# ---- block 1 ----
==> config.mk <==
export PLATFORM = sky130hd
export DESIGN_NAME = mem_arbiter_flat
export DESIGN_NICKNAME = d
export VERILOG_FILES = /design/src/rtl/mem_arbiter_if.sv /design/src/rtl/mem_arbiter.sv /design/src/flat_wrapper.sv
export SDC_FILE = /design/constraint.sdc
export NUM_CORES = 1
export LEC_CHECK = 0
export CAP_MARGIN = 30
export CORE_AREA = 10 10 129 131
export CTS_CLUSTER_DIAMETER = 150
export DETAILED_ROUTE_END_ITERATION = 10
export DIE_AREA = 0 0 139 141
export HOLD_SLACK_MARGIN = 0.15
export PLACE_DENSITY = 0.88
export RECOVER_POWER = 25
export SETUP_SLACK_MARGIN = 0.05
export SYNTH_ARGS = -nofsm -noshare
export SYNTH_HDL_FRONTEND = slang
export SYNTH_SLANG_ARGS = --single-unit
==> constraint.sdc <==
create_clock -name clk -period 2.5 [get_ports clk]
set_clock_uncertainty 0.2 [all_clocks]
set_input_delay 0.5 -clock clk [delete_from_list [all_inputs] [get_ports clk]]
set_output_delay 0.5 -clock clk [all_outputs]
set_load 0.1 [all_outputs]
==> src/rtl/mem_arbiter_if.sv <==
// Requester and memory-side signal bundle for mem_arbiter.
// The slave modport is the arbiter's view; master is the requester/memory-model view.
interface mem_arbiter_if;
    logic        if_req;
    logic [31:0] if_addr;
    logic        if_gnt;
    logic        if_rvalid;
    logic [31:0] if_rdata;

    logic        ls_req;
    logic        ls_we;
    logic [3:0]  ls_be;
    logic [31:0] ls_addr;
    logic [31:0] ls_wdata;
    logic        ls_gnt;
    logic        ls_rvalid;
    logic [31:0] ls_rdata;

    logic        mem_req;
    logic        mem_we;
    logic [3:0]  mem_be;
    logic [31:0] mem_addr;
    logic [31:0] mem_wdata;
    logic        mem_ready;
    logic [31:0] mem_rdata;

    modport slave (
        input  if_req, if_addr, ls_req, ls_we, ls_be, ls_addr, ls_wdata,
               mem_ready, mem_rdata,
        output if_gnt, if_rvalid, if_rdata, ls_gnt, ls_rvalid, ls_rdata,
               mem_req, mem_we, mem_be, mem_addr, mem_wdata
    );

    modport master (
        output if_req, if_addr, ls_req, ls_we, ls_be, ls_addr, ls_wdata,
               mem_ready, mem_rdata,
        input  if_gnt, if_rvalid, if_rdata, ls_gnt, ls_rvalid, ls_rdata,
               mem_req, mem_we, mem_be, mem_addr, mem_wdata
    );
endinterface

==> src/rtl/mem_arbiter.sv <==
// Two-requester (fetch, load/store) single-port memory arbiter; LS priority with fetch starvation guard.
// Grant is combinational in IDLE; mem_req the cycle after; rvalid one cycle after mem_ready.
module mem_arbiter #(
    parameter int STARVE_MAX = 4
) (
    input  logic         clk,
    input  logic         rst,
    mem_arbiter_if.slave bus
);
    typedef enum logic [1:0] {IDLE, BUSY_IF, BUSY_LS} state_t;

    localparam logic [2:0] STARVE_LIM = 3'(STARVE_MAX);

    state_t      state_q, state_d;
    logic [2:0]  starve_q, starve_d;
    logic        we_q, we_d;
    logic [3:0]  be_q, be_d;
    logic [31:0] addr_q, addr_d;
    logic [31:0] wdata_q, wdata_d;
    logic        if_rvalid_q, if_rvalid_d;
    logic        ls_rvalid_q, ls_rvalid_d;
    logic [31:0] if_rdata_q, if_rdata_d;
    logic [31:0] ls_rdata_q, ls_rdata_d;
    logic        if_gnt, ls_gnt;

    always_comb begin
        state_d     = state_q;
        starve_d    = starve_q;
        we_d        = we_q;
        be_d        = be_q;
        addr_d      = addr_q;
        wdata_d     = wdata_q;
        if_rvalid_d = 1'b0;
        ls_rvalid_d = 1'b0;
        if_rdata_d  = if_rdata_q;
        ls_rdata_d  = ls_rdata_q;
        if_gnt      = 1'b0;
        ls_gnt      = 1'b0;

        unique case (state_q)
            IDLE: begin
                // Fetch wins only when alone or when LS has hogged STARVE_MAX grants in a row.
                if (!rst && bus.if_req && (!bus.ls_req || starve_q == STARVE_LIM)) begin
                    if_gnt   = 1'b1;
                    state_d  = BUSY_IF;
                    starve_d = 3'd0;
                    we_d     = 1'b0;
                    be_d     = 4'hF;
                    addr_d   = bus.if_addr;
                    wdata_d  = 32'd0;
                end else if (!rst && bus.ls_req) begin
                    ls_gnt  = 1'b1;
                    state_d = BUSY_LS;
                    if (bus.if_req && starve_q != STARVE_LIM)
                        starve_d = starve_q + 3'd1;
                    we_d    = bus.ls_we;
                    be_d    = bus.ls_be;
                    addr_d  = bus.ls_addr;
                    wdata_d = bus.ls_wdata;
                end
            end
            BUSY_IF: begin
                if (bus.mem_ready) begin
                    state_d     = IDLE;
                    if_rvalid_d = 1'b1;
                    if_rdata_d  = bus.mem_rdata;
                end
            end
            BUSY_LS: begin
                if (bus.mem_ready) begin
                    state_d     = IDLE;
                    ls_rvalid_d = 1'b1;
                    ls_rdata_d  = bus.mem_rdata;
                end
            end
            default: state_d = IDLE;
        endcase
    end

    always_ff @(posedge clk) begin
        if (rst) begin
            state_q     <= IDLE;
            starve_q    <= 3'd0;
            we_q        <= 1'b0;
            be_q        <= 4'd0;
            addr_q      <= 32'd0;
            wdata_q     <= 32'd0;
            if_rvalid_q <= 1'b0;
            ls_rvalid_q <= 1'b0;
            if_rdata_q  <= 32'd0;
            ls_rdata_q  <= 32'd0;
        end else begin
            state_q     <= state_d;
            starve_q    <= starve_d;
            we_q        <= we_d;
            be_q        <= be_d;
            addr_q      <= addr_d;
            wdata_q     <= wdata_d;
            if_rvalid_q <= if_rvalid_d;
            ls_rvalid_q <= ls_rvalid_d;
            if_rdata_q  <= if_rdata_d;
            ls_rdata_q  <= ls_rdata_d;
        end
    end

    assign bus.if_gnt    = if_gnt;
    assign bus.ls_gnt    = ls_gnt;
    assign bus.mem_req   = (state_q != IDLE);
    assign bus.mem_we    = we_q;
    assign bus.mem_be    = be_q;
    assign bus.mem_addr  = addr_q;
    assign bus.mem_wdata = wdata_q;
    assign bus.if_rvalid = if_rvalid_q;
    assign bus.ls_rvalid = ls_rvalid_q;
    assign bus.if_rdata  = if_rdata_q;
    assign bus.ls_rdata  = ls_rdata_q;
endmodule

==> src/flat_wrapper.sv <==
// flat-port wrapper written by rule: the top's interface ports become plain ports
module mem_arbiter_flat 
#(
    parameter int STARVE_MAX = 4
)
  (clk, rst, bus_if_req, bus_if_addr, bus_ls_req, bus_ls_we, bus_ls_be, bus_ls_addr, bus_ls_wdata, bus_mem_ready, bus_mem_rdata, bus_if_gnt, bus_if_rvalid, bus_if_rdata, bus_ls_gnt, bus_ls_rvalid, bus_ls_rdata, bus_mem_req, bus_mem_we, bus_mem_be, bus_mem_addr, bus_mem_wdata);
  mem_arbiter_if bus_i ();
  input  logic clk;
  input  logic rst;
  input wire logic [$bits(bus_i.if_req)-1:0] bus_if_req;
  input wire logic [$bits(bus_i.if_addr)-1:0] bus_if_addr;
  input wire logic [$bits(bus_i.ls_req)-1:0] bus_ls_req;
  input wire logic [$bits(bus_i.ls_we)-1:0] bus_ls_we;
  input wire logic [$bits(bus_i.ls_be)-1:0] bus_ls_be;
  input wire logic [$bits(bus_i.ls_addr)-1:0] bus_ls_addr;
  input wire logic [$bits(bus_i.ls_wdata)-1:0] bus_ls_wdata;
  input wire logic [$bits(bus_i.mem_ready)-1:0] bus_mem_ready;
  input wire logic [$bits(bus_i.mem_rdata)-1:0] bus_mem_rdata;
  output wire logic [$bits(bus_i.if_gnt)-1:0] bus_if_gnt;
  output wire logic [$bits(bus_i.if_rvalid)-1:0] bus_if_rvalid;
  output wire logic [$bits(bus_i.if_rdata)-1:0] bus_if_rdata;
  output wire logic [$bits(bus_i.ls_gnt)-1:0] bus_ls_gnt;
  output wire logic [$bits(bus_i.ls_rvalid)-1:0] bus_ls_rvalid;
  output wire logic [$bits(bus_i.ls_rdata)-1:0] bus_ls_rdata;
  output wire logic [$bits(bus_i.mem_req)-1:0] bus_mem_req;
  output wire logic [$bits(bus_i.mem_we)-1:0] bus_mem_we;
  output wire logic [$bits(bus_i.mem_be)-1:0] bus_mem_be;
  output wire logic [$bits(bus_i.mem_addr)-1:0] bus_mem_addr;
  output wire logic [$bits(bus_i.mem_wdata)-1:0] bus_mem_wdata;
  assign bus_i.if_req = bus_if_req;
  assign bus_i.if_addr = bus_if_addr;
  assign bus_i.ls_req = bus_ls_req;
  assign bus_i.ls_we = bus_ls_we;
  assign bus_i.ls_be = bus_ls_be;
  assign bus_i.ls_addr = bus_ls_addr;
  assign bus_i.ls_wdata = bus_ls_wdata;
  assign bus_i.mem_ready = bus_mem_ready;
  assign bus_i.mem_rdata = bus_mem_rdata;
  assign bus_if_gnt = bus_i.if_gnt;
  assign bus_if_rvalid = bus_i.if_rvalid;
  assign bus_if_rdata = bus_i.if_rdata;
  assign bus_ls_gnt = bus_i.ls_gnt;
  assign bus_ls_rvalid = bus_i.ls_rvalid;
  assign bus_ls_rdata = bus_i.ls_rdata;
  assign bus_mem_req = bus_i.mem_req;
  assign bus_mem_we = bus_i.mem_we;
  assign bus_mem_be = bus_i.mem_be;
  assign bus_mem_addr = bus_i.mem_addr;
  assign bus_mem_wdata = bus_i.mem_wdata;
  mem_arbiter #(.STARVE_MAX(STARVE_MAX)) u_core (.clk(clk), .rst(rst), .bus(bus_i));
endmodule
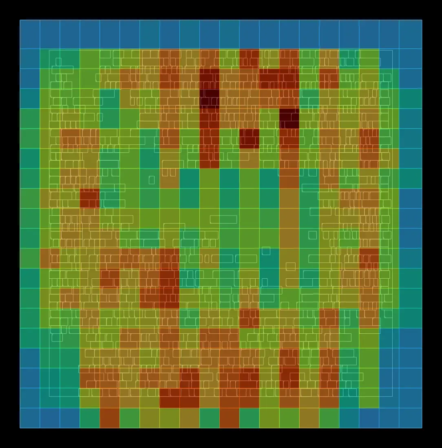
Fig. 1. Routing congestion map (block 1).
met2 Usage GRT: 0.329
GRT Overall Usage: 0.197
final design utilization: 0.627
WL per Instance: 17.9 um
met3 usage in global routing: 0.0662

-- synth_stat cells --
cell type,count
nand2b_4,1
buf_1,4
buf_4,1
a311oi_1,32
dfxtp_1,140
nand2_1,134
and3b_1,1
nand2b_1,3
a21oi_1,138
nor2_1,4
o21ai_0,44
o21ai_1,24
or2_1,1
ha_1,5
a211oi_1,4
nor2b_1,2
nand4_1,2
and2_1,3
a21bo_2,1
or3b_1,31
clkbuf_1,46
nor3_1,5
inv_1,6
buf_6,5
o2111ai_1,1
buf_2,16
or3_1,2
nor3b_1,2
nand3_1,35
a21boi_4,1
==> out/qor.txt <==
diode count: 1
crit path launch type: flop
Core Area: 14200 um2
yosys stat area: 5710 um2
share of layout cells above drive strength 1: 0.207
sequential power: 2.43 mW
vias per cell: 5.36
Final Slew Violations: 0
Int Power: 4.42 mW
CTS root buf: clkbuf_16
Area Overhead vs Synth: 56.1%
status: finished, final reports clean
Distinct cells, synth: 30
DIE WIDTH: 139 um
Net Count, Synth: 837
leakage: 3.41 nW
worst min-delay path endpoint: u_core.bus.ls_rdata[8]$_SDFFE_PP0P_
# nets final: 1082
Top class by area: flip-flops and latches

# ---- block 2 ----
Fig. 2: block 2, met4 routing
Scale: 2 px per um.
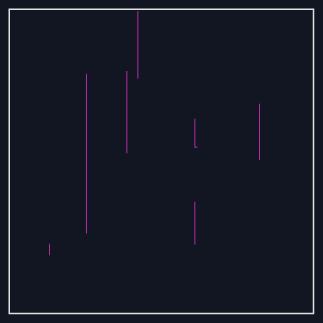
Fig. 3: block 2, floorplan with the power grid
Scale: 3 px per um. Pins as bars on the die edge.
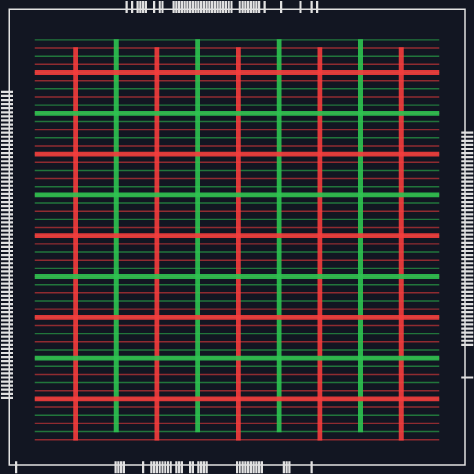
## src/rtl/alu_drv_pkg.sv

```systemverilog
// Shared opcode encodings, FSM state type and settle-length helper for alu_cmd_driver.
package alu_drv_pkg;

    localparam logic [3:0] OP_ADD  = 4'b0000;
    localparam logic [3:0] OP_SUB  = 4'b0001;
    localparam logic [3:0] OP_MUL  = 4'b0010;
    localparam logic [3:0] OP_DIV  = 4'b0011;
    localparam logic [3:0] OP_SHL  = 4'b0100;
    localparam logic [3:0] OP_SHR  = 4'b0101;
    localparam logic [3:0] OP_ROL  = 4'b0110;
    localparam logic [3:0] OP_ROR  = 4'b0111;
    localparam logic [3:0] OP_AND  = 4'b1000;
    localparam logic [3:0] OP_OR   = 4'b1001;
    localparam logic [3:0] OP_XOR  = 4'b1010;
    localparam logic [3:0] OP_NOR  = 4'b1011;
    localparam logic [3:0] OP_NAND = 4'b1100;
    localparam logic [3:0] OP_XNOR = 4'b1101;
    localparam logic [3:0] OP_GT   = 4'b1110;
    localparam logic [3:0] OP_EQ   = 4'b1111;

    // One bit per opcode; set bits select the long settle time.
    localparam logic [15:0] LONG_SETTLE_MASK = 16'((1 << OP_MUL) | (1 << OP_DIV));

    typedef enum logic [1:0] {
        IDLE,
        SETTLE,
        RESP
    } drv_state_t;

    function automatic logic is_long_settle(logic [3:0] sel);
        return LONG_SETTLE_MASK[sel];
    endfunction

endpackage

```

## src/rtl/alu_cmd_driver.sv

```systemverilog
// Sequential command/response front end for the 32-bit combinational ALU.
// Optional result accumulator enabled by defining ALU_DRV_ACC_EN.
module alu_cmd_driver
    import alu_drv_pkg::*;
#(
    parameter int unsigned WIDTH              = 32,
    parameter int unsigned SETTLE_CYCLES      = 2,
    parameter int unsigned LONG_SETTLE_CYCLES = 4
) (
    input  logic             clk,
    input  logic             rst_n,
    input  logic             cmd_valid,
    output logic             cmd_ready,
    input  logic [3:0]       cmd_sel,
    input  logic [WIDTH-1:0] cmd_a,
    input  logic [WIDTH-1:0] cmd_b,
    input  logic             cmd_acc,
    output logic [WIDTH-1:0] alu_a,
    output logic [WIDTH-1:0] alu_b,
    output logic [3:0]       alu_sel,
    input  logic [WIDTH-1:0] alu_out,
    input  logic             alu_carry,
    output logic             rsp_valid,
    input  logic             rsp_ready,
    output logic [WIDTH-1:0] rsp_data,
    output logic             rsp_carry,
    output logic             rsp_zero,
    output logic             rsp_err
);

    drv_state_t       state_q, state_d;
    logic [3:0]       cnt_q, cnt_d;
    logic [WIDTH-1:0] alu_a_q, alu_a_d, alu_b_q, alu_b_d;
    logic [3:0]       alu_sel_q, alu_sel_d;
    logic [WIDTH-1:0] rsp_data_q, rsp_data_d;
    logic             rsp_carry_q, rsp_carry_d;
    logic             rsp_zero_q, rsp_zero_d;
    logic             rsp_err_q, rsp_err_d;
    logic [WIDTH-1:0] eff_a;

`ifdef ALU_DRV_ACC_EN
    logic [WIDTH-1:0] acc_q, acc_d;

    assign eff_a = cmd_acc ? acc_q : cmd_a;

    always_ff @(posedge clk or negedge rst_n) begin
        if (!rst_n) begin
            acc_q <= '0;
        end else begin
            acc_q <= acc_d;
        end
    end
`else
    logic unused_cmd_acc;

    assign unused_cmd_acc = cmd_acc;
    assign eff_a          = cmd_a;
`endif

    // Gated with rst_n so the port reads 0 for the whole reset assertion.
    assign cmd_ready = rst_n && (state_q == IDLE);

    always_comb begin
        state_d     = state_q;
        cnt_d       = cnt_q;
        alu_a_d     = alu_a_q;
        alu_b_d     = alu_b_q;
        alu_sel_d   = alu_sel_q;
        rsp_data_d  = rsp_data_q;
        rsp_carry_d = rsp_carry_q;
        rsp_zero_d  = rsp_zero_q;
        rsp_err_d   = rsp_err_q;
`ifdef ALU_DRV_ACC_EN
        acc_d       = acc_q;
`endif
        unique case (state_q)
            IDLE: begin
                if (cmd_valid) begin
                    alu_a_d   = eff_a;
                    alu_b_d   = cmd_b;
                    alu_sel_d = cmd_sel;
                    if (cmd_sel == OP_DIV && cmd_b == '0) begin
                        // Divide-by-zero short-circuits the settle and never samples the ALU.
                        rsp_data_d  = '1;
                        rsp_carry_d = 1'b0;
                        rsp_zero_d  = 1'b0;
                        rsp_err_d   = 1'b1;
                        state_d     = RESP;
                    end else begin
                        cnt_d   = is_long_settle(cmd_sel) ? 4'(LONG_SETTLE_CYCLES - 1)
                                                          : 4'(SETTLE_CYCLES - 1);
                        state_d = SETTLE;
                    end
                end
            end
            SETTLE: begin
                if (cnt_q == 4'd0) begin
                    rsp_data_d  = alu_out;
                    rsp_carry_d = alu_carry;
                    rsp_zero_d  = (alu_out == '0);
                    rsp_err_d   = 1'b0;
                    state_d     = RESP;
`ifdef ALU_DRV_ACC_EN
                    acc_d       = alu_out;
`endif
                end else begin
                    cnt_d = cnt_q - 4'd1;
                end
            end
            RESP: begin
                if (rsp_ready) begin
                    state_d = IDLE;
                end
            end
            default: state_d = IDLE;
        endcase
    end

    always_ff @(posedge clk or negedge rst_n) begin
        if (!rst_n) begin
            state_q     <= IDLE;
            cnt_q       <= 4'd0;
            alu_a_q     <= '0;
            alu_b_q     <= '0;
            alu_sel_q   <= 4'b0000;
            rsp_data_q  <= '0;
            rsp_carry_q <= 1'b0;
            rsp_zero_q  <= 1'b1;
            rsp_err_q   <= 1'b0;
        end else begin
            state_q     <= state_d;
            cnt_q       <= cnt_d;
            alu_a_q     <= alu_a_d;
            alu_b_q     <= alu_b_d;
            alu_sel_q   <= alu_sel_d;
            rsp_data_q  <= rsp_data_d;
            rsp_carry_q <= rsp_carry_d;
            rsp_zero_q  <= rsp_zero_d;
            rsp_err_q   <= rsp_err_d;
        end
    end

    assign alu_a     = alu_a_q;
    assign alu_b     = alu_b_q;
    assign alu_sel   = alu_sel_q;
    assign rsp_valid = (state_q == RESP);
    assign rsp_data  = rsp_data_q;
    assign rsp_carry = rsp_carry_q;
    assign rsp_zero  = rsp_zero_q;
    assign rsp_err   = rsp_err_q;

endmodule

```

## config.mk

```make
export PLATFORM = sky130hd
export DESIGN_NAME = alu_cmd_driver
export DESIGN_NICKNAME = d
export VERILOG_FILES = /design/src/rtl/alu_drv_pkg.sv /design/src/rtl/alu_cmd_driver.sv
export SDC_FILE = /design/constraint.sdc
export NUM_CORES = 1
export LEC_CHECK = 0
export CAP_MARGIN = 20
export CELL_PAD_IN_SITES_DETAIL_PLACEMENT = 1
export CELL_PAD_IN_SITES_GLOBAL_PLACEMENT = 2
export CORE_MARGIN = 8
export CORE_UTILIZATION = 25
export CTS_CLUSTER_DIAMETER = 100
export DETAILED_ROUTE_END_ITERATION = 10
export PLACE_DENSITY = 0.77
export SETUP_SLACK_MARGIN = 0.05
export SYNTH_ARGS = -nofsm -noshare
export SYNTH_HDL_FRONTEND = slang
export SYNTH_SLANG_ARGS = --single-unit
export TNS_END_PERCENT = 5
```

## constraint.sdc

```tcl
create_clock -name clk -period 2.47 [get_ports clk]
set_clock_uncertainty 0.15 [all_clocks]
set_input_delay 0.6175 -clock clk [delete_from_list [all_inputs] [get_ports clk]]
set_output_delay 0.6175 -clock clk [all_outputs]
set_load 0.01 [all_outputs]
```

==> out/qor.txt <==
crit path from: cmd_b[2]
Critical Path Sink: rsp_data[19]$_DFFE_PN0P_
Buf+Inv Stages, Crit Path: 3
Synth async-reset ratio: 1.00
worst slack at placement: -704 ps
Max-cap violations: 0
Pre-antenna DRT Iters: 4
met2 Usage GRT: 0.220
# nets final: 690
first-pass GRT wire length: 25.2 mm
Worst-Margin Slew: 886 ps
Synth Warn #: 0
yosys cell count: 360
dominant kind of combinational cell: multiplexers
postcts setup bufs: 4
sequential share of power: 0.333
placed cells: 792
Post-Syn Area: 4580 um2
M1 GR Usage: 0.174
leakage: 3.24 nW
Final Slew Violations: 0
Logic pwr share: 0.520
crit path launch type: input port
clock buffer count: 10
global route overflow: 0
xor+xnor area frac: 0
status: finished, final reports clean
number of signal-net buffers in the layout: 235
CTS H-tree lvls: 3
Port Buf Inserts: 209
yosys stat area: 4580 um2
Crit Path Max Fanout: 5
met2 wire len: 7.44 mm
seq_cells: 109
# rows: 49
initial antenna violation count: 5
Net Count, Synth: 468
Arr. time, crit path: 2510 ps
post-cts resize count: 71
CP most frequent cell: buf_12
DR WL met3: 1.71 mm
vias in the first global route: 4336
clock network area share: 0.0370
Final Critical Period: 2390 ps
# setup viols final: 0
## Picture notes: Fig. 2
- share of all routed wire: 1.4%
- nets with wire on the layer: 5
- main direction: vertical
- wire length on this layer: 223 um
- longest straight run: 79.6 um
detailed-route wire length: 16.2 mm
vias: 3757

## Picture notes: Fig. 3
- green: VDD
- red: VSS
- signal pins: 211
- rows: 49
Max VDD drop: 0.440 mV
DIE WIDTH: 151 um
die height: 151 um

## cell usage in the layout (no fill, tap or decap), types with 3 or more instances in the layout
cell / n
dlygate4sd2_1: 22
nor4_1: 8
clkbuf_16: 9
clkdlybuf4s50_1: 174
diode_2: 4
a21oi_1: 23
buf_6: 4
mux2i_1: 3
nor4b_1: 31
nor4_2: 4
dfrtp_1: 107
nor3_1: 3
inv_1: 38
buf_4: 17
mux2_2: 69
nor2_1: 6
inv_6: 5
dlymetal6s2s_1: 7
a21oi_2: 12
o21ai_0: 3
buf_12: 4

# ---- block 3 ----
Fig. 4: block 3, routing congestion map
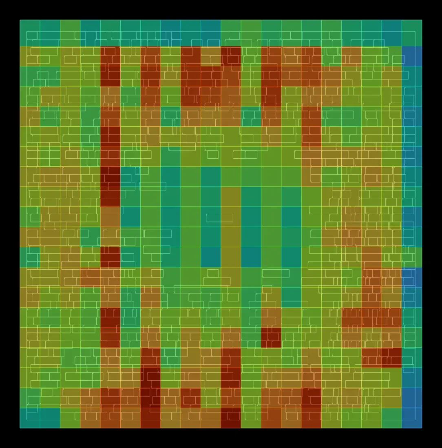
Fig. 5: block 3, routed clock nets over the placement
Scale: 4 px per um.
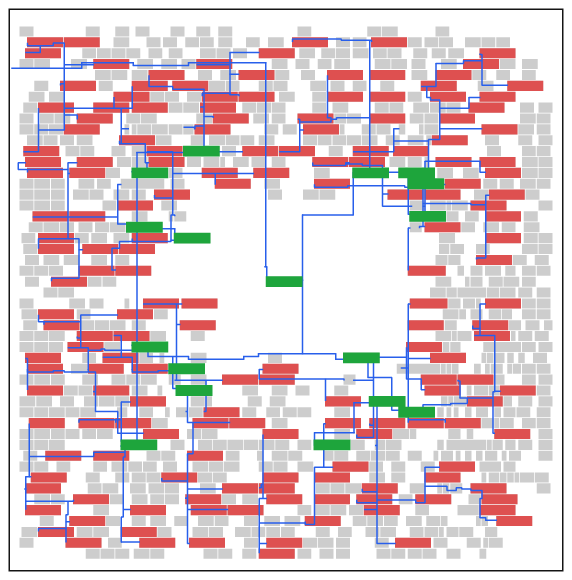
File: src/rtl/id_ex_stage_reg.sv
// ID/EX pipeline register with load-use hazard detection; 1-cycle latency.
// Stalls by inserting a bubble; i_enable=0 freezes all state, and flush overrides stall.
module id_ex_stage_reg #(
  parameter int NB_DATA = 32,
  parameter int NB_REG  = 5,
  parameter int NB_CTRL = 16
) (
  input  logic               i_clk,
  input  logic               i_rst_n,
  input  logic               i_enable,
  input  logic               i_flush,
  input  logic               i_id_valid,
  input  logic [NB_CTRL-1:0] i_ctrl,
  input  logic [NB_DATA-1:0] i_pc4,
  input  logic [NB_DATA-1:0] i_rs_data,
  input  logic [NB_DATA-1:0] i_rt_data,
  input  logic [NB_DATA-1:0] i_imm,
  input  logic [NB_REG-1:0]  i_rs_addr,
  input  logic [NB_REG-1:0]  i_rt_addr,
  input  logic [NB_REG-1:0]  i_rd_addr,
  input  logic [4:0]         i_shamt,
  input  logic [5:0]         i_funct,
  output logic [NB_CTRL-1:0] o_ctrl,
  output logic [NB_DATA-1:0] o_pc4,
  output logic [NB_DATA-1:0] o_rs_data,
  output logic [NB_DATA-1:0] o_rt_data,
  output logic [NB_DATA-1:0] o_imm,
  output logic [NB_REG-1:0]  o_rs_addr,
  output logic [NB_REG-1:0]  o_rt_addr,
  output logic [NB_REG-1:0]  o_rd_addr,
  output logic [4:0]         o_shamt,
  output logic [5:0]         o_funct,
  output logic               o_ex_valid,
  output logic               o_stall
);

  // Mem_read sits just above Reg_dst[1:0] and Size_control[4:0].
  localparam int MEM_READ_BIT = 7;

  typedef struct packed {
    logic [NB_DATA-1:0] pc4;
    logic [NB_DATA-1:0] rs_data;
    logic [NB_DATA-1:0] rt_data;
    logic [NB_DATA-1:0] imm;
    logic [NB_REG-1:0]  rs_addr;
    logic [NB_REG-1:0]  rt_addr;
    logic [NB_REG-1:0]  rd_addr;
    logic [4:0]         shamt;
    logic [5:0]         funct;
  } payload_t;

  payload_t           payload_d;
  payload_t           payload_q;
  logic [NB_CTRL-1:0] ctrl_q;
  logic               ex_valid_q;
  logic               ex_mem_read;
  logic               rt_match;
  logic               stall;
  logic               bubble;

  assign payload_d = '{
    pc4:     i_pc4,
    rs_data: i_rs_data,
    rt_data: i_rt_data,
    imm:     i_imm,
    rs_addr: i_rs_addr,
    rt_addr: i_rt_addr,
    rd_addr: i_rd_addr,
    shamt:   i_shamt,
    funct:   i_funct
  };

  assign ex_mem_read = ctrl_q[MEM_READ_BIT];
  assign rt_match    = (payload_q.rt_addr == i_rs_addr) || (payload_q.rt_addr == i_rt_addr);
  assign stall       = ex_valid_q && ex_mem_read && i_id_valid && !i_flush &&
                       (payload_q.rt_addr != '0) && rt_match;
  assign bubble      = i_flush || stall;

  // Payload loads even on a bubble; only ctrl/valid are squashed.
  always_ff @(posedge i_clk or negedge i_rst_n) begin
    if (!i_rst_n) begin
      payload_q  <= '0;
      ctrl_q     <= '0;
      ex_valid_q <= 1'b0;
    end else if (i_enable) begin
      payload_q  <= payload_d;
      ctrl_q     <= (bubble || !i_id_valid) ? '0 : i_ctrl;
      ex_valid_q <= !bubble && i_id_valid;
    end
  end

  assign o_ctrl     = ctrl_q;
  assign o_pc4      = payload_q.pc4;
  assign o_rs_data  = payload_q.rs_data;
  assign o_rt_data  = payload_q.rt_data;
  assign o_imm      = payload_q.imm;
  assign o_rs_addr  = payload_q.rs_addr;
  assign o_rt_addr  = payload_q.rt_addr;
  assign o_rd_addr  = payload_q.rd_addr;
  assign o_shamt    = payload_q.shamt;
  assign o_funct    = payload_q.funct;
  assign o_ex_valid = ex_valid_q;
  assign o_stall    = stall;

endmodule

File: config.mk
export PLATFORM = sky130hd
export DESIGN_NAME = id_ex_stage_reg
export DESIGN_NICKNAME = d
export VERILOG_FILES = /design/src/rtl/id_ex_stage_reg.sv
export SDC_FILE = /design/constraint.sdc
export NUM_CORES = 1
export LEC_CHECK = 0
export CORE_AREA = 2 2 136 138
export DETAILED_ROUTE_END_ITERATION = 10
export DIE_AREA = 0 0 138 140
export GPL_TIMING_DRIVEN = 0
export PLACE_DENSITY = 0.76
export SLEW_MARGIN = 20
export SYNTH_ARGS = -nofsm -noshare
export SYNTH_HDL_FRONTEND = slang
export SYNTH_SLANG_ARGS = --single-unit
File: constraint.sdc
create_clock -name i_clk -period 2.3 [get_ports i_clk]
set_input_delay 0.46 -clock i_clk [delete_from_list [all_inputs] [get_ports i_clk]]
set_output_delay 0.46 -clock i_clk [all_outputs]
set_load 0.01 [all_outputs]
==> out/qor.txt <==
Arr. time, crit path: 1910 ps
Switching Share: 0.252
Commonest flop: dfrtp_1
final design utilization: 0.621
clock network area share: 0.0533
crit path from: o_rt_addr[0]$_DFFE_PN0P_
status: finished with violations
failing checks: setup timing
Pre-antenna DRT Iters: 4
total power: 8.02 mW
met2 wire len: 10.2 mm
Crit Path Category: flop to primary output
part of the cycle the worst path needs: 1.03
dominant logic cell type in the layout: clkdlybuf4s50_1
WP depth: 5
slew margin rel.: 0.492
vias per cell: 4.83
critical path's slowest cell: or4_4
detailed-route wire length: 18.9 mm
Dominant cell area share: 0.649
flip-flops with a built-in enable: 0
Max VDD drop: 0.557 mV
Final Slew Violations: 0
tool warnings: 30
worst setup margin: -66.5 ps
WL per Instance: 18.2 um
filler cell count: 1369
CP Capture Type: primary output
# setup viols final: 1
Sink Count: 171
About Fig. 4:
GRT Overall Usage: 0.196
met2 Usage GRT: 0.358

About Fig. 5:
- red: flip-flops (count 171)
- blue: clock wires (length 2040 um)
- green: clock drivers (count 17)
- flops lie: widely spread
Clock Power Share: 0.357
Layout Skew: 9.48 ps

-- power by group through the flow --
| stage | combinational (mW) | clock (mW) | sequential [mW] |
|---|---|---|---|
| 6_report | 1.67 | 2.86 | 3.48 |
| 2_1_floorplan | 0.403 | 0 | 3.67 |
| 5_1_grt | 1.77 | 3.08 | 3.52 |
| 3_5_place_dp | 1.66 | 0 | 3.54 |
| 4_1_cts | 1.69 | 2.94 | 3.49 |
| 3_3_place_gp | 1.62 | 0 | 3.52 |

# ---- block 4 ----
File: config.mk
export PLATFORM = sky130hd
export DESIGN_NAME = fpga_cfg_loader
export DESIGN_NICKNAME = d
export VERILOG_FILES = /design/src/rtl/fpga_cfg_loader.sv
export SDC_FILE = /design/constraint.sdc
export NUM_CORES = 1
export LEC_CHECK = 0
export ABC_CLOCK_PERIOD_IN_PS = 2750
export CELL_PAD_IN_SITES_DETAIL_PLACEMENT = 0
export CELL_PAD_IN_SITES_GLOBAL_PLACEMENT = 1
export CORE_MARGIN = 10
export CORE_UTILIZATION = 44
export CTS_CLUSTER_DIAMETER = 100
export DETAILED_ROUTE_END_ITERATION = 10
export PLACE_DENSITY_LB_ADDON = 0.1
export SETUP_SLACK_MARGIN = 0.4
export SLEW_MARGIN = 20
export SYNTH_ARGS = -nofsm -noshare
export SYNTH_HDL_FRONTEND = slang
export SYNTH_SLANG_ARGS = --single-unit
export TNS_END_PERCENT = 50
File: constraint.sdc
create_clock -name clk_i -period 2.75 [get_ports clk_i]
set_input_delay 0.4125 -clock clk_i [delete_from_list [all_inputs] [get_ports clk_i]]
set_output_delay 0.4125 -clock clk_i [all_outputs]
set_load 0.02 [all_outputs]
File: src/rtl/fpga_cfg_loader.sv
// Configuration loader for the 2x2 fpga_top. It accepts host words over valid/ready,
// serialises them LSB-first and loads the connection chain, then the CLB chain. It also
// generates the scan clock as registered half-rate pulses and raises a sticky done flag.
module fpga_cfg_loader #(
  parameter int unsigned CONN_CHAIN_LEN = 256,
  parameter int unsigned CLB_CHAIN_LEN  = 64,
  parameter int unsigned WORD_WIDTH     = 8
) (
  input  logic                  clk_i,
  input  logic                  rst_i,
  input  logic                  cfg_start_i,
  input  logic [WORD_WIDTH-1:0] cfg_data_i,
  input  logic                  cfg_valid_i,
  output logic                  cfg_ready_o,
  output logic                  scan_clk_o,
  output logic                  conn_scan_in_o,
  output logic                  conn_scan_en_o,
  output logic                  clb_scan_in_o,
  output logic                  clb_scan_en_o,
  output logic                  busy_o,
  output logic                  done_o
);

  localparam int unsigned MaxLen = (CONN_CHAIN_LEN > CLB_CHAIN_LEN) ? CONN_CHAIN_LEN
                                                                    : CLB_CHAIN_LEN;
  localparam int unsigned CntW   = $clog2(MaxLen + 1);
  localparam int unsigned IdxW   = (WORD_WIDTH > 1) ? $clog2(WORD_WIDTH) : 1;

  localparam logic [CntW-1:0] ConnLast = CntW'(CONN_CHAIN_LEN - 1);
  localparam logic [CntW-1:0] ClbLast  = CntW'(CLB_CHAIN_LEN - 1);
  localparam logic [IdxW-1:0] IdxLast  = IdxW'(WORD_WIDTH - 1);

  // DONE is StIdle with done_q set.
  typedef enum logic [1:0] {StIdle, StConn, StClb, StFlush} state_e;

  state_e                state_q;
  logic [WORD_WIDTH-1:0] buf_q;
  logic [IdxW-1:0]       idx_q;
  logic                  full_q;
  logic [CntW-1:0]       bit_cnt_q;
  logic                  scan_clk_q;
  logic                  conn_in_q;
  logic                  conn_en_q;
  logic                  clb_in_q;
  logic                  clb_en_q;
  logic                  busy_q;
  logic                  done_q;

  logic                  shifting;
  logic                  last_bit;
  logic [IdxW-1:0]       idx_nxt;

  // Decode of the current bit position relative to the active chain.
  always_comb begin
    shifting = (state_q == StConn) || (state_q == StClb);
    last_bit = (state_q == StConn) ? (bit_cnt_q == ConnLast) : (bit_cnt_q == ClbLast);
    idx_nxt  = idx_q + 1'b1;
  end

  assign cfg_ready_o    = shifting && !full_q;
  assign scan_clk_o     = scan_clk_q;
  assign conn_scan_in_o = conn_in_q;
  assign conn_scan_en_o = conn_en_q;
  assign clb_scan_in_o  = clb_in_q;
  assign clb_scan_en_o  = clb_en_q;
  assign busy_o         = busy_q;
  assign done_o         = done_q;

  // Load FSM: word buffer, bit counter and all registered scan outputs.
  // While the buffer is full, scan_clk_q doubles as the phase flag: 0 = phase A, 1 = phase B.
  always_ff @(posedge clk_i or posedge rst_i) begin
    if (rst_i) begin
      state_q    <= StIdle;
      buf_q      <= '0;
      idx_q      <= '0;
      full_q     <= 1'b0;
      bit_cnt_q  <= '0;
      scan_clk_q <= 1'b0;
      conn_in_q  <= 1'b0;
      conn_en_q  <= 1'b0;
      clb_in_q   <= 1'b0;
      clb_en_q   <= 1'b0;
      busy_q     <= 1'b0;
      done_q     <= 1'b0;
    end else begin
      unique case (state_q)
        StIdle: begin
          if (cfg_start_i) begin
            state_q   <= StConn;
            done_q    <= 1'b0;
            busy_q    <= 1'b1;
            conn_en_q <= 1'b1;
            conn_in_q <= 1'b0;
            bit_cnt_q <= '0;
            full_q    <= 1'b0;
            idx_q     <= '0;
          end
        end
        StConn, StClb: begin
          if (!full_q) begin
            // Empty buffer: stall with the clock low; an accepted word goes straight to phase A.
            scan_clk_q <= 1'b0;
            if (cfg_valid_i) begin
              buf_q  <= cfg_data_i;
              idx_q  <= '0;
              full_q <= 1'b1;
              if (state_q == StConn) begin
                conn_in_q <= cfg_data_i[0];
              end else begin
                clb_in_q <= cfg_data_i[0];
              end
            end
          end else if (!scan_clk_q) begin
            scan_clk_q <= 1'b1;
          end else begin
            // End of phase B: the bit is consumed.
            scan_clk_q <= 1'b0;
            if (last_bit && (state_q == StClb)) begin
              // Trailing bits of the final word are dropped.
              state_q <= StFlush;
              full_q  <= 1'b0;
            end else begin
              if (last_bit) begin
                state_q   <= StClb;
                bit_cnt_q <= '0;
                conn_en_q <= 1'b0;
                conn_in_q <= 1'b0;
                clb_en_q  <= 1'b1;
              end else begin
                bit_cnt_q <= bit_cnt_q + 1'b1;
              end
              if (idx_q == IdxLast) begin
                full_q <= 1'b0;
              end else begin
                idx_q <= idx_nxt;
                if ((state_q == StConn) && !last_bit) begin
                  conn_in_q <= buf_q[idx_nxt];
                end else begin
                  clb_in_q <= buf_q[idx_nxt];
                end
              end
            end
          end
        end
        StFlush: begin
          // Data and enables were held for this cycle; now shut the chains off.
          state_q    <= StIdle;
          scan_clk_q <= 1'b0;
          conn_en_q  <= 1'b0;
          conn_in_q  <= 1'b0;
          clb_en_q   <= 1'b0;
          clb_in_q   <= 1'b0;
          busy_q     <= 1'b0;
          done_q     <= 1'b1;
        end
        default: state_q <= StIdle;
      endcase
    end
  end

endmodule

==> out/qor.txt <==
status: finished, final reports clean
Biggest register: bit_cnt_q
Max Freq: 0.440 GHz
CTS H-tree lvls: 2
Area Overhead vs Synth: 22.3%
Core Area: 3770 um2
RePlAce Congestion: 0.865
RSZ-0062 raised after global routing: true
worst slack at placement: 345 ps
Final Critical Period: 2270 ps
xor+xnor area frac: 0
# setup viols final: 0
Crit Path Max Fanout: 8
die height: 83.3 um
total power: 2.49 mW
clock buffer count: 6
Area after DPL: 2000 um2
Final Hold Slack: 489 ps
Syn Inst Count: 170
FA/HA/MAJ Cells, Area Fraction: 0.0496
Clock Power Share: 0.226
count leader, synth: dfrtp_1
Tapcells: 48
total CTS buffers: 5
FF+latch area: 751 um2
Port Buf Inserts: 19
FF+latch count, synth: 30
Largest regs: bit_cnt_q: 9 flops, buf_q: 8 flops, idx_q: 3 flops
global route overflow: 0
Data buffer area share: 0.105
yosys stat area: 1770 um2
Synth async-reset ratio: 1.00
Synth Warn #: 0
Int Power: 1.57 mW
dominant kind of combinational cell: AND-OR/OR-AND gates
top cells by count: dfrtp_1 (30), nand2_1 (13), inv_1 (10), o21ai_0 (10)
RR Endpoint: clb_scan_in_o$_DFFE_PP0P_
top cells by area: dfrtp_1 (43%), mux2_2 (5.1%), ha_1 (5.0%)
Worst Hold Launch: clb_scan_en_o$_DFFE_PP0P_
detailed-route wire length: 3.93 mm
Non-Clock Inverter Count: 10
## per-layer routing
layer	share of wire	vias to the layer above	global-route usage
li1	-	689	-
met1	0.47	713	0.138
met2	0.47	39	0.176
met3	0.049	6	0.0361
met4	0.015	0	0.0523
met5	0	-	0
## power by group through the flow
stage | combinational, mW | sequential [mW] | clock [mW]
after floorplan | 0.842 | 0.778 | 0
after global placement | 1.11 | 0.782 | 0
after detailed placement | 1.13 | 0.791 | 0
after CTS | 1.13 | 0.784 | 0.571
after global routing | 1.27 | 0.822 | 0.592
final | 1.15 | 0.786 | 0.563
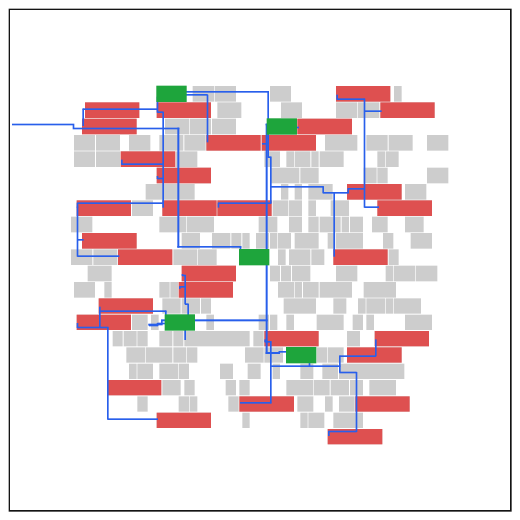
Fig. 6. Routed clock nets over the placement (block 4).
Scale: 6 px per um.
- red: flip-flops (count 30)
- blue: clock wires (length 448 um)
- green: clock drivers (count 5)
- routed clock nets: 6
worst-skew pair later-pin latency: 290 ps
Layout Skew: 7.25 ps

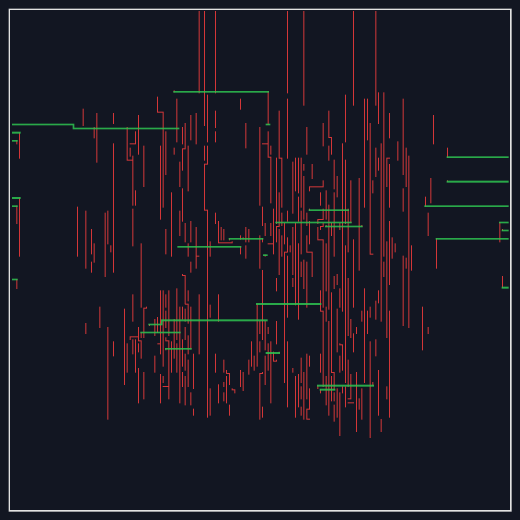
Fig. 7. Routed metal, one color a layer (block 4).
Scale: 6 px per um. Only two layers are drawn.
- green: metal 3 (wire length 193 um)
- red: metal 2 (wire length 1850 um)
WL per Instance: 16.3 um
vias: 1447


# ---- block 5 ----
Fig. 8: block 5, routing congestion map
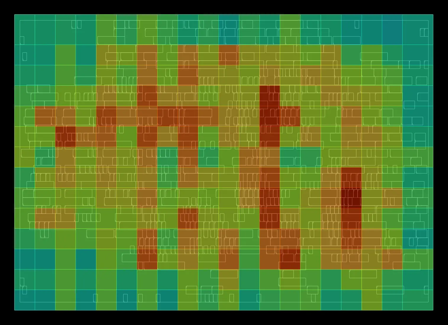
`config.mk`:
```
export PLATFORM = sky130hd
export DESIGN_NAME = flash_loader_flat
export DESIGN_NICKNAME = d
export VERILOG_FILES = /design/src/rtl/flash_pkg.sv /design/src/rtl/flash_loader_if.sv /design/src/rtl/flash_loader_spi_shifter.sv /design/src/rtl/flash_loader.sv /design/src/flat_wrapper.sv
export SDC_FILE = /design/constraint.sdc
export NUM_CORES = 1
export LEC_CHECK = 0
export ABC_AREA = 1
export CAP_MARGIN = 20
export CORE_ASPECT_RATIO = 0.7
export CORE_MARGIN = 1.5
export CORE_UTILIZATION = 45
export DETAILED_ROUTE_END_ITERATION = 8
export HOLD_SLACK_MARGIN = 0.1
export PLACE_DENSITY = 0.69
export RECOVER_POWER = 100
export SLEW_MARGIN = 20
export SYNTH_ARGS = -nofsm -noshare
export SYNTH_HDL_FRONTEND = slang
export SYNTH_SLANG_ARGS = --single-unit
```
`constraint.sdc`:
```
create_clock -name clk -period 2.7 [get_ports clk]
set_input_delay 0.27 -clock clk [delete_from_list [all_inputs] [get_ports clk]]
set_output_delay 0.27 -clock clk [all_outputs]
set_load 0.05 [all_outputs]
```
`src/rtl/flash_pkg.sv`:
```
// Shared definitions for the boot flash loader: SPI command, ramio write
// encodings and the loader state machine states.
package flash_pkg;

   localparam logic [7:0] FlashCmdRead = 8'h03;

   localparam logic [1:0] WriteNone = 2'b00;
   localparam logic [1:0] WriteWord = 2'b11;

   typedef enum logic [2:0] {
      Idle,
      Command,
      Read,
      Write,
      WriteWait,
      Done
   } state_t;

endpackage

```
`src/rtl/flash_loader_if.sv`:
```
// ramio write-port bundle between the flash loader (master) and the RAM
// controller (slave).
interface flash_loader_if;

   logic        ramio_enable;
   logic [1:0]  ramio_write_type;
   logic [2:0]  ramio_read_type;
   logic [31:0] ramio_address;
   logic [31:0] ramio_data_in;
   logic        ramio_busy;

   modport master (
      output ramio_enable,
      output ramio_write_type,
      output ramio_read_type,
      output ramio_address,
      output ramio_data_in,
      input  ramio_busy
   );

   modport slave (
      input  ramio_enable,
      input  ramio_write_type,
      input  ramio_read_type,
      input  ramio_address,
      input  ramio_data_in,
      output ramio_busy
   );

endinterface

```
`src/rtl/flash_loader_spi_shifter.sv`:
```
// Bit-serial MSB-first SPI mode-0 shifter. Each bit is one low clk cycle
// (mosi updated) followed by one high clk cycle; miso is captured on the
// edge that ends the high phase. A new load may be issued on the finishing
// cycle so consecutive fields stream without a gap.
module spi_shifter (
   input  logic        clk,
   input  logic        rst_n,
   input  logic        load,
   input  logic [31:0] load_data,
   input  logic [4:0]  load_last,
   input  logic        miso,
   output logic        sclk,
   output logic        mosi,
   output logic        active,
   output logic        finish,
   output logic [7:0]  rx_byte
);

   logic [31:0] shift;
   logic [4:0]  count;
   logic [4:0]  last;

   assign finish  = active && sclk && (count == last);
   assign rx_byte = {shift[6:0], miso};

   // Phase generation and shifting; a load restarts with a low phase carrying the MSB.
   always_ff @(posedge clk or negedge rst_n) begin
      if (!rst_n) begin
         shift  <= '0;
         count  <= '0;
         last   <= '0;
         sclk   <= 1'b0;
         mosi   <= 1'b0;
         active <= 1'b0;
      end else if (load) begin
         shift  <= load_data;
         count  <= '0;
         last   <= load_last;
         sclk   <= 1'b0;
         mosi   <= load_data[31];
         active <= 1'b1;
      end else if (active) begin
         if (!sclk) begin
            sclk <= 1'b1;
         end else begin
            sclk  <= 1'b0;
            shift <= {shift[30:0], miso};
            if (count == last) begin
               active <= 1'b0;
               mosi   <= 1'b0;
            end else begin
               count <= count + 5'd1;
               mosi  <= shift[30];
            end
         end
      end
   end

endmodule

```
`src/rtl/flash_loader.sv`:
```
// Boot loader: reads ByteCount bytes from SPI flash with the READ command
// and writes them as little-endian words into RAM through ramio.
module flash_loader
   import flash_pkg::*;
#(
   parameter logic [23:0] FlashStartAddress = 24'h000000,
   parameter logic [31:0] RamStartAddress   = 32'h0000_0000,
   parameter int          ByteCount         = 2048
) (
   input  logic   clk,
   input  logic   rst_n,
   input  logic   start,
   output logic   done,
   output logic   flash_clk,
   input  logic   flash_miso,
   output logic   flash_mosi,
   output logic   flash_cs_n,
   flash_loader_if.master ramio
);

   localparam int WordCount  = ByteCount / 4;
   localparam int IndexWidth = $clog2(WordCount + 1);
   localparam logic [IndexWidth-1:0] LastIndex = IndexWidth'(WordCount - 1);

   if (ByteCount <= 0 || (ByteCount % 4) != 0) begin : g_bad_count
      $fatal(1, "flash_loader: ByteCount must be a nonzero multiple of 4");
   end
   if (RamStartAddress[1:0] != 2'b00) begin : g_bad_ram_address
      $fatal(1, "flash_loader: RamStartAddress must be 4-aligned");
   end

   state_t                state;
   logic [1:0]            byte_idx;
   logic [IndexWidth-1:0] word_idx;
   logic [31:0]           word;
   logic                  wait_first;
   logic                  enable_q;
   logic [1:0]            write_type_q;
   logic [31:0]           address_q;
   logic [31:0]           data_q;

   logic        sh_load;
   logic [31:0] sh_data;
   logic [4:0]  sh_last;
   logic        sh_active;
   logic        sh_finish;
   logic [7:0]  sh_rx;

   spi_shifter u_shifter (
      .clk       (clk),
      .rst_n     (rst_n),
      .load      (sh_load),
      .load_data (sh_data),
      .load_last (sh_last),
      .miso      (flash_miso),
      .sclk      (flash_clk),
      .mosi      (flash_mosi),
      .active    (sh_active),
      .finish    (sh_finish),
      .rx_byte   (sh_rx)
   );

   assign ramio.ramio_enable     = enable_q;
   assign ramio.ramio_write_type = write_type_q;
   assign ramio.ramio_read_type  = 3'b000;
   assign ramio.ramio_address    = address_q;
   assign ramio.ramio_data_in    = data_q;

   // Shifter launch: command word on entering Command, then back-to-back read bytes until a word is complete.
   always_comb begin
      sh_load = 1'b0;
      sh_data = 32'h0;
      sh_last = 5'd7;
      if (state == Command && !sh_active) begin
         sh_load = 1'b1;
         sh_data = {FlashCmdRead, FlashStartAddress};
         sh_last = 5'd31;
      end else if (state == Command && sh_finish) begin
         sh_load = 1'b1;
      end else if (state == Read && (!sh_active || (sh_finish && byte_idx != 2'd3))) begin
         sh_load = 1'b1;
      end
   end

   // Transfer sequencing, word assembly and the registered ramio/cs_n/done outputs.
   always_ff @(posedge clk or negedge rst_n) begin
      if (!rst_n) begin
         state        <= Idle;
         done         <= 1'b0;
         flash_cs_n   <= 1'b1;
         enable_q     <= 1'b0;
         write_type_q <= WriteNone;
         address_q    <= 32'h0;
         data_q       <= 32'h0;
         word         <= 32'h0;
         byte_idx     <= 2'd0;
         word_idx     <= '0;
         wait_first   <= 1'b0;
      end else begin
         case (state)
            Idle: begin
               if (start) begin
                  flash_cs_n <= 1'b0;
                  word_idx   <= '0;
                  byte_idx   <= 2'd0;
                  state      <= Command;
               end
            end
            Command: begin
               if (sh_finish) begin
                  state <= Read;
               end
            end
            Read: begin
               if (sh_finish) begin
                  word[{byte_idx, 3'b000} +: 8] <= sh_rx;
                  byte_idx <= byte_idx + 2'd1;
                  if (byte_idx == 2'd3) begin
                     state <= Write;
                  end
               end
            end
            Write: begin
               if (!ramio.ramio_busy) begin
                  enable_q     <= 1'b1;
                  write_type_q <= WriteWord;
                  address_q    <= RamStartAddress + (32'(word_idx) << 2);
                  data_q       <= word;
                  wait_first   <= 1'b1;
                  state        <= WriteWait;
               end
            end
            WriteWait: begin
               enable_q     <= 1'b0;
               write_type_q <= WriteNone;
               if (wait_first) begin
                  wait_first <= 1'b0;
               end else if (!ramio.ramio_busy) begin
                  word_idx <= word_idx + 1'b1;
                  if (word_idx == LastIndex) begin
                     flash_cs_n <= 1'b1;
                     done       <= 1'b1;
                     state      <= Done;
                  end else begin
                     state <= Read;
                  end
               end
            end
            Done: begin
               if (start) begin
                  done       <= 1'b0;
                  flash_cs_n <= 1'b0;
                  word_idx   <= '0;
                  byte_idx   <= 2'd0;
                  state      <= Command;
               end
            end
            default: state <= Idle;
         endcase
      end
   end

endmodule

```
`src/flat_wrapper.sv`:
```
// flat-port wrapper written by rule: the top's interface ports become plain ports
module flash_loader_flat import flash_pkg::*;
#(
   parameter logic [23:0] FlashStartAddress = 24'h000000,
   parameter logic [31:0] RamStartAddress   = 32'h0000_0000,
   parameter int          ByteCount         = 2048
)
  (clk, rst_n, start, done, flash_clk, flash_miso, flash_mosi, flash_cs_n, ramio_ramio_enable, ramio_ramio_write_type, ramio_ramio_read_type, ramio_ramio_address, ramio_ramio_data_in, ramio_ramio_busy);
  flash_loader_if ramio_i ();
  input  logic clk;
  input  logic rst_n;
  input  logic start;
  output logic done;
  output logic flash_clk;
  input  logic flash_miso;
  output logic flash_mosi;
  output logic flash_cs_n;
  output wire logic [$bits(ramio_i.ramio_enable)-1:0] ramio_ramio_enable;
  output wire logic [$bits(ramio_i.ramio_write_type)-1:0] ramio_ramio_write_type;
  output wire logic [$bits(ramio_i.ramio_read_type)-1:0] ramio_ramio_read_type;
  output wire logic [$bits(ramio_i.ramio_address)-1:0] ramio_ramio_address;
  output wire logic [$bits(ramio_i.ramio_data_in)-1:0] ramio_ramio_data_in;
  input wire logic [$bits(ramio_i.ramio_busy)-1:0] ramio_ramio_busy;
  assign ramio_ramio_enable = ramio_i.ramio_enable;
  assign ramio_ramio_write_type = ramio_i.ramio_write_type;
  assign ramio_ramio_read_type = ramio_i.ramio_read_type;
  assign ramio_ramio_address = ramio_i.ramio_address;
  assign ramio_ramio_data_in = ramio_i.ramio_data_in;
  assign ramio_i.ramio_busy = ramio_ramio_busy;
  flash_loader #(.FlashStartAddress(FlashStartAddress), .RamStartAddress(RamStartAddress), .ByteCount(ByteCount)) u_core (.clk(clk), .rst_n(rst_n), .start(start), .done(done), .flash_clk(flash_clk), .flash_miso(flash_miso), .flash_mosi(flash_mosi), .flash_cs_n(flash_cs_n), .ramio(ramio_i));
endmodule
```
==> out/qor.txt <==
status: finished, final reports clean
Max-cap violations: 0
diode count: 0
sequential share of power: 0.383
part of the cycle the worst path needs: 0.844
Max VDD drop: 0.530 mV
tool warnings: 31
Post-Layout Cell Count: 892
worst-skew pair later-pin latency: 410 ps
worst r2r src: u_core.byte_idx[0]$_DFFE_PN0P_
Tapcells: 166
vias: 4494
power per cell area: 988 nW/um2
Clock Power Share: 0.308
leakage: 3.66 nW
# setup viols final: 0
#MultiIn Comb: 447
ANT nets after route: 0
Sink Count: 133
reg-to-reg slack, setup: 420 ps
## Picture notes: Fig. 8
busiest grt layer: met2
met3 usage in global routing: 0.0434

==> state kept, by name, indices dropped and copies added, names as in the netlist <==
register                       flops
u_core.word_idx                   10
u_core.u_shifter.active            1
u_core.u_shifter.sclk              1
u_core.ramio.ramio_address        10
u_core.state                       3
u_core.u_shifter.mosi              1
u_core.u_shifter.shift            31
u_core.u_shifter.last              2
u_core.ramio.ramio_write_type      1
u_core.ramio.ramio_data_in        32
u_core.done                        1
u_core.word                       32
u_core.byte_idx                    2
u_core.u_shifter.count             5
u_core.flash_cs_n                  1

# ---- block 6 ----
File: src/rtl/sn74ls163.sv
// sn74ls163: synchronous 4-bit binary counter with synchronous clear,
// synchronous parallel load and cascadable ripple carry out.
// This is a zero-delay model: TPD_Q and TPD_RCO record the datasheet
// timing of the part but are not applied to the outputs.
module sn74ls163 #(
    parameter int TPD_Q   = 18,
    parameter int TPD_RCO = 20
) (
    input  logic       clk,
    input  logic       clr_n,
    input  logic       load_n,
    input  logic       enp,
    input  logic       ent,
    input  logic [3:0] d,
    output logic [3:0] q,
    output logic       rco
);

    // Negative delays are meaningless. This empty guard block is the only
    // place the timing parameters are referenced.
    if (TPD_Q < 0 || TPD_RCO < 0) begin : g_neg_tpd
    end

    logic [3:0] q_q;
    logic [3:0] q_d;
    logic       cnt_en;

    // Next-state: clear beats load beats count. A control input that is
    // neither 0 nor 1 poisons the state with x. Synthesis treats the
    // x-branches as unreachable don't-cares.
    always_comb begin
        q_d    = q_q;
        cnt_en = enp & ent;
        if (clr_n == 1'b0) begin
            q_d = 4'b0000;
        end else if (clr_n != 1'b1) begin
            q_d = 4'bxxxx;
        end else if (load_n == 1'b0) begin
            // An x on any bit of d carries through to the same bit of q.
            q_d = d;
        end else if (load_n != 1'b1) begin
            q_d = 4'bxxxx;
        end else if (cnt_en == 1'b1) begin
            // The 4-bit add wraps 1111 -> 0000. No overflow state is kept.
            q_d = q_q + 4'd1;
        end else if (cnt_en != 1'b0) begin
            q_d = 4'bxxxx;
        end
    end

    // State register. Every change to q, including clear, happens on the
    // rising clock edge, so pulses on clr_n or load_n between edges do nothing.
    always_ff @(posedge clk) begin
        q_q <= q_d;
    end

    assign q = q_q;

    // Ripple carry is purely combinational and depends only on ent and q.
    assign rco = ent & (q_q == 4'b1111);

endmodule
File: config.mk
export PLATFORM = sky130hd
export DESIGN_NAME = sn74ls163
export DESIGN_NICKNAME = d
export VERILOG_FILES = /design/src/rtl/sn74ls163.sv
export SDC_FILE = /design/constraint.sdc
export NUM_CORES = 1
export LEC_CHECK = 0
export ABC_AREA = 1
export CORE_AREA = 2 2 39 41
export CTS_CLUSTER_SIZE = 16
export DETAILED_ROUTE_END_ITERATION = 12
export DIE_AREA = 0 0 41 43
export PLACE_DENSITY = 0.44
export SLEW_MARGIN = 0
export SYNTH_ARGS = -nofsm -noshare
export SYNTH_HDL_FRONTEND = slang
export SYNTH_SLANG_ARGS = --single-unit
File: constraint.sdc
create_clock -name clk -period 1.15 [get_ports clk]
set_input_delay 0.1725 -clock clk [delete_from_list [all_inputs] [get_ports clk]]
set_output_delay 0.1725 -clock clk [all_outputs]
set_load 0.03 [all_outputs]
==> out/qor.txt <==
worst setup margin: -7.37 ps
#MultiIn Comb: 28
power per cell area: 1040 nW/um2
GRT Overall Usage: 0.104
failing checks: setup timing
count leader, synth: nand2_1
clock transition at the registers of the reported paths: 40 ps
CP cell instances: ha_4, nand2_4, nor2_4, buf_6
R2R cell count: 4
1st-iter DRT viols: 2
top cells by count: nand2_1 (9), dfxtp_1 (4), nor2_1 (4)
Worst-Margin Slew: 254 ps
sequential share of power: 0.346
# IOs: 14
worst-skew pair later-pin latency: 240 ps
postcts setup bufs: 1
Pre-antenna DRT Iters: 4
Tapcells: 16
Worst Hold Launch: load_n
diode count: 0
Crit Path Category: flop to primary output
# setup viols final: 1
tool warnings: 28
yosys simple share: 0.394
Max VDD drop: 0.476 mV
WL per Instance: 9.79 um
Max-cap violations: 0
status: finished with violations
CTS root buf: clkbuf_4
critical path required time: 980 ps
CTS tree: built
detailed-route wire length: 695 um
Switching Share: 0.303
seq_cells: 4
[per-stage QoR]
step | power (mW) | instances | utilization | setup WS, ps | area [um2]
final | 0.483 | 71 | 0.335 | -7.37 | 464
after detailed placement | 0.290 | 67 | 0.292 | -153 | 404
after global placement | 0.291 | 67 | 0.292 | -143 | 404
after CTS | 0.493 | 71 | 0.333 | -21.8 | 460
after global routing | 0.520 | 71 | 0.335 | -58.4 | 464
after floorplan | 0.226 | 36 | - | 24.9 | 251
[worst reg2reg max path, cell delays in order, from the launching register on]
cell and delay [ps]:
dfxtp_2 330, ha_4 160, or2_2 260, nand3_1 100, a31oi_1 80
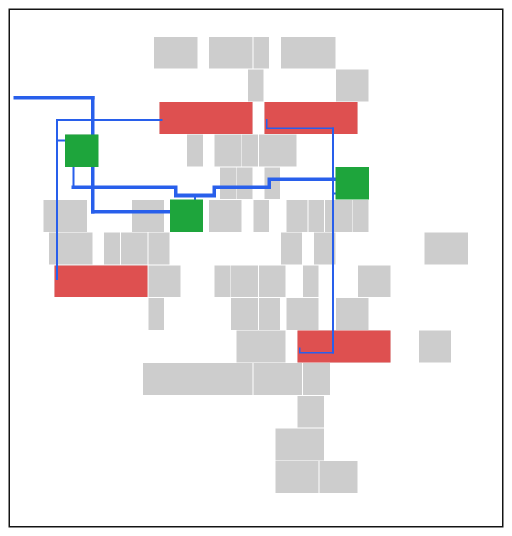
Fig. 9. Routed clock nets over the placement (block 6).
Scale: 12 px per um.
- green: clock drivers (count 3)
- red: flip-flops (count 4)
- blue: clock wires (length 106 um)
- routed clock nets: 4
Clock Power Share: 0.379
Layout Skew: 5.05 ps

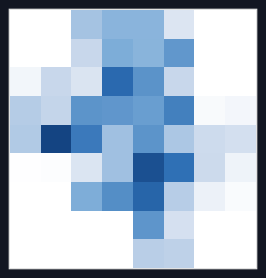
Fig. 10. Cell density map (block 6).
Scale: 6 px per um. 8 x 9 tiles, from white (low) to dark blue (high), 0 to 100% covered.
- mean over tiles: 25%
- tiles over 75% full: 5.6%
- nearly empty tiles: 36%
- densest ninth of the die: center
Starting Density: 0.175
final design utilization: 0.335
Core Area: 1380 um2


# ---- block 7 ----
### src/rtl/keypad_cmd_encoder.sv
// 4x4 keypad scanner/debouncer that turns presses into one-cycle command codes
// and a locally accumulated decimal operand for operation_control.
module keypad_cmd_encoder #(
  parameter int SCAN_DIV     = 1000,
  parameter int DEBOUNCE_CYC = 20000
) (
  input  logic       clk,
  input  logic       rst,
  output logic [3:0] row,
  input  logic [3:0] col,
  output logic [3:0] key_code,
  output logic [7:0] data_out,
  output logic [7:0] entry_val,
  output logic       next_is_b,
  output logic       digit_sat
);

  localparam int DIV_W = (SCAN_DIV > 2) ? $clog2(SCAN_DIV) : 1;
  localparam int CNT_W = (DEBOUNCE_CYC > 2) ? $clog2(DEBOUNCE_CYC) : 1;
  localparam logic [DIV_W-1:0] DIV_LAST = DIV_W'(SCAN_DIV - 1);
  localparam logic [CNT_W-1:0] CNT_LAST = CNT_W'(DEBOUNCE_CYC - 1);

  localparam logic [1:0] S_SCAN  = 2'd0;
  localparam logic [1:0] S_DEB   = 2'd1;
  localparam logic [1:0] S_PRESS = 2'd2;
  localparam logic [1:0] S_HOLD  = 2'd3;

  localparam logic [1:0] K_DIGIT = 2'd0;
  localparam logic [1:0] K_OP    = 2'd1;
  localparam logic [1:0] K_ENT   = 2'd2;
  localparam logic [1:0] K_CLR   = 2'd3;

  localparam logic [3:0] IDLE = 4'b1111;

  logic [1:0]       state;
  logic [1:0]       row_idx;
  logic [1:0]       cap_c;
  logic [3:0]       cap_col;
  logic [3:0]       col_m, col_s;
  logic [DIV_W-1:0] div_cnt;
  logic [CNT_W-1:0] cnt;

  logic             one_low;
  logic [1:0]       low_idx;
  logic [3:0]       key_id;
  logic [1:0]       kind;
  logic [3:0]       digit;
  logic [3:0]       op;
  logic [11:0]      acc;

  // Only a single low column is a valid press; chords are treated as no key.
  always_comb begin
    one_low = 1'b1;
    low_idx = 2'd0;
    case (col_s)
      4'b1110: low_idx = 2'd0;
      4'b1101: low_idx = 2'd1;
      4'b1011: low_idx = 2'd2;
      4'b0111: low_idx = 2'd3;
      default: one_low = 1'b0;
    endcase
  end

  // Row index stays frozen outside SCAN, so it identifies the captured row.
  assign key_id = {row_idx, cap_c};

  always_comb begin
    kind  = K_DIGIT;
    digit = 4'd0;
    op    = IDLE;
    case (key_id)
      4'd0:  digit = 4'd1;
      4'd1:  digit = 4'd2;
      4'd2:  digit = 4'd3;
      4'd3:  begin kind = K_OP; op = 4'b0010; end
      4'd4:  digit = 4'd4;
      4'd5:  digit = 4'd5;
      4'd6:  digit = 4'd6;
      4'd7:  begin kind = K_OP; op = 4'b0011; end
      4'd8:  digit = 4'd7;
      4'd9:  digit = 4'd8;
      4'd10: digit = 4'd9;
      4'd11: begin kind = K_OP; op = 4'b0100; end
      4'd12: kind = K_CLR;
      4'd13: digit = 4'd0;
      4'd14: kind = K_ENT;
      default: begin kind = K_OP; op = 4'b0101; end
    endcase
  end

  // Worst case 255*10+9 = 2559 fits in 12 bits.
  assign acc = ({4'b0, entry_val} * 12'd10) + {8'b0, digit};

  always_ff @(posedge clk or posedge rst) begin
    if (rst) begin
      col_m     <= 4'b1111;
      col_s     <= 4'b1111;
      state     <= S_SCAN;
      row_idx   <= 2'd0;
      row       <= 4'b1110;
      div_cnt   <= '0;
      cnt       <= '0;
      cap_c     <= 2'd0;
      cap_col   <= 4'b1111;
      key_code  <= IDLE;
      data_out  <= 8'd0;
      entry_val <= 8'd0;
      next_is_b <= 1'b0;
      digit_sat <= 1'b0;
    end else begin
      col_m     <= col;
      col_s     <= col_m;
      key_code  <= IDLE;
      digit_sat <= 1'b0;
      case (state)
        S_SCAN: begin
          if (div_cnt == DIV_LAST) begin
            div_cnt <= '0;
            if (one_low) begin
              cap_col <= col_s;
              cap_c   <= low_idx;
              cnt     <= '0;
              state   <= S_DEB;
            end else begin
              row_idx <= row_idx + 2'd1;
              row     <= {row[2:0], row[3]};
            end
          end else begin
            div_cnt <= div_cnt + 1'b1;
          end
        end
        S_DEB: begin
          if (col_s == cap_col) begin
            if (cnt == CNT_LAST) state <= S_PRESS;
            else                 cnt   <= cnt + 1'b1;
          end else begin
            row_idx <= row_idx + 2'd1;
            row     <= {row[2:0], row[3]};
            state   <= S_SCAN;
          end
        end
        S_PRESS: begin
          case (kind)
            K_DIGIT: begin
              if (acc > 12'd255) begin
                entry_val <= 8'hFF;
                digit_sat <= 1'b1;
              end else begin
                entry_val <= acc[7:0];
              end
            end
            K_OP: key_code <= op;
            K_ENT: begin
              key_code  <= next_is_b ? 4'b0001 : 4'b0000;
              data_out  <= entry_val;
              entry_val <= 8'd0;
              next_is_b <= ~next_is_b;
            end
            default: begin
              key_code  <= 4'b1000;
              entry_val <= 8'd0;
              data_out  <= 8'd0;
              next_is_b <= 1'b0;
            end
          endcase
          cnt   <= '0;
          state <= S_HOLD;
        end
        default: begin
          // Release needs DEBOUNCE_CYC consecutive all-high samples; no auto-repeat.
          if (col_s == 4'b1111) begin
            if (cnt == CNT_LAST) begin
              row_idx <= row_idx + 2'd1;
              row     <= {row[2:0], row[3]};
              state   <= S_SCAN;
            end else begin
              cnt <= cnt + 1'b1;
            end
          end else begin
            cnt <= '0;
          end
        end
      endcase
    end
  end

endmodule

### config.mk
export PLATFORM = sky130hd
export DESIGN_NAME = keypad_cmd_encoder
export DESIGN_NICKNAME = d
export VERILOG_FILES = /design/src/rtl/keypad_cmd_encoder.sv
export SDC_FILE = /design/constraint.sdc
export NUM_CORES = 1
export LEC_CHECK = 0
export CAP_MARGIN = 0
export CORE_ASPECT_RATIO = 0.9
export CORE_MARGIN = 2
export CORE_UTILIZATION = 53
export CTS_CLUSTER_DIAMETER = 40
export DETAILED_ROUTE_END_ITERATION = 6
export PLACE_DENSITY = 0.76
export SLEW_MARGIN = 20
export SYNTH_ARGS = -nofsm -noshare
export SYNTH_HDL_FRONTEND = slang
export SYNTH_SLANG_ARGS = --single-unit
### constraint.sdc
create_clock -name clk -period 3.95 [get_ports clk]
set_input_delay 0.79 -clock clk [delete_from_list [all_inputs] [get_ports clk]]
set_output_delay 0.79 -clock clk [all_outputs]
set_load 0.1 [all_outputs]
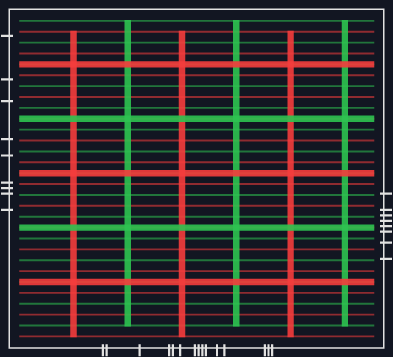
Fig. 11. Floorplan with the power grid (block 7).
Scale: 4 px per um. Pins as bars on the die edge.
- red: VSS
- green: VDD
- rows: 29
- signal pins: 32
Core Area: 7000 um2
die height: 84.3 um

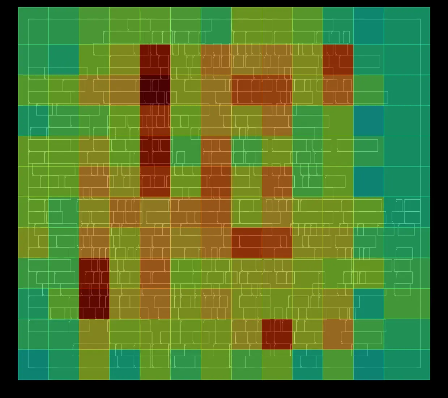
Fig. 12. Routing congestion map (block 7).
busiest grt layer: met1
final design utilization: 0.625

==> out/qor.txt <==
flip-flop count of the largest register after layout: 15
seq_cells: 69
fraction of area in registers: 0.400
crit path launch type: flop
Top class by area: multi-input combinational cells
Avg Inst Size Synth: 9.94 um2
worst-skew pair later-pin latency: 340 ps
status: finished, final reports clean
clock transition at the registers of the reported paths: 70 ps
placed cells: 492
RR Endpoint: entry_val[4]$_DFFE_PP0P_
R2R cell count: 12
ANT nets after route: 0
#MultiIn Comb: 289
Non-Clock Inverter Count: 8
part of the cycle the worst path needs: 0.783
yosys cell count: 382
vias per cell: 5.63
Die ar.: 7860 um2
yosys stat area: 3800 um2
Top Layout Cells: dfrtp_1 (50), nand2_1 (42), o21ai_0 (36)
CP most frequent cell: ha_1
met2 wire len: 3.20 mm
WP depth: 12
Worst-Margin Slew: 1000 ps
FA/HA/MAJ Cells, Area Fraction: 0.0797
RePlAce Congestion: 0.857
Net Count, Synth: 411
dominant kind of combinational cell: simple AND/OR/NAND/NOR gates
filler cell count: 557
Post-Layout Cell Count: 508
CTS tree: built
setup_tns: 0 ps
CTS H-tree lvls: 3
Post-Syn Area: 3800 um2
Critical Path Sink: entry_val[4]$_DFFE_PP0P_
Pre-antenna DRT Iters: 4
CP Capture Type: flop
share of layout cells above drive strength 1: 0.142
Switching Share: 0.208
GRT Overall Usage: 0.204
Starting Density: 0.542
Max VDD drop: 0.285 mV
Final Critical Period: 3090 ps
# IOs: 32
-- cell usage after synthesis, drive strengths merged (5+ instances only) --
| cell | number |
|---|---|
| a21oi | 16 |
| a31oi | 5 |
| and3 | 5 |
| buf | 6 |
| clkbuf | 10 |
| dfrtp | 50 |
| dfstp | 19 |
| ha | 21 |
| inv | 8 |
| mux2 | 9 |
| nand2 | 42 |
| nand3 | 14 |
| nand4 | 7 |
| nor2 | 29 |
| nor2b | 10 |
| nor3 | 11 |
| o21ai | 36 |
| o31ai | 10 |
| xnor2 | 9 |
| xor2 | 9 |

# ---- block 8 ----
File: config.mk
export PLATFORM = sky130hd
export DESIGN_NAME = bus_dev_endpoint
export DESIGN_NICKNAME = d
export VERILOG_FILES = /design/src/rtl/bus_dev_endpoint.sv
export SDC_FILE = /design/constraint.sdc
export NUM_CORES = 1
export LEC_CHECK = 0
export CAP_MARGIN = 0
export CORE_MARGIN = 5
export CORE_UTILIZATION = 35
export CTS_CLUSTER_DIAMETER = 100
export DETAILED_ROUTE_END_ITERATION = 16
export GPL_ROUTABILITY_DRIVEN = 0
export HOLD_SLACK_MARGIN = 0.02
export PLACE_DENSITY_LB_ADDON = 0.2
export SLEW_MARGIN = 20
export SYNTH_ARGS = -nofsm -noshare
export SYNTH_HDL_FRONTEND = slang
export SYNTH_HIERARCHICAL = 1
export SYNTH_SLANG_ARGS = --single-unit
File: constraint.sdc
create_clock -name clk -period 2.5 [get_ports clk]
set_clock_uncertainty 0.15 [all_clocks]
set_input_delay 0.5 -clock clk [delete_from_list [all_inputs] [get_ports clk]]
set_output_delay 0.5 -clock clk [all_outputs]
set_load 0.05 [all_outputs]
File: src/rtl/bus_dev_endpoint.sv
// bus_dev_endpoint: device-side terminal of the shared-bus arbiter protocol.
//   TX: device writes into a FIFO that the arbiter drains via pndng/pop/D_pop.
//   RX: arbiter pushes via push/D_push; packets for this id or broadcast are buffered.
// Latency: write-to-pndng 1 cycle; FIFO heads are first-word fall-through.
// Backpressure: none on the bus side; a push into a full RX FIFO is dropped and
//   flagged on rx_ovf. A TX write while full (with no same-cycle pop) is dropped.
// Ports:
//   clk, reset (async active-low)
//   tx_wr/tx_data/tx_full           device TX write side
//   pndng/pop/D_pop                 arbiter TX drain side
//   push/D_push                     arbiter RX delivery side
//   rx_valid/rx_data/rx_rd          device RX read side
//   rx_ovf/rx_ovf_clr               sticky RX overflow flag and its clear
//   drop_cnt                        only with BUS_EP_DROP_CNT_EN defined
// Configuration macro: BUS_EP_DROP_CNT_EN adds the saturating drop counter.

// ---------------------------------------------------------------------------
// bus_ep_fifo: circular-buffer FIFO with first-word fall-through head.
//   Latency: a write is visible at head_o / nempty_o on the next cycle.
//   Backpressure: writes while full are accepted only if a read is accepted in
//   the same cycle; otherwise they are discarded. Reads while empty are ignored.
// Ports: wr_i/wr_dat_i write request, rd_i read request, head_o FIFO head
//   (0 when empty), full_o, nempty_o.
// ---------------------------------------------------------------------------
module bus_ep_fifo #(
  parameter int W     = 16,
  parameter int DEPTH = 8
) (
  input  logic         clk_i,
  input  logic         rst_ni,
  input  logic         wr_i,
  input  logic [W-1:0] wr_dat_i,
  input  logic         rd_i,
  output logic [W-1:0] head_o,
  output logic         full_o,
  output logic         nempty_o
);

  localparam int AW = $clog2(DEPTH);
  localparam int CW = AW + 1;

  logic [W-1:0]  mem_q [DEPTH];
  logic [AW-1:0] rd_ptr_q, rd_ptr_d;
  logic [AW-1:0] wr_ptr_q, wr_ptr_d;
  logic [CW-1:0] cnt_q, cnt_d;
  logic          rd_acc;
  logic          wr_acc;

  assign nempty_o = (cnt_q != '0);
  assign full_o   = (cnt_q == CW'(DEPTH));

  // A read only counts when there is something to read, so an empty FIFO
  // with simultaneous wr+rd accepts just the write.
  assign rd_acc = rd_i && nempty_o;
  // A same-cycle read frees the slot a full FIFO needs for the write.
  assign wr_acc = wr_i && (!full_o || rd_acc);

  // Head is forced to zero when empty so stale storage never leaks out,
  // including immediately after an asynchronous reset.
  assign head_o = nempty_o ? mem_q[rd_ptr_q] : '0;

  always_comb begin
    rd_ptr_d = rd_ptr_q;
    wr_ptr_d = wr_ptr_q;
    cnt_d    = cnt_q;
    // Pointers are exactly AW bits wide, so wrap modulo DEPTH is free.
    if (rd_acc) rd_ptr_d = rd_ptr_q + AW'(1);
    if (wr_acc) wr_ptr_d = wr_ptr_q + AW'(1);
    case ({wr_acc, rd_acc})
      2'b10:   cnt_d = cnt_q + CW'(1);
      2'b01:   cnt_d = cnt_q - CW'(1);
      default: cnt_d = cnt_q;
    endcase
  end

  always_ff @(posedge clk_i or negedge rst_ni) begin
    if (!rst_ni) begin
      rd_ptr_q <= '0;
      wr_ptr_q <= '0;
      cnt_q    <= '0;
    end else begin
      rd_ptr_q <= rd_ptr_d;
      wr_ptr_q <= wr_ptr_d;
      cnt_q    <= cnt_d;
    end
  end

  // Storage needs no reset: contents are only observable through head_o,
  // which is gated by the (reset) count.
  always_ff @(posedge clk_i) begin
    if (wr_acc) mem_q[wr_ptr_q] <= wr_dat_i;
  end

endmodule

// ---------------------------------------------------------------------------
// bus_dev_endpoint top
// ---------------------------------------------------------------------------
module bus_dev_endpoint #(
  parameter int pckg_sz     = 16,
  parameter int profundidad = 8,
  parameter int id          = 0,
  parameter int broadcast   = 255
) (
  input  logic               clk,
  input  logic               reset,
  input  logic               tx_wr,
  input  logic [pckg_sz-1:0] tx_data,
  output logic               tx_full,
  output logic               pndng,
  input  logic               pop,
  output logic [pckg_sz-1:0] D_pop,
  input  logic               push,
  input  logic [pckg_sz-1:0] D_push,
  output logic               rx_valid,
  output logic [pckg_sz-1:0] rx_data,
  input  logic               rx_rd,
  output logic               rx_ovf,
  input  logic               rx_ovf_clr
`ifdef BUS_EP_DROP_CNT_EN
  ,
  output logic [7:0]         drop_cnt
`endif
);

  logic [7:0] rx_dest;
  logic       rx_hit;
  logic       rx_full;
  logic       rx_drop;
  logic       rx_ovf_q, rx_ovf_d;

  // ---------------- TX path ----------------
  bus_ep_fifo #(
    .W     (pckg_sz),
    .DEPTH (profundidad)
  ) u_tx_fifo (
    .clk_i    (clk),
    .rst_ni   (reset),
    .wr_i     (tx_wr),
    .wr_dat_i (tx_data),
    .rd_i     (pop),
    .head_o   (D_pop),
    .full_o   (tx_full),
    .nempty_o (pndng)
  );

  // ---------------- RX path ----------------
  // Destination lives in the top byte; non-matching traffic never touches state.
  assign rx_dest = D_push[pckg_sz-1 -: 8];
  assign rx_hit  = push && ((rx_dest == 8'(id)) || (rx_dest == 8'(broadcast)));

  bus_ep_fifo #(
    .W     (pckg_sz),
    .DEPTH (profundidad)
  ) u_rx_fifo (
    .clk_i    (clk),
    .rst_ni   (reset),
    .wr_i     (rx_hit),
    .wr_dat_i (D_push),
    .rd_i     (rx_rd),
    .head_o   (rx_data),
    .full_o   (rx_full),
    .nempty_o (rx_valid)
  );

  // Accepted packet lost: FIFO full and no same-cycle read to make room.
  assign rx_drop = rx_hit && rx_full && !(rx_rd && rx_valid);

  // Set beats clear when both happen on the same edge.
  always_comb begin
    rx_ovf_d = rx_ovf_q;
    if (rx_drop)         rx_ovf_d = 1'b1;
    else if (rx_ovf_clr) rx_ovf_d = 1'b0;
  end

  always_ff @(posedge clk or negedge reset) begin
    if (!reset) rx_ovf_q <= 1'b0;
    else        rx_ovf_q <= rx_ovf_d;
  end

  assign rx_ovf = rx_ovf_q;

`ifdef BUS_EP_DROP_CNT_EN
  // ---------------- Drop counter ----------------
  logic       tx_drop;
  logic [1:0] n_drop;
  logic [7:0] cnt_base;
  logic [8:0] cnt_sum;
  logic [7:0] drop_cnt_q, drop_cnt_d;

  assign tx_drop = tx_wr && tx_full && !(pop && pndng);

  // TX and RX drops can coincide, so the step is 0..2.
  assign n_drop = {1'b0, tx_drop} + {1'b0, rx_drop};

  always_comb begin
    // A clear restarts from zero but still counts this cycle's drops.
    cnt_base   = rx_ovf_clr ? 8'd0 : drop_cnt_q;
    cnt_sum    = {1'b0, cnt_base} + {7'd0, n_drop};
    drop_cnt_d = cnt_sum[8] ? 8'hFF : cnt_sum[7:0];
  end

  always_ff @(posedge clk or negedge reset) begin
    if (!reset) drop_cnt_q <= 8'd0;
    else        drop_cnt_q <= drop_cnt_d;
  end

  assign drop_cnt = drop_cnt_q;
`endif

endmodule
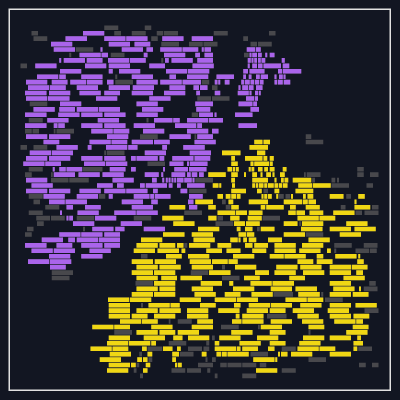
Fig. 13. Hierarchy map (block 8).
Scale: 2 px per um. Other cells in gray.
- purple: `u_tx_fifo` (cells 293)
- yellow: `u_rx_fifo` (cells 310)
- not colored: 152
Die ar.: 36000 um2
final design utilization: 0.465
Post-Layout Cell Count: 1157

==> out/qor.txt <==
Clock Power Share: 0.207
yosys stat area: 11300 um2
status: finished with violations
worst setup margin: -367 ps
DR WL met3: 1.12 mm
global route overflow: 0
vias per cell: 5.06
CP cell instances: buf_12, buf_16, mux4_2, mux2i_1, nor2_2, buf_12
sequential power: 5.84 mW
critical path required time: 1850 ps
CTS tree: built
slowest stage delay, CP: 490 ps
count leader, synth: edfxtp_1
failing checks: setup timing
# setup viols final: 32
initial antenna violation count: 0
# IOs: 75
RR Endpoint: u_tx_fifo/cnt_q[2]$_DFFE_PN0P_
Final Hold Fails: 0
Pre-antenna DRT Iters: 6
clock-net power: 3.90 mW
top routing layer used: met4
Switching Share: 0.352
Int Power: 12.2 mW
worst slack at placement: -873 ps
Max-cap violations: 0
Seq share, synth: 0.726
# nets final: 783
leakage: 5.05 nW
postcts setup bufs: 7
detailed-route wire length: 24.9 mm
Synth Warn #: 6
crit path from: u_tx_fifo/rd_ptr_q[0]$_DFFE_PN0N_
[registers in the layout, summed over array words and instances, names as in the netlist]
name	flops
u_rx_fifo/mem_q	128
u_tx_fifo/mem_q	128
u_rx_fifo/cnt_q	4
u_tx_fifo/cnt_q	4
u_rx_fifo/rd_ptr_q	3
u_rx_fifo/wr_ptr_q	3
u_tx_fifo/rd_ptr_q	3
u_tx_fifo/wr_ptr_q	3
rx_ovf	1
[final cells by class]
cell class                 instances  area, um2
clock buffer                      37        756
multi-input combinational        258       3060
tap                              402        503
fill                            2671      17000
inverter                          15       58.8
sequential                       277       8220
timing repair buffer             153       2050
clock inverter                    15        101

# ---- block 9 ----
Fig. 14: block 9, cell density map
Scale: 1.5 px per um. 18 x 13 tiles, from white (low) to dark blue (high), 0 to 100% covered.
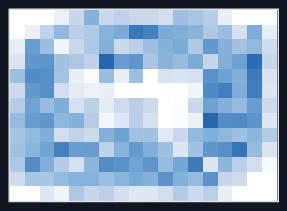
Fig. 15: block 9, routed clock nets over the placement
Scale: 3 px per um.
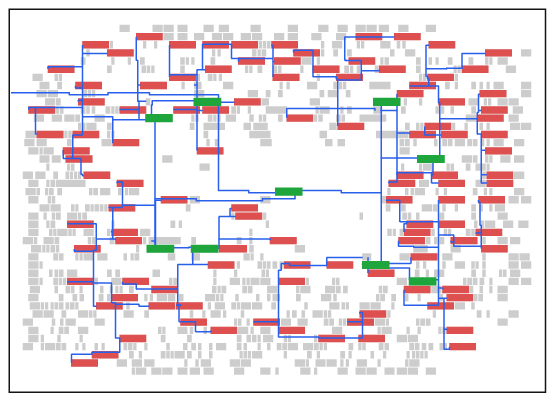
[src/rtl/regs_sd_pkg.sv]
// Shared constants and types for the SD register-bank arbiter.
package regs_sd_pkg;

  localparam int DATA_W = 32;
  localparam int ADDR_W = 5;

  typedef enum logic [1:0] {
    IDLE    = 2'd0,
    ISSUE   = 2'd1,
    RELEASE = 2'd2
  } state_e;

  localparam logic OWN_H    = 1'b0;
  localparam logic OWN_E    = 1'b1;

  localparam logic RW_WRITE = 1'b0;
  localparam logic RW_READ  = 1'b1;

endpackage

[src/rtl/regs_sd_arbiter_rr.sv]
// Combinational 2-way round-robin picker: a tie goes to whoever did not own last.
module regs_arb_rr
  import regs_sd_pkg::*;
(
  input  logic h_req_i,
  input  logic e_req_i,
  input  logic last_owner_i,
  output logic grant_valid_o,
  output logic grant_owner_o
);

  // NOTE: every output gets a default first so no path leaves it unassigned (no latch).
  always_comb begin
    grant_valid_o = h_req_i | e_req_i;
    grant_owner_o = OWN_H;
    if (h_req_i && e_req_i) begin
      grant_owner_o = (last_owner_i == OWN_H) ? OWN_E : OWN_H;
    end else if (e_req_i) begin
      grant_owner_o = OWN_E;
    end
  end

endmodule

[src/rtl/regs_sd_arbiter.sv]
// Serialises host (H) and engine (E) accesses onto the single-port SD register bank.
// Optional bank-ack watchdog with h_err/e_err outputs: define REGS_ARB_TIMEOUT_EN.
module regs_sd_arbiter #(
  parameter int DATA_W         = regs_sd_pkg::DATA_W,
`ifdef REGS_ARB_TIMEOUT_EN
  parameter int TIMEOUT_CYCLES = 16,
`endif
  parameter int ADDR_W         = regs_sd_pkg::ADDR_W
) (
  input  logic              clk,
  input  logic              reset,
  input  logic              h_req,
  input  logic              h_rw,
  input  logic [ADDR_W-1:0] h_addr,
  input  logic [DATA_W-1:0] h_data_in,
  output logic              h_ack,
  output logic [DATA_W-1:0] h_data_out,
  input  logic              e_req,
  input  logic              e_rw,
  input  logic [ADDR_W-1:0] e_addr,
  input  logic [DATA_W-1:0] e_data_in,
  output logic              e_ack,
  output logic [DATA_W-1:0] e_data_out,
`ifdef REGS_ARB_TIMEOUT_EN
  output logic              h_err,
  output logic              e_err,
`endif
  output logic              r_req,
  output logic              r_rw,
  output logic [ADDR_W-1:0] r_addr,
  output logic [DATA_W-1:0] r_data_in,
  input  logic              r_ack,
  input  logic [DATA_W-1:0] r_data_out,
  output logic              busy,
  output logic              owner
);

  import regs_sd_pkg::*;

  state_e            state_q;
  logic              last_owner_q;
  logic              owner_q;
  logic              r_req_q;
  logic              r_rw_q;
  logic [ADDR_W-1:0] r_addr_q;
  logic [DATA_W-1:0] r_data_in_q;
  logic              h_ack_q;
  logic              e_ack_q;
  logic [DATA_W-1:0] h_data_out_q;
  logic [DATA_W-1:0] e_data_out_q;
  logic              grant_valid;
  logic              grant_owner;
  logic              timeout_hit;

`ifdef REGS_ARB_TIMEOUT_EN
  localparam logic [7:0] TIMEOUT_LAST = 8'(TIMEOUT_CYCLES - 1);
  logic [7:0] tmo_cnt_q;
  logic       h_err_q;
  logic       e_err_q;
  assign timeout_hit = (tmo_cnt_q == TIMEOUT_LAST);
  assign h_err       = h_err_q;
  assign e_err       = e_err_q;
`else
  assign timeout_hit = 1'b0;
`endif

  regs_arb_rr u_rr (
    .h_req_i       (h_req),
    .e_req_i       (e_req),
    .last_owner_i  (last_owner_q),
    .grant_valid_o (grant_valid),
    .grant_owner_o (grant_owner)
  );

  // NOTE: state is updated with non-blocking assignments so every register samples pre-edge values.
  always_ff @(posedge clk or posedge reset) begin
    if (reset) begin
      state_q      <= IDLE;
      last_owner_q <= OWN_E;
      owner_q      <= OWN_H;
      r_req_q      <= 1'b0;
      r_rw_q       <= RW_WRITE;
      r_addr_q     <= '0;
      r_data_in_q  <= '0;
      h_ack_q      <= 1'b0;
      e_ack_q      <= 1'b0;
      h_data_out_q <= '0;
      e_data_out_q <= '0;
`ifdef REGS_ARB_TIMEOUT_EN
      tmo_cnt_q    <= '0;
      h_err_q      <= 1'b0;
      e_err_q      <= 1'b0;
`endif
    end else begin
      h_ack_q <= 1'b0;
      e_ack_q <= 1'b0;
`ifdef REGS_ARB_TIMEOUT_EN
      h_err_q <= 1'b0;
      e_err_q <= 1'b0;
`endif
      case (state_q)
        IDLE: begin
          // r_ack is deliberately not looked at here, so a spurious bank ack is ignored.
          if (grant_valid) begin
            owner_q     <= grant_owner;
            r_req_q     <= 1'b1;
            r_rw_q      <= (grant_owner == OWN_E) ? e_rw      : h_rw;
            r_addr_q    <= (grant_owner == OWN_E) ? e_addr    : h_addr;
            r_data_in_q <= (grant_owner == OWN_E) ? e_data_in : h_data_in;
`ifdef REGS_ARB_TIMEOUT_EN
            tmo_cnt_q   <= '0;
`endif
            state_q     <= ISSUE;
          end
        end
        ISSUE: begin
          if (r_ack || timeout_hit) begin
            r_req_q      <= 1'b0;
            last_owner_q <= owner_q;
            state_q      <= RELEASE;
            if (owner_q == OWN_E) e_ack_q <= 1'b1;
            else                  h_ack_q <= 1'b1;
            if (r_ack && (r_rw_q == RW_READ)) begin
              if (owner_q == OWN_E) e_data_out_q <= r_data_out;
              else                  h_data_out_q <= r_data_out;
            end
`ifdef REGS_ARB_TIMEOUT_EN
            if (!r_ack) begin
              if (owner_q == OWN_E) e_err_q <= 1'b1;
              else                  h_err_q <= 1'b1;
            end
`endif
          end
`ifdef REGS_ARB_TIMEOUT_EN
          else begin
            tmo_cnt_q <= tmo_cnt_q + 8'd1;
          end
`endif
        end
        RELEASE: begin
          if (!r_ack) state_q <= IDLE;
        end
        default: state_q <= IDLE;
      endcase
    end
  end

  assign r_req      = r_req_q;
  assign r_rw       = r_rw_q;
  assign r_addr     = r_addr_q;
  assign r_data_in  = r_data_in_q;
  assign h_ack      = h_ack_q;
  assign e_ack      = e_ack_q;
  assign h_data_out = h_data_out_q;
  assign e_data_out = e_data_out_q;
  assign busy       = (state_q != IDLE);
  assign owner      = owner_q;

endmodule

[config.mk]
export PLATFORM = sky130hd
export DESIGN_NAME = regs_sd_arbiter
export DESIGN_NICKNAME = d
export VERILOG_FILES = /design/src/rtl/regs_sd_pkg.sv /design/src/rtl/regs_sd_arbiter_rr.sv /design/src/rtl/regs_sd_arbiter.sv
export SDC_FILE = /design/constraint.sdc
export NUM_CORES = 1
export LEC_CHECK = 0
export ABC_AREA = 1
export ABC_CLOCK_PERIOD_IN_PS = 4050
export CORE_ASPECT_RATIO = 0.7
export CORE_MARGIN = 4
export CORE_UTILIZATION = 25
export CTS_CLUSTER_SIZE = 28
export DETAILED_ROUTE_END_ITERATION = 10
export GPL_ROUTABILITY_DRIVEN = 1
export GPL_TIMING_DRIVEN = 0
export PLACE_DENSITY = 0.53
export SLEW_MARGIN = 20
export SYNTH_ARGS = -nofsm -noshare
export SYNTH_HDL_FRONTEND = slang
export SYNTH_SLANG_ARGS = --single-unit
[constraint.sdc]
create_clock -name clk -period 4.05 [get_ports clk]
set_clock_uncertainty 0.05 [all_clocks]
set_input_delay 0.81 -clock clk [delete_from_list [all_inputs] [get_ports clk]]
set_output_delay 0.81 -clock clk [all_outputs]
set_load 0.03 [all_outputs]
==> out/qor.txt <==
post-cts resize count: 0
CP Capture Type: primary output
Max-cap violations: 0
Crit Path Max Fanout: 4
Buf+Inv Stages, Crit Path: 2
xor+xnor area frac: 0
Final Hold Slack: 420 ps
cts-stage hold buffer count: 0
1st-iter DRT viols: 275
worst min-delay path endpoint: e_data_out[0]$_DFFE_PP0P_
status: finished, final reports clean
dominant logic cell type in the layout: nand2_1
slew margin rel.: 0.621
worst setup margin: 1620 ps
ao+oa area frac: 0.00469
Final Slew Violations: 0
Avg Inst Size Synth: 7.96 um2
Clock Path Buffers: 2
GRT Overall Usage: 0.150
detailed-route wire length: 16.9 mm
Seq share, synth: 0.538
top routing layer used: met5
busiest grt layer: met1
worst slack at placement: 1600 ps
Final Critical Period: 2430 ps
met3 usage in global routing: 0.0657
Critical Path Sink: busy
RSZ-0062 raised after global routing: false
Max VDD drop: 0.314 mV
reg-to-reg slack, setup: 2520 ps
# nets final: 981
Switching Share: 0.446
top cells by count: nand2_1 (255), nand3_1 (142), dfrtp_1 (108)
worst r2r src: last_owner_q$_DFFE_PP1P_
Hold Crit Depth: 2
Int Power: 3.50 mW
Distinct cells, synth: 17
About Fig. 14:
- tiles over 75% full: 1.3%
- emptiest ninth of the die: center
- fullest tile: 78%
- mean over tiles: 34%
final design utilization: 0.400
Starting Density: 0.255
Core Area: 19900 um2

About Fig. 15:
- blue: clock wires (length 1590 um)
- green: clock drivers (count 9)
- red: flip-flops (count 109)
- routed clock nets: 10
clock-net power: 0.929 mW
worst-skew pair later-pin latency: 350 ps
Clock Power Share: 0.147

cell type report:
| class | count | area, um2 | area share |
|---|---|---|---|
| plain buffers | 40 | 315 | 0.0397 |
| clock buffers | 10 | 239 | 0.0301 |
| clock inverters | 6 | 68.8 | 0.00866 |
| inverters | 80 | 305 | 0.0384 |
| multi-input cells | 408 | 1730 | 0.218 |
| flip-flops and latches | 109 | 2730 | 0.344 |
| well taps | 270 | 338 | 0.0425 |
| repair buffers | 220 | 2220 | 0.279 |

# ---- block 10 ----
Fig. 16: block 10, cell density map
Scale: 1.5 px per um. 16 x 12 tiles, from white (low) to dark blue (high), 0 to 100% covered.
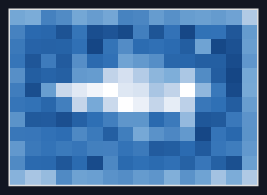
Fig. 17: block 10, routing congestion map
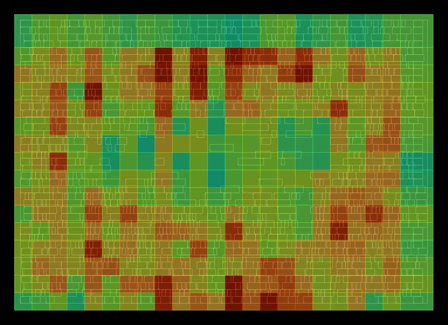
**src/rtl/id_ex_register.sv**
```systemverilog
// id_ex_register: ID/EX pipeline register with load-use stall detection, bubble insertion and bubble counter
module id_ex_register (
    input  logic        clk,
    input  logic        rst,
    input  logic        id_RegWrite,
    input  logic [1:0]  id_MemWrite,
    input  logic [4:0]  id_AluOpcode,
    input  logic [2:0]  id_JumpSignal,
    input  logic        id_AluSrcASignal,
    input  logic        id_AluSrcBSignal,
    input  logic [1:0]  id_WriteRegDataSignal,
    input  logic [1:0]  id_WriteRegSignal,
    input  logic [2:0]  id_MemRead,
    input  logic [31:0] id_pc_plus4,
    input  logic [31:0] id_rs_data,
    input  logic [31:0] id_rt_data,
    input  logic [31:0] id_imm_ext,
    input  logic [4:0]  id_shamt,
    input  logic [4:0]  id_rs,
    input  logic [4:0]  id_rt,
    input  logic [4:0]  id_rd,
    input  logic        id_valid,
    input  logic        id_uses_rs,
    input  logic        id_uses_rt,
    input  logic        flush,
    input  logic        hold,
    output logic        ex_RegWrite,
    output logic [1:0]  ex_MemWrite,
    output logic [4:0]  ex_AluOpcode,
    output logic [2:0]  ex_JumpSignal,
    output logic        ex_AluSrcASignal,
    output logic        ex_AluSrcBSignal,
    output logic [1:0]  ex_WriteRegDataSignal,
    output logic [1:0]  ex_WriteRegSignal,
    output logic [2:0]  ex_MemRead,
    output logic [31:0] ex_pc_plus4,
    output logic [31:0] ex_rs_data,
    output logic [31:0] ex_rt_data,
    output logic [31:0] ex_imm_ext,
    output logic [4:0]  ex_shamt,
    output logic [4:0]  ex_rs,
    output logic [4:0]  ex_rt,
    output logic [4:0]  ex_rd,
    output logic        ex_valid,
    output logic [4:0]  ex_dest,
    output logic        load_use_stall,
    output logic [15:0] bubble_cnt
);
    logic [19:0]  ctrl_q;
    logic [148:0] data_q;
    logic         bubble;
    assign {ex_RegWrite, ex_MemWrite, ex_AluOpcode, ex_JumpSignal, ex_AluSrcASignal, ex_AluSrcBSignal,
            ex_WriteRegDataSignal, ex_WriteRegSignal, ex_MemRead} = ctrl_q;
    assign {ex_pc_plus4, ex_rs_data, ex_rt_data, ex_imm_ext, ex_shamt, ex_rs, ex_rt, ex_rd, ex_valid} = data_q;
    assign ex_dest = ex_WriteRegSignal == 2'b00 ? ex_rt :
                     ex_WriteRegSignal == 2'b01 ? ex_rd :
                     ex_WriteRegSignal == 2'b10 ? 5'd31 : 5'd0;
    // flush squashes the ID instruction anyway, so it masks the stall
    assign load_use_stall = ex_valid & (ex_MemRead != 3'd0) & ex_RegWrite & (ex_dest != 5'd0) &
                            ((id_uses_rs & (id_rs == ex_dest)) | (id_uses_rt & (id_rt == ex_dest))) &
                            id_valid & ~flush;
    assign bubble = flush | load_use_stall;
    always_ff @(posedge clk) begin
        if (rst) begin
            ctrl_q     <= '0;
            data_q     <= '0;
            bubble_cnt <= '0;
        end else if (!hold) begin
            ctrl_q <= (bubble || !id_valid) ? '0 :
                      {id_RegWrite, id_MemWrite, id_AluOpcode, id_JumpSignal, id_AluSrcASignal, id_AluSrcBSignal,
                       id_WriteRegDataSignal, id_WriteRegSignal, id_MemRead};
            data_q <= bubble ? '0 :
                      {id_pc_plus4, id_rs_data, id_rt_data, id_imm_ext, id_shamt, id_rs, id_rt, id_rd, id_valid};
            if (bubble && bubble_cnt != 16'hFFFF) bubble_cnt <= bubble_cnt + 16'd1;
        end
    end
endmodule

```
**config.mk**
```make
export PLATFORM = sky130hd
export DESIGN_NAME = id_ex_register
export DESIGN_NICKNAME = d
export VERILOG_FILES = /design/src/rtl/id_ex_register.sv
export SDC_FILE = /design/constraint.sdc
export NUM_CORES = 1
export LEC_CHECK = 0
export ABC_AREA = 1
export CAP_MARGIN = 0
export CORE_ASPECT_RATIO = 0.7
export CORE_MARGIN = 2
export CORE_UTILIZATION = 41
export CTS_CLUSTER_DIAMETER = 150
export DETAILED_ROUTE_END_ITERATION = 10
export PLACE_DENSITY = 0.81
export SYNTH_ARGS = -nofsm -noshare
export SYNTH_HDL_FRONTEND = slang
export SYNTH_SLANG_ARGS = --single-unit
```
**constraint.sdc**
```tcl
create_clock -name clk -period 2.05 [get_ports clk]
set_input_delay 0.205 -clock clk [delete_from_list [all_inputs] [get_ports clk]]
set_output_delay 0.205 -clock clk [all_outputs]
set_load 0.01 [all_outputs]
```
==> out/qor.txt <==
total CTS buffers: 17
RePlAce Congestion: 0.874
detailed-route wire length: 26.7 mm
R2R cell count: 16
# setup viols final: 47
worst r2r src: ctrl_q[3]$_SDFFE_PP0N_
leading area contributor after synthesis: dfxtp_1
number of signal-net buffers in the layout: 410
failing checks: setup timing
Final Hold Slack: 123 ps
FA/HA/MAJ Cells, Area Fraction: 0.00169
Worst-Margin Slew: 764 ps
seq_cells: 185
combinational gate area: 3370 um2
Buf+Inv Stages, Crit Path: 2
slew margin rel.: 0.491
initial antenna violation count: 0
fraction of area in registers: 0.299
vias per cell: 5.13
vias in the first global route: 7221
sequential share of power: 0.454
Syn Inst Count: 995
# rows: 41
FF+latch count, synth: 185
CTS H-tree lvls: 4
crit path from: ctrl_q[3]$_SDFFE_PP0N_
worst setup margin: -74.1 ps
Critical Path Sink: load_use_stall
#MultiIn Comb: 681
status: finished with violations
FF+latch area: 3710 um2
Comb. pwr: 1.44 mW
Max Freq: 0.471 GHz
Avg Inst Size Synth: 7.44 um2
fin area: 12400 um2
yosys simple share: 0.298
WP depth: 11
About Fig. 16:
- fullest tile: 91%
- mean over tiles: 63%
- emptiest ninth of the die: center
- tiles over 75% full: 31%
- nearly empty tiles: 1.6%
Core Area: 17900 um2
Starting Density: 0.415
final design utilization: 0.696

About Fig. 17:
GRT Overall Usage: 0.246
met2 Usage GRT: 0.408
WL per Instance: 16.8 um

==> registers in the layout, indices dropped and copies added (netlist names) <==
name        cells
data_q        149
ctrl_q         20
bubble_cnt     16
==> per-layer routing <==
metal	track usage	wire length, um	vias to the layer above
met5	0	0	-
met4	0.0835	525	0
met3	0.0870	2330	39
met2	0.408	12900	310
met1	0.301	11000	3822
li1	-	-	4005
==> cell families after synthesis <==
family | after synthesis
buffers and inverters | 129
AND-OR/OR-AND | 171
AND/OR/NAND/NOR | 500
XOR/XNOR | 9
adder cells (fa/ha/maj) | 1
flip-flops | 185

# ---- block 11 ----
Fig. 18: block 11, routing congestion map
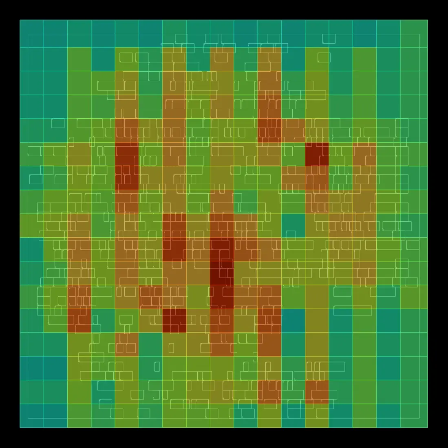
Fig. 19: block 11, routed clock nets over the placement
Scale: 4 px per um.
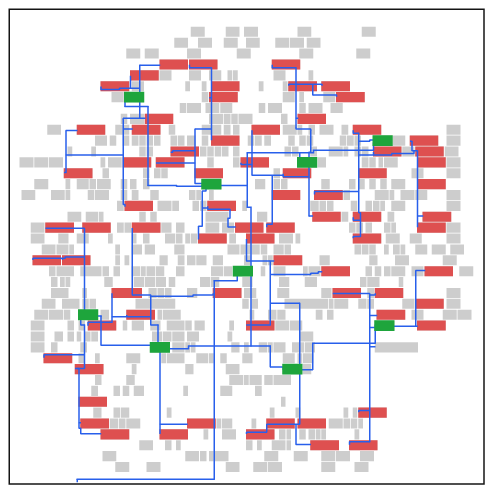
File: src/rtl/float_norm_if.sv
// float_norm_if: handshake and data bundle between adder datapath, normalizer and consumer
interface float_norm_if;
  logic        in_valid;
  logic        in_ready;
  logic        sign_in;
  logic [7:0]  exp_in;
  logic [24:0] mant_in;
  logic        out_valid;
  logic        out_ready;
  logic [31:0] S;
  logic        overflow;
  logic        underflow;
  modport master (
    output in_valid, sign_in, exp_in, mant_in, out_ready,
    input  in_ready, out_valid, S, overflow, underflow
  );
  modport slave (
    input  in_valid, sign_in, exp_in, mant_in, out_ready,
    output in_ready, out_valid, S, overflow, underflow
  );
endinterface

File: src/rtl/float_norm_seq.sv
// float_norm_seq: sequential one-bit-per-cycle normalizer and IEEE-754 single packer
module float_norm_seq (
  input logic        clk,
  input logic        rst,
  float_norm_if.slave bus
);
  typedef enum logic [1:0] {IDLE, SHIFT, PACK, DONE} state_t;
  state_t             r_state;
  logic               r_sign;
  logic signed [9:0]  r_exp;
  logic [24:0]        r_mant;
  logic               r_in_ready;
  logic               r_out_valid;
  logic               r_ovf;
  logic               r_unf;
  logic [31:0]        r_s;
  logic               w_zero;
  logic               w_ovf;
  logic               w_unf;
  logic [31:0]        w_s;
  // zero beats overflow, overflow beats underflow
  always_comb begin
    w_zero = r_mant == '0;
    w_ovf  = !w_zero && r_exp >= 10'sd255;
    w_unf  = !w_zero && !w_ovf && (r_exp <= 10'sd0 || !r_mant[23]);
    w_s    = w_zero ? 32'h0 :
             w_ovf  ? {r_sign, 8'hFF, 23'h0} :
             w_unf  ? {r_sign, 31'h0} :
                      {r_sign, r_exp[7:0], r_mant[22:0]};
  end
  always_ff @(posedge clk) begin
    if (rst) begin
      r_state     <= IDLE;
      r_sign      <= 1'b0;
      r_exp       <= '0;
      r_mant      <= '0;
      r_in_ready  <= 1'b1;
      r_out_valid <= 1'b0;
      r_ovf       <= 1'b0;
      r_unf       <= 1'b0;
      r_s         <= '0;
    end else begin
      case (r_state)
        IDLE: if (bus.in_valid) begin
          r_sign     <= bus.sign_in;
          r_exp      <= {2'b00, bus.exp_in};
          r_mant     <= bus.mant_in;
          r_in_ready <= 1'b0;
          r_state    <= SHIFT;
        end
        SHIFT: if (w_zero) r_state <= PACK;
        else if (r_mant[24]) begin
          r_mant  <= r_mant >> 1;
          r_exp   <= r_exp + 10'sd1;
          r_state <= PACK;
        end else if (r_mant[23] || r_exp <= 10'sd1) r_state <= PACK;
        else begin
          r_mant <= r_mant << 1;
          r_exp  <= r_exp - 10'sd1;
        end
        PACK: begin
          r_s         <= w_s;
          r_ovf       <= w_ovf;
          r_unf       <= w_unf;
          r_out_valid <= 1'b1;
          r_state     <= DONE;
        end
        DONE: if (bus.out_ready) begin
          r_out_valid <= 1'b0;
          r_in_ready  <= 1'b1;
          r_state     <= IDLE;
        end
      endcase
    end
  end
  assign bus.in_ready  = r_in_ready;
  assign bus.out_valid = r_out_valid;
  assign bus.S         = r_s;
  assign bus.overflow  = r_ovf;
  assign bus.underflow = r_unf;
endmodule
File: src/flat_wrapper.sv
// flat-port wrapper written by rule: the top's interface ports become plain ports
module float_norm_seq_flat 
  (clk, rst, bus_in_valid, bus_sign_in, bus_exp_in, bus_mant_in, bus_out_ready, bus_in_ready, bus_out_valid, bus_S, bus_overflow, bus_underflow);
  float_norm_if bus_i ();
  input logic clk;
  input logic rst;
  input wire logic [$bits(bus_i.in_valid)-1:0] bus_in_valid;
  input wire logic [$bits(bus_i.sign_in)-1:0] bus_sign_in;
  input wire logic [$bits(bus_i.exp_in)-1:0] bus_exp_in;
  input wire logic [$bits(bus_i.mant_in)-1:0] bus_mant_in;
  input wire logic [$bits(bus_i.out_ready)-1:0] bus_out_ready;
  output wire logic [$bits(bus_i.in_ready)-1:0] bus_in_ready;
  output wire logic [$bits(bus_i.out_valid)-1:0] bus_out_valid;
  output wire logic [$bits(bus_i.S)-1:0] bus_S;
  output wire logic [$bits(bus_i.overflow)-1:0] bus_overflow;
  output wire logic [$bits(bus_i.underflow)-1:0] bus_underflow;
  assign bus_i.in_valid = bus_in_valid;
  assign bus_i.sign_in = bus_sign_in;
  assign bus_i.exp_in = bus_exp_in;
  assign bus_i.mant_in = bus_mant_in;
  assign bus_i.out_ready = bus_out_ready;
  assign bus_in_ready = bus_i.in_ready;
  assign bus_out_valid = bus_i.out_valid;
  assign bus_S = bus_i.S;
  assign bus_overflow = bus_i.overflow;
  assign bus_underflow = bus_i.underflow;
  float_norm_seq u_core (.clk(clk), .rst(rst), .bus(bus_i));
endmodule
File: config.mk
export PLATFORM = sky130hd
export DESIGN_NAME = float_norm_seq_flat
export DESIGN_NICKNAME = d
export VERILOG_FILES = /design/src/rtl/float_norm_if.sv /design/src/rtl/float_norm_seq.sv /design/src/flat_wrapper.sv
export SDC_FILE = /design/constraint.sdc
export NUM_CORES = 1
export LEC_CHECK = 0
export CAP_MARGIN = 30
export CORE_MARGIN = 2
export CORE_UTILIZATION = 29
export CTS_BUF_LIST = sky130_fd_sc_hd__clkbuf_8
export DETAILED_ROUTE_END_ITERATION = 8
export HOLD_SLACK_MARGIN = 0.12
export PLACE_DENSITY = 0.58
export SYNTH_ARGS = -nofsm -noshare
export SYNTH_HDL_FRONTEND = slang
export SYNTH_SLANG_ARGS = --single-unit
File: constraint.sdc
create_clock -name clk -period 4.1 [get_ports clk]
set_clock_uncertainty 0.05 [all_clocks]
set_input_delay 0.615 -clock clk [delete_from_list [all_inputs] [get_ports clk]]
set_output_delay 0.615 -clock clk [all_outputs]
set_load 0.05 [all_outputs]
==> out/qor.txt <==
status: finished, final reports clean
clock network area share: 0.0448
top cells by area: dfxtp_1 (39%), a21oi_1 (8.6%), mux2i_1 (6.3%)
# nets final: 567
Final Critical Period: 2780 ps
yosys cell count: 466
ao+oa area frac: 0.274
total CTS buffers: 9
# rows: 41
Sink Count: 74
crit path launch type: flop
CTS tree: built
Switching Share: 0.460
Logic pwr share: 0.498
worst r2r src: u_core.r_exp[0]$_SDFFE_PP0P_
## Picture notes: Fig. 18
GRT Overall Usage: 0.166
busiest grt layer: met2
M1 GR Usage: 0.217
WL per Instance: 16.4 um
met3 usage in global routing: 0.0463

## Picture notes: Fig. 19
- green: clock drivers (count 9)
- blue: clock wires (length 1130 um)
- red: flip-flops (count 74)
- flops lie: widely spread
Clock Power Share: 0.189
worst-skew pair later-pin latency: 370 ps
clock-net power: 0.645 mW

[cell families (layout without fill, tap and decap cells)]
family	count (synthesis)	count (layout)
AOI/OAI and AO/OA	164	164
muxes	24	24
xor gates and xnor gates	1	1
buffers and inverters	52	112
DFF	74	74
adders and majority gates	8	8
and+or+nand+nor	143	143
[per-stage QoR]
| step | cell area, um2 | utilization |
|---|---|---|
| 4_1_cts | 4860 | 0.384 |
| 6_report | 4890 | 0.386 |
| 5_1_grt | 4890 | 0.386 |
| 3_5_place_dp | 4640 | 0.367 |
| 3_3_place_gp | 4640 | 0.367 |
| 2_1_floorplan | 3790 | - |

# ---- block 12 ----
## src/rtl/conv_sequencer.sv

```systemverilog
// Time-shared 3x3 convolution sequencer over a latched 4x4 image, one MAC tap per cycle.
// Optional `CONV_STALL_CNT_EN adds a saturating output-backpressure counter (stall_cnt).
module conv_sequencer #(
  parameter int DATA_W = 8,
  parameter int ACC_W  = 20
) (
  input  logic                 clk,
  input  logic                 rst,
  input  logic                 start,
  input  logic [16*DATA_W-1:0] in_flat,
  input  logic [9*DATA_W-1:0]  filt_flat,
  output logic                 busy,
  output logic                 done,
  output logic                 result_valid,
  input  logic                 result_ready,
  output logic [ACC_W-1:0]     result_data,
  output logic [1:0]           result_idx
`ifdef CONV_STALL_CNT_EN
  ,
  output logic [15:0]          stall_cnt
`endif
);

  localparam logic [2:0] S_IDLE = 3'd0;
  localparam logic [2:0] S_LOAD = 3'd1;
  localparam logic [2:0] S_MAC  = 3'd2;
  localparam logic [2:0] S_OUT  = 3'd3;
  localparam logic [2:0] S_DONE = 3'd4;

  logic [2:0]            state_q, state_d;
  logic [3:0]            tap_q, tap_d;
  logic [1:0]            win_q, win_d;
  logic [ACC_W-1:0]      acc_q, acc_d;
  logic [16*DATA_W-1:0]  in_q, in_d;
  logic [9*DATA_W-1:0]   filt_q, filt_d;
  logic                  busy_q, busy_d;
  logic                  done_q, done_d;
  logic                  valid_q, valid_d;
  logic [ACC_W-1:0]      data_q, data_d;
  logic [1:0]            idx_q, idx_d;

  logic [DATA_W-1:0]     in_arr_s [16];
  logic [DATA_W-1:0]     filt_arr_s [9];
  logic [1:0]            tap_i_s, tap_j_s;
  logic [1:0]            row_s, col_s;
  logic [3:0]            pix_idx_s;
  logic [2*DATA_W-1:0]   prod_s;
  logic [ACC_W-1:0]      prod_ext_s;

  // Operand unpacking and the single shared multiplier for the current tap.
  always_comb begin
    for (int k = 0; k < 16; k++) in_arr_s[k] = in_q[k*DATA_W +: DATA_W];
    for (int t = 0; t < 9; t++) filt_arr_s[t] = filt_q[t*DATA_W +: DATA_W];
    case (tap_q)
      4'd0:    begin tap_i_s = 2'd0; tap_j_s = 2'd0; end
      4'd1:    begin tap_i_s = 2'd0; tap_j_s = 2'd1; end
      4'd2:    begin tap_i_s = 2'd0; tap_j_s = 2'd2; end
      4'd3:    begin tap_i_s = 2'd1; tap_j_s = 2'd0; end
      4'd4:    begin tap_i_s = 2'd1; tap_j_s = 2'd1; end
      4'd5:    begin tap_i_s = 2'd1; tap_j_s = 2'd2; end
      4'd6:    begin tap_i_s = 2'd2; tap_j_s = 2'd0; end
      4'd7:    begin tap_i_s = 2'd2; tap_j_s = 2'd1; end
      4'd8:    begin tap_i_s = 2'd2; tap_j_s = 2'd2; end
      default: begin tap_i_s = 2'd0; tap_j_s = 2'd0; end
    endcase
    row_s      = {1'b0, win_q[1]} + tap_i_s;
    col_s      = {1'b0, win_q[0]} + tap_j_s;
    pix_idx_s  = {row_s, col_s};
    prod_s     = {{DATA_W{1'b0}}, in_arr_s[pix_idx_s]} * {{DATA_W{1'b0}}, filt_arr_s[tap_q]};
    prod_ext_s = {{(ACC_W-2*DATA_W){1'b0}}, prod_s};
  end

  // Sequencing FSM; all outputs are derived from the next state so they leave flops.
  always_comb begin
    state_d = state_q;
    tap_d   = tap_q;
    win_d   = win_q;
    acc_d   = acc_q;
    in_d    = in_q;
    filt_d  = filt_q;
    data_d  = data_q;
    idx_d   = idx_q;
    case (state_q)
      S_IDLE: begin
        if (start) state_d = S_LOAD;
        else       state_d = S_IDLE;
      end
      S_LOAD: begin
        in_d    = in_flat;
        filt_d  = filt_flat;
        win_d   = 2'd0;
        tap_d   = 4'd0;
        state_d = S_MAC;
      end
      S_MAC: begin
        if (tap_q == 4'd0) acc_d = prod_ext_s;
        else               acc_d = acc_q + prod_ext_s;
        if (tap_q == 4'd8) begin
          data_d  = acc_d;
          idx_d   = win_q;
          tap_d   = 4'd0;
          state_d = S_OUT;
        end else begin
          tap_d   = tap_q + 4'd1;
        end
      end
      S_OUT: begin
        if (result_ready) begin
          if (win_q == 2'd3) begin
            state_d = S_DONE;
          end else begin
            win_d   = win_q + 2'd1;
            tap_d   = 4'd0;
            state_d = S_MAC;
          end
        end else begin
          state_d = S_OUT;
        end
      end
      S_DONE:  state_d = S_IDLE;
      default: state_d = S_IDLE;
    endcase
    busy_d  = (state_d != S_IDLE);
    done_d  = (state_d == S_DONE);
    valid_d = (state_d == S_OUT);
  end

  // State and output registers with synchronous reset.
  always_ff @(posedge clk) begin
    if (rst) begin
      state_q <= S_IDLE;
      tap_q   <= 4'd0;
      win_q   <= 2'd0;
      acc_q   <= {ACC_W{1'b0}};
      in_q    <= {(16*DATA_W){1'b0}};
      filt_q  <= {(9*DATA_W){1'b0}};
      busy_q  <= 1'b0;
      done_q  <= 1'b0;
      valid_q <= 1'b0;
      data_q  <= {ACC_W{1'b0}};
      idx_q   <= 2'd0;
    end else begin
      state_q <= state_d;
      tap_q   <= tap_d;
      win_q   <= win_d;
      acc_q   <= acc_d;
      in_q    <= in_d;
      filt_q  <= filt_d;
      busy_q  <= busy_d;
      done_q  <= done_d;
      valid_q <= valid_d;
      data_q  <= data_d;
      idx_q   <= idx_d;
    end
  end

  assign busy         = busy_q;
  assign done         = done_q;
  assign result_valid = valid_q;
  assign result_data  = data_q;
  assign result_idx   = idx_q;

`ifdef CONV_STALL_CNT_EN
  logic [15:0] stall_cnt_q, stall_cnt_d;

  // Saturating count of offered-but-not-accepted result cycles, restarted per run.
  always_comb begin
    if (state_q == S_LOAD) begin
      stall_cnt_d = 16'd0;
    end else if (valid_q && !result_ready && (stall_cnt_q != 16'hFFFF)) begin
      stall_cnt_d = stall_cnt_q + 16'd1;
    end else begin
      stall_cnt_d = stall_cnt_q;
    end
  end

  // Stall counter register.
  always_ff @(posedge clk) begin
    if (rst) stall_cnt_q <= 16'd0;
    else     stall_cnt_q <= stall_cnt_d;
  end

  assign stall_cnt = stall_cnt_q;
`endif

endmodule

```

## config.mk

```make
export PLATFORM = sky130hd
export DESIGN_NAME = conv_sequencer
export DESIGN_NICKNAME = d
export VERILOG_FILES = /design/src/rtl/conv_sequencer.sv
export SDC_FILE = /design/constraint.sdc
export NUM_CORES = 1
export LEC_CHECK = 0
export CAP_MARGIN = 15
export CORE_UTILIZATION = 55
export CTS_CLUSTER_SIZE = 12
export DETAILED_ROUTE_END_ITERATION = 10
export HOLD_SLACK_MARGIN = 0.02
export PLACE_DENSITY = 0.86
export SLEW_MARGIN = 20
export SYNTH_ARGS = -nofsm -noshare
export SYNTH_HDL_FRONTEND = slang
export SYNTH_SLANG_ARGS = --single-unit
export TNS_END_PERCENT = 100
```

## constraint.sdc

```tcl
create_clock -name clk -period 13.09 [get_ports clk]
set_clock_uncertainty 0.15 [all_clocks]
set_input_delay 1.9635 -clock clk [delete_from_list [all_inputs] [get_ports clk]]
set_output_delay 1.9635 -clock clk [all_outputs]
set_load 0.05 [all_outputs]
```

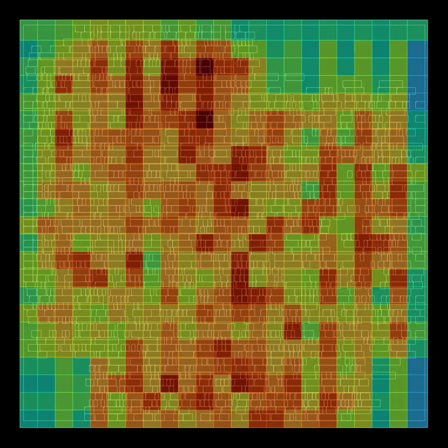
Fig. 20. Routing congestion map (block 12).
busiest grt layer: met2
M1 GR Usage: 0.359
WL per Instance: 17.2 um
met3 usage in global routing: 0.0371
met2 Usage GRT: 0.487

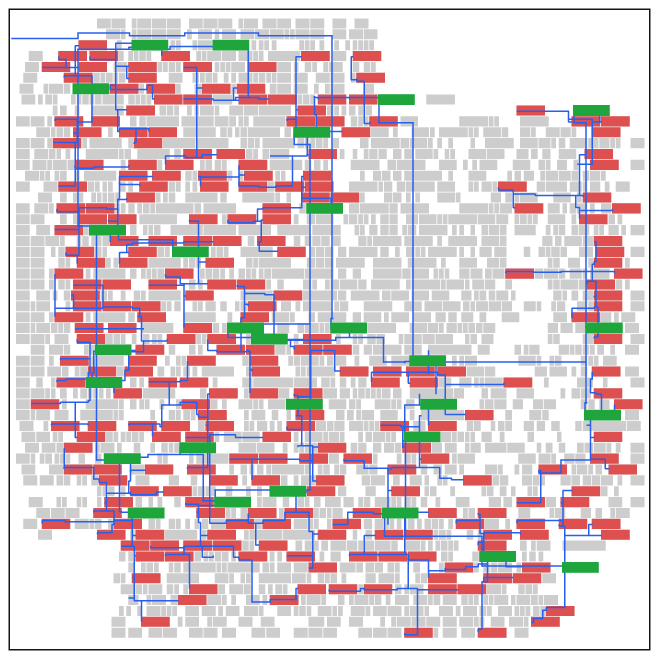
Fig. 21. Routed clock nets over the placement (block 12).
Scale: 4 px per um.
- blue: clock wires (length 3000 um)
- green: clock drivers (count 28)
- red: flip-flops (count 258)
- routed clock nets: 29
worst-skew pair later-pin latency: 570 ps
clock-net power: 0.804 mW
Clock Power Share: 0.426

## worst max-delay path by stage
stage	endpoint	slack (ps)
3_5_place_dp	result_data[19]$_SDFFE_PP0P_	4560
5_1_grt	result_data[19]$_SDFFE_PP0P_	4020
2_1_floorplan	result_data[19]$_SDFFE_PP0P_	5000
6_report	result_data[19]$_SDFFE_PP0P_	4480
3_3_place_gp	result_data[19]$_SDFFE_PP0P_	4720
4_1_cts	result_data[19]$_SDFFE_PP0P_	4510
==> out/qor.txt <==
Area after DPL: 16100 um2
Detailed Place HPWL: 26.9 mm
Core Area: 24400 um2
CP Capture Type: flop
Comb. pwr: 0.240 mW
Data buffer area share: 0.140
Largest regs: in_q: 128 flops, filt_q: 72 flops
number of signal-net buffers in the layout: 240
#MultiIn Comb: 1208
Post-Syn Area: 13700 um2
# nets final: 2101
vias per cell: 5.67
vias: 12100
Avg Inst Size Synth: 8.37 um2
sequential share of power: 0.447
top routing layer used: met4
critical path's top delay family: adder cells
ao+oa area frac: 0.147
status: finished, final reports clean
Final Critical Period: 8610 ps
Non-Clock Inverter Count: 61
postcts setup bufs: 0
Worst-Margin Slew: 1100 ps
GRT Overall Usage: 0.284
Biggest register: in_q
yosys stat area: 13700 um2
dominant kind of combinational cell: simple AND/OR/NAND/NOR gates
Post-Layout Cell Count: 2139
worst r2r src: win_q[0]$_SDFFE_PP0P_
R2R cell count: 28
Clock Path Buffers: 3
clock buffer count: 38
# setup viols final: 0

# ---- block 13 ----
Fig. 22: block 13, routing congestion map
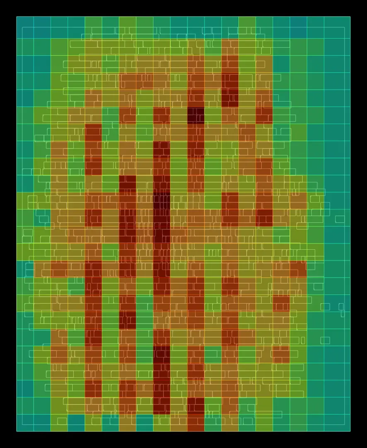
Fig. 23: block 13, cell density map
Scale: 1.5 px per um. 13 x 17 tiles, from white (low) to dark blue (high), 0 to 100% covered.
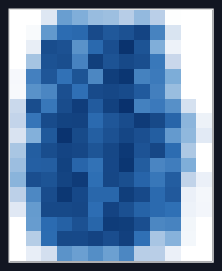
Fig. 24: block 13, routed clock nets over the placement
Scale: 3 px per um.
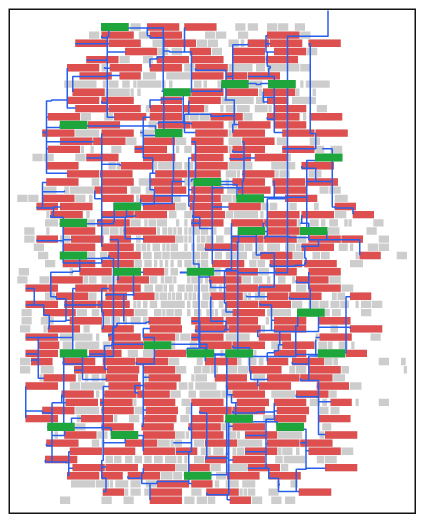
**src/rtl/wb_bram_slave.sv**
```systemverilog
// WISHBONE classic-cycle slave around a single-port block RAM with byte-lane
// writes, selectable read latency and error termination for unmapped words.
module wb_bram_slave #(
   parameter int DAT_W    = 32,
   parameter int ADR_W    = 3,
   parameter int DEPTH    = 8,
   parameter int READ_LAT = 1
) (
   input  logic               CLK_I,
   input  logic               RST_I,
   input  logic               CYC_I,
   input  logic               STB_I,
   input  logic               WE_I,
   input  logic [ADR_W-1:0]   ADR_I,
   input  logic [DAT_W/8-1:0] SEL_I,
   input  logic [DAT_W-1:0]   DAT_I,
   output logic [DAT_W-1:0]   DAT_O,
   output logic               ACK_O,
   output logic               ERR_O
);

   localparam int              NB      = DAT_W / 8;
   localparam logic [ADR_W:0]  DEPTH_C = (ADR_W + 1)'(DEPTH);

   typedef enum logic [1:0] {
      IDLE    = 2'd0,
      RD_WAIT = 2'd1,
      TERM    = 2'd2
   } state_t;

   state_t             state_q, state_d;
   logic               ack_q, ack_d;
   logic               err_q, err_d;
   logic [DAT_W-1:0]   dat_q, dat_d;
   logic [DAT_W-1:0]   ram_rd_q;
   logic [DAT_W-1:0]   rd_word_s;
   logic               req_s;
   logic               oor_s;
   logic               mem_we_s;
   logic               rd_en_s;
   logic [DAT_W-1:0]   mem_q [DEPTH];

   assign req_s     = CYC_I & STB_I;
   assign oor_s     = ({1'b0, ADR_I} >= DEPTH_C);
   assign rd_word_s = mem_q[ADR_I];

   // RAM array: byte-lane write port plus registered read port used by the two-cycle path
   always_ff @(posedge CLK_I) begin
      if (mem_we_s) begin
         for (int n = 0; n < NB; n++) begin
            if (SEL_I[n]) begin
               mem_q[ADR_I][8*n +: 8] <= DAT_I[8*n +: 8];
            end
         end
      end
      if (rd_en_s) begin
         ram_rd_q <= mem_q[ADR_I];
      end
   end

   // Handshake state and registered bus outputs
   always_ff @(posedge CLK_I) begin
      if (RST_I) begin
         state_q <= IDLE;
         ack_q   <= 1'b0;
         err_q   <= 1'b0;
         dat_q   <= {DAT_W{1'b0}};
      end else begin
         state_q <= state_d;
         ack_q   <= ack_d;
         err_q   <= err_d;
         dat_q   <= dat_d;
      end
   end

   // Next-state decode; a write coinciding with reset is suppressed here
   always_comb begin
      state_d  = state_q;
      ack_d    = 1'b0;
      err_d    = 1'b0;
      dat_d    = dat_q;
      mem_we_s = 1'b0;
      rd_en_s  = 1'b0;
      case (state_q)
         IDLE: begin
            if (req_s && oor_s) begin
               err_d   = 1'b1;
               state_d = TERM;
            end else if (req_s && WE_I) begin
               mem_we_s = ~RST_I;
               ack_d    = 1'b1;
               state_d  = TERM;
            end else if (req_s) begin
               rd_en_s = 1'b1;
               if (READ_LAT == 1) begin
                  dat_d   = rd_word_s;
                  ack_d   = 1'b1;
                  state_d = TERM;
               end else begin
                  state_d = RD_WAIT;
               end
            end else begin
               state_d = IDLE;
            end
         end
         RD_WAIT: begin
            if (CYC_I) begin
               dat_d   = ram_rd_q;
               ack_d   = 1'b1;
               state_d = TERM;
            end else begin
               state_d = IDLE;
            end
         end
         TERM: begin
            state_d = IDLE;
         end
         default: begin
            state_d = IDLE;
         end
      endcase
   end

   assign DAT_O = dat_q;
   assign ACK_O = ack_q;
   assign ERR_O = err_q;

endmodule
```
**config.mk**
```make
export PLATFORM = sky130hd
export DESIGN_NAME = wb_bram_slave
export DESIGN_NICKNAME = d
export VERILOG_FILES = /design/src/rtl/wb_bram_slave.sv
export SDC_FILE = /design/constraint.sdc
export NUM_CORES = 1
export LEC_CHECK = 0
export CAP_MARGIN = 10
export CORE_ASPECT_RATIO = 1.25
export CORE_MARGIN = 2
export CORE_UTILIZATION = 53
export DETAILED_ROUTE_END_ITERATION = 10
export PLACE_DENSITY = 0.85
export SLEW_MARGIN = 25
export SYNTH_ARGS = -nofsm -noshare
export SYNTH_HDL_FRONTEND = slang
export SYNTH_SLANG_ARGS = --single-unit
```
**constraint.sdc**
```tcl
create_clock -name CLK_I -period 2.22 [get_ports CLK_I]
set_input_delay 0.222 -clock CLK_I [delete_from_list [all_inputs] [get_ports CLK_I]]
set_output_delay 0.222 -clock CLK_I [all_outputs]
set_load 0.01 [all_outputs]
```
==> out/qor.txt <==
# IOs: 78
crit path launch type: flop
Max-cap violations: 0
CTS root buf: clkbuf_16
leakage: 4.52 nW
CTS H-tree lvls: 1
Syn Inst Count: 677
Arr. time, crit path: 2090 ps
Clock Path Buffers: 3
# setup viols final: 0
RePlAce Congestion: 0.784
Post-Layout Cell Count: 1088
Pre-antenna DRT Iters: 5
combinational gate area: 2710 um2
sequential power: 5.97 mW
fin area: 13500 um2
worst setup margin: 366 ps
dominant logic cell type in the layout: edfxtp_1
# rows: 59
R2R cell count: 6
diode count: 1
largest net degree at the start of global routing: 34
status: finished, final reports clean
number of signal-net buffers in the layout: 132
total CTS buffers: 27
first-pass GRT wire length: 37.6 mm
worst-skew pair later-pin latency: 530 ps
Int Power: 9.02 mW
Sink Count: 289
Commonest flop: edfxtp_1
critical path's slowest cell: dfxtp_1
Hold Path Class: input port to flop
Top power group: sequential cells
Worst Hold Launch: ADR_I[1]
Die ar.: 22600 um2
placed cells: 1037
Final Hold Fails: 0
Max Freq: 0.539 GHz
sequential share of power: 0.527
Switching Share: 0.203
flip-flops with a built-in enable: 256
About Fig. 22:
final design utilization: 0.648
WL per Instance: 22.6 um
met3 usage in global routing: 0.0351

About Fig. 23:
- emptiest ninth of the die: north-east
- tiles over 75% full: 48%
- mean over tiles: 58%
- nearly empty tiles: 13%
Core Area: 20900 um2
Starting Density: 0.543

About Fig. 24:
- blue: clock wires (length 2960 um)
- green: clock drivers (count 27)
- red: flip-flops (count 289)
- routed clock nets: 28
Layout Skew: 13.0 ps
clock-net power: 4.65 mW

-- Yosys cell counts (all sizes together) (11+ instances only) --
library cell / n
mux4: 22
a221oi: 11
a21oi: 14
edfxtp: 256
a211oi: 21
a22oi: 16
clkbuf: 14
nand2: 49
dfxtp: 33
nor3: 12
nor2: 68
mux2i: 56
mux2: 15
buf: 32
-- per-layer routing --
layer	up-vias	GRT usage	share of wire
li1	2873	-	-
met1	3216	0.281	0.38
met2	328	0.380	0.51
met3	51	0.0351	0.082
met4	0	0.0828	0.028
met5	-	0	0


==> screenshots <==
Routed metal, one color a layer.
shot_01.png
Scale: 6 px per um. Only two layers are drawn.
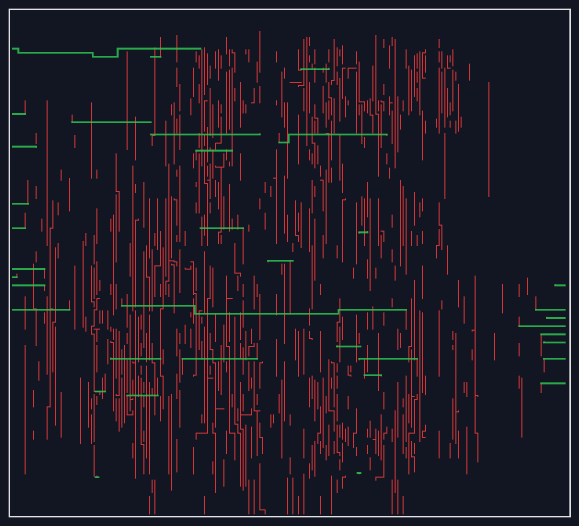
shot_02.png
Scale: 12 px per um. Only two layers are drawn.
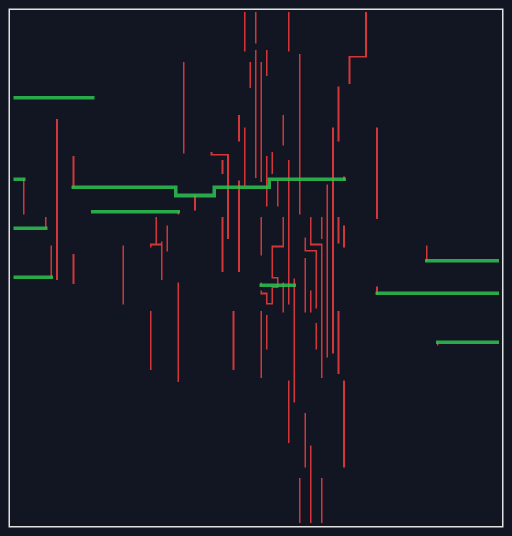
shot_03.png
Scale: 4 px per um. Only two layers are drawn.
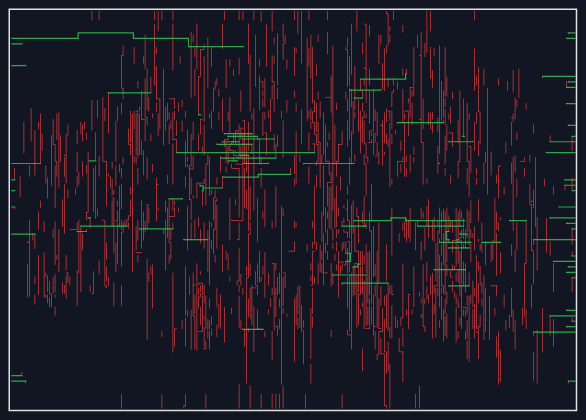
shot_04.png
Scale: 3 px per um. Only two layers are drawn.
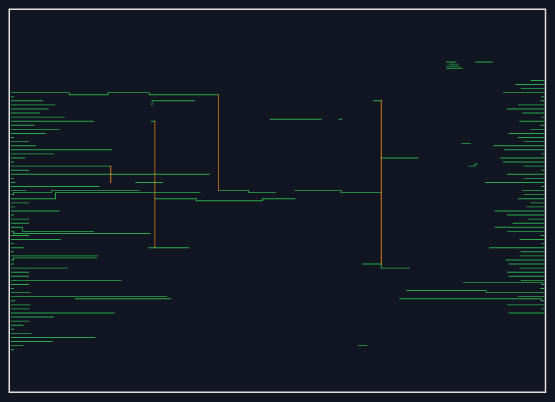
- block 5 = shot_03.png
- block 6 = shot_02.png
- block 7 = shot_01.png
- block 9 = shot_04.png


## Gallery

Floorplan with the power grid.
picture 1
Scale: 3 px per um. Pins as bars on the die edge.
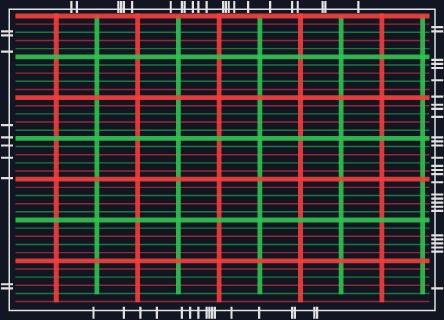
picture 2
Scale: 3 px per um. Pins as bars on the die edge.
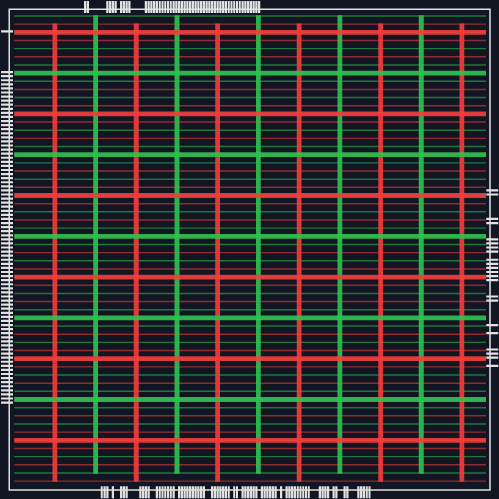
picture 3
Scale: 12 px per um. Pins as bars on the die edge.
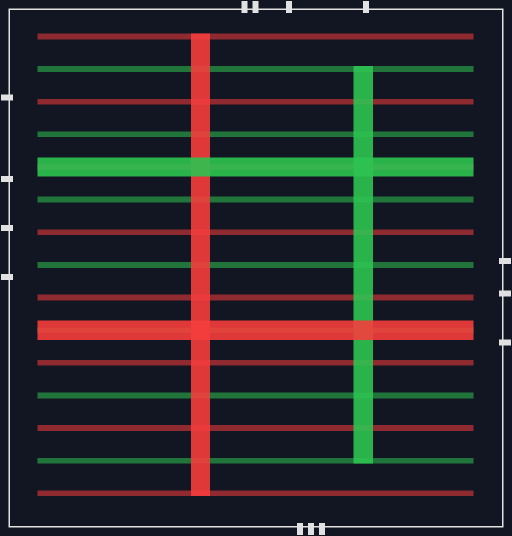
picture 4
Scale: 4 px per um. Pins as bars on the die edge.
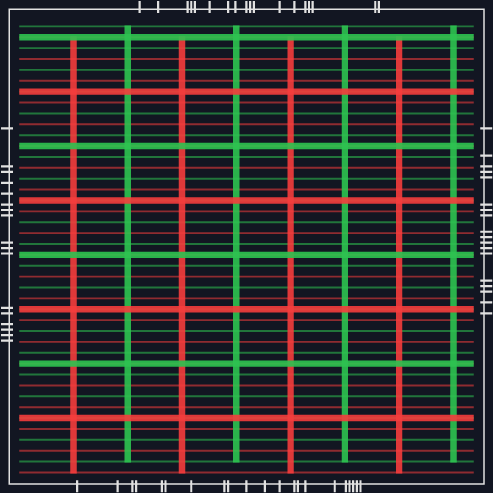
picture 5
Scale: 6 px per um. Pins as bars on the die edge.
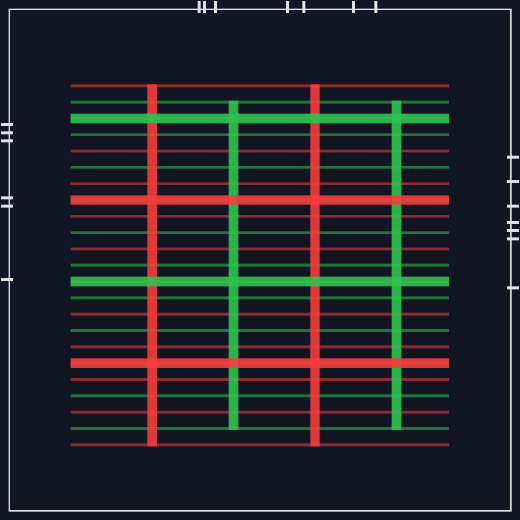
picture 6
Scale: 3 px per um. Pins as bars on the die edge.
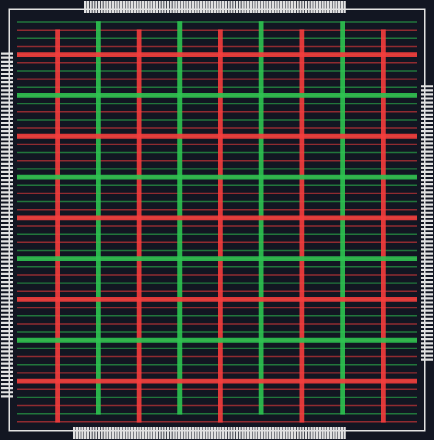
- block 12 = picture 2
- block 11 = picture 4
- block 5 = picture 1
- block 3 = picture 6
- block 4 = picture 5
- block 6 = picture 3
Of these, smallest die: picture 3
Of these, most pins: picture 6

Power figures rest on the tool's default switching activity, not on a simulated workload.
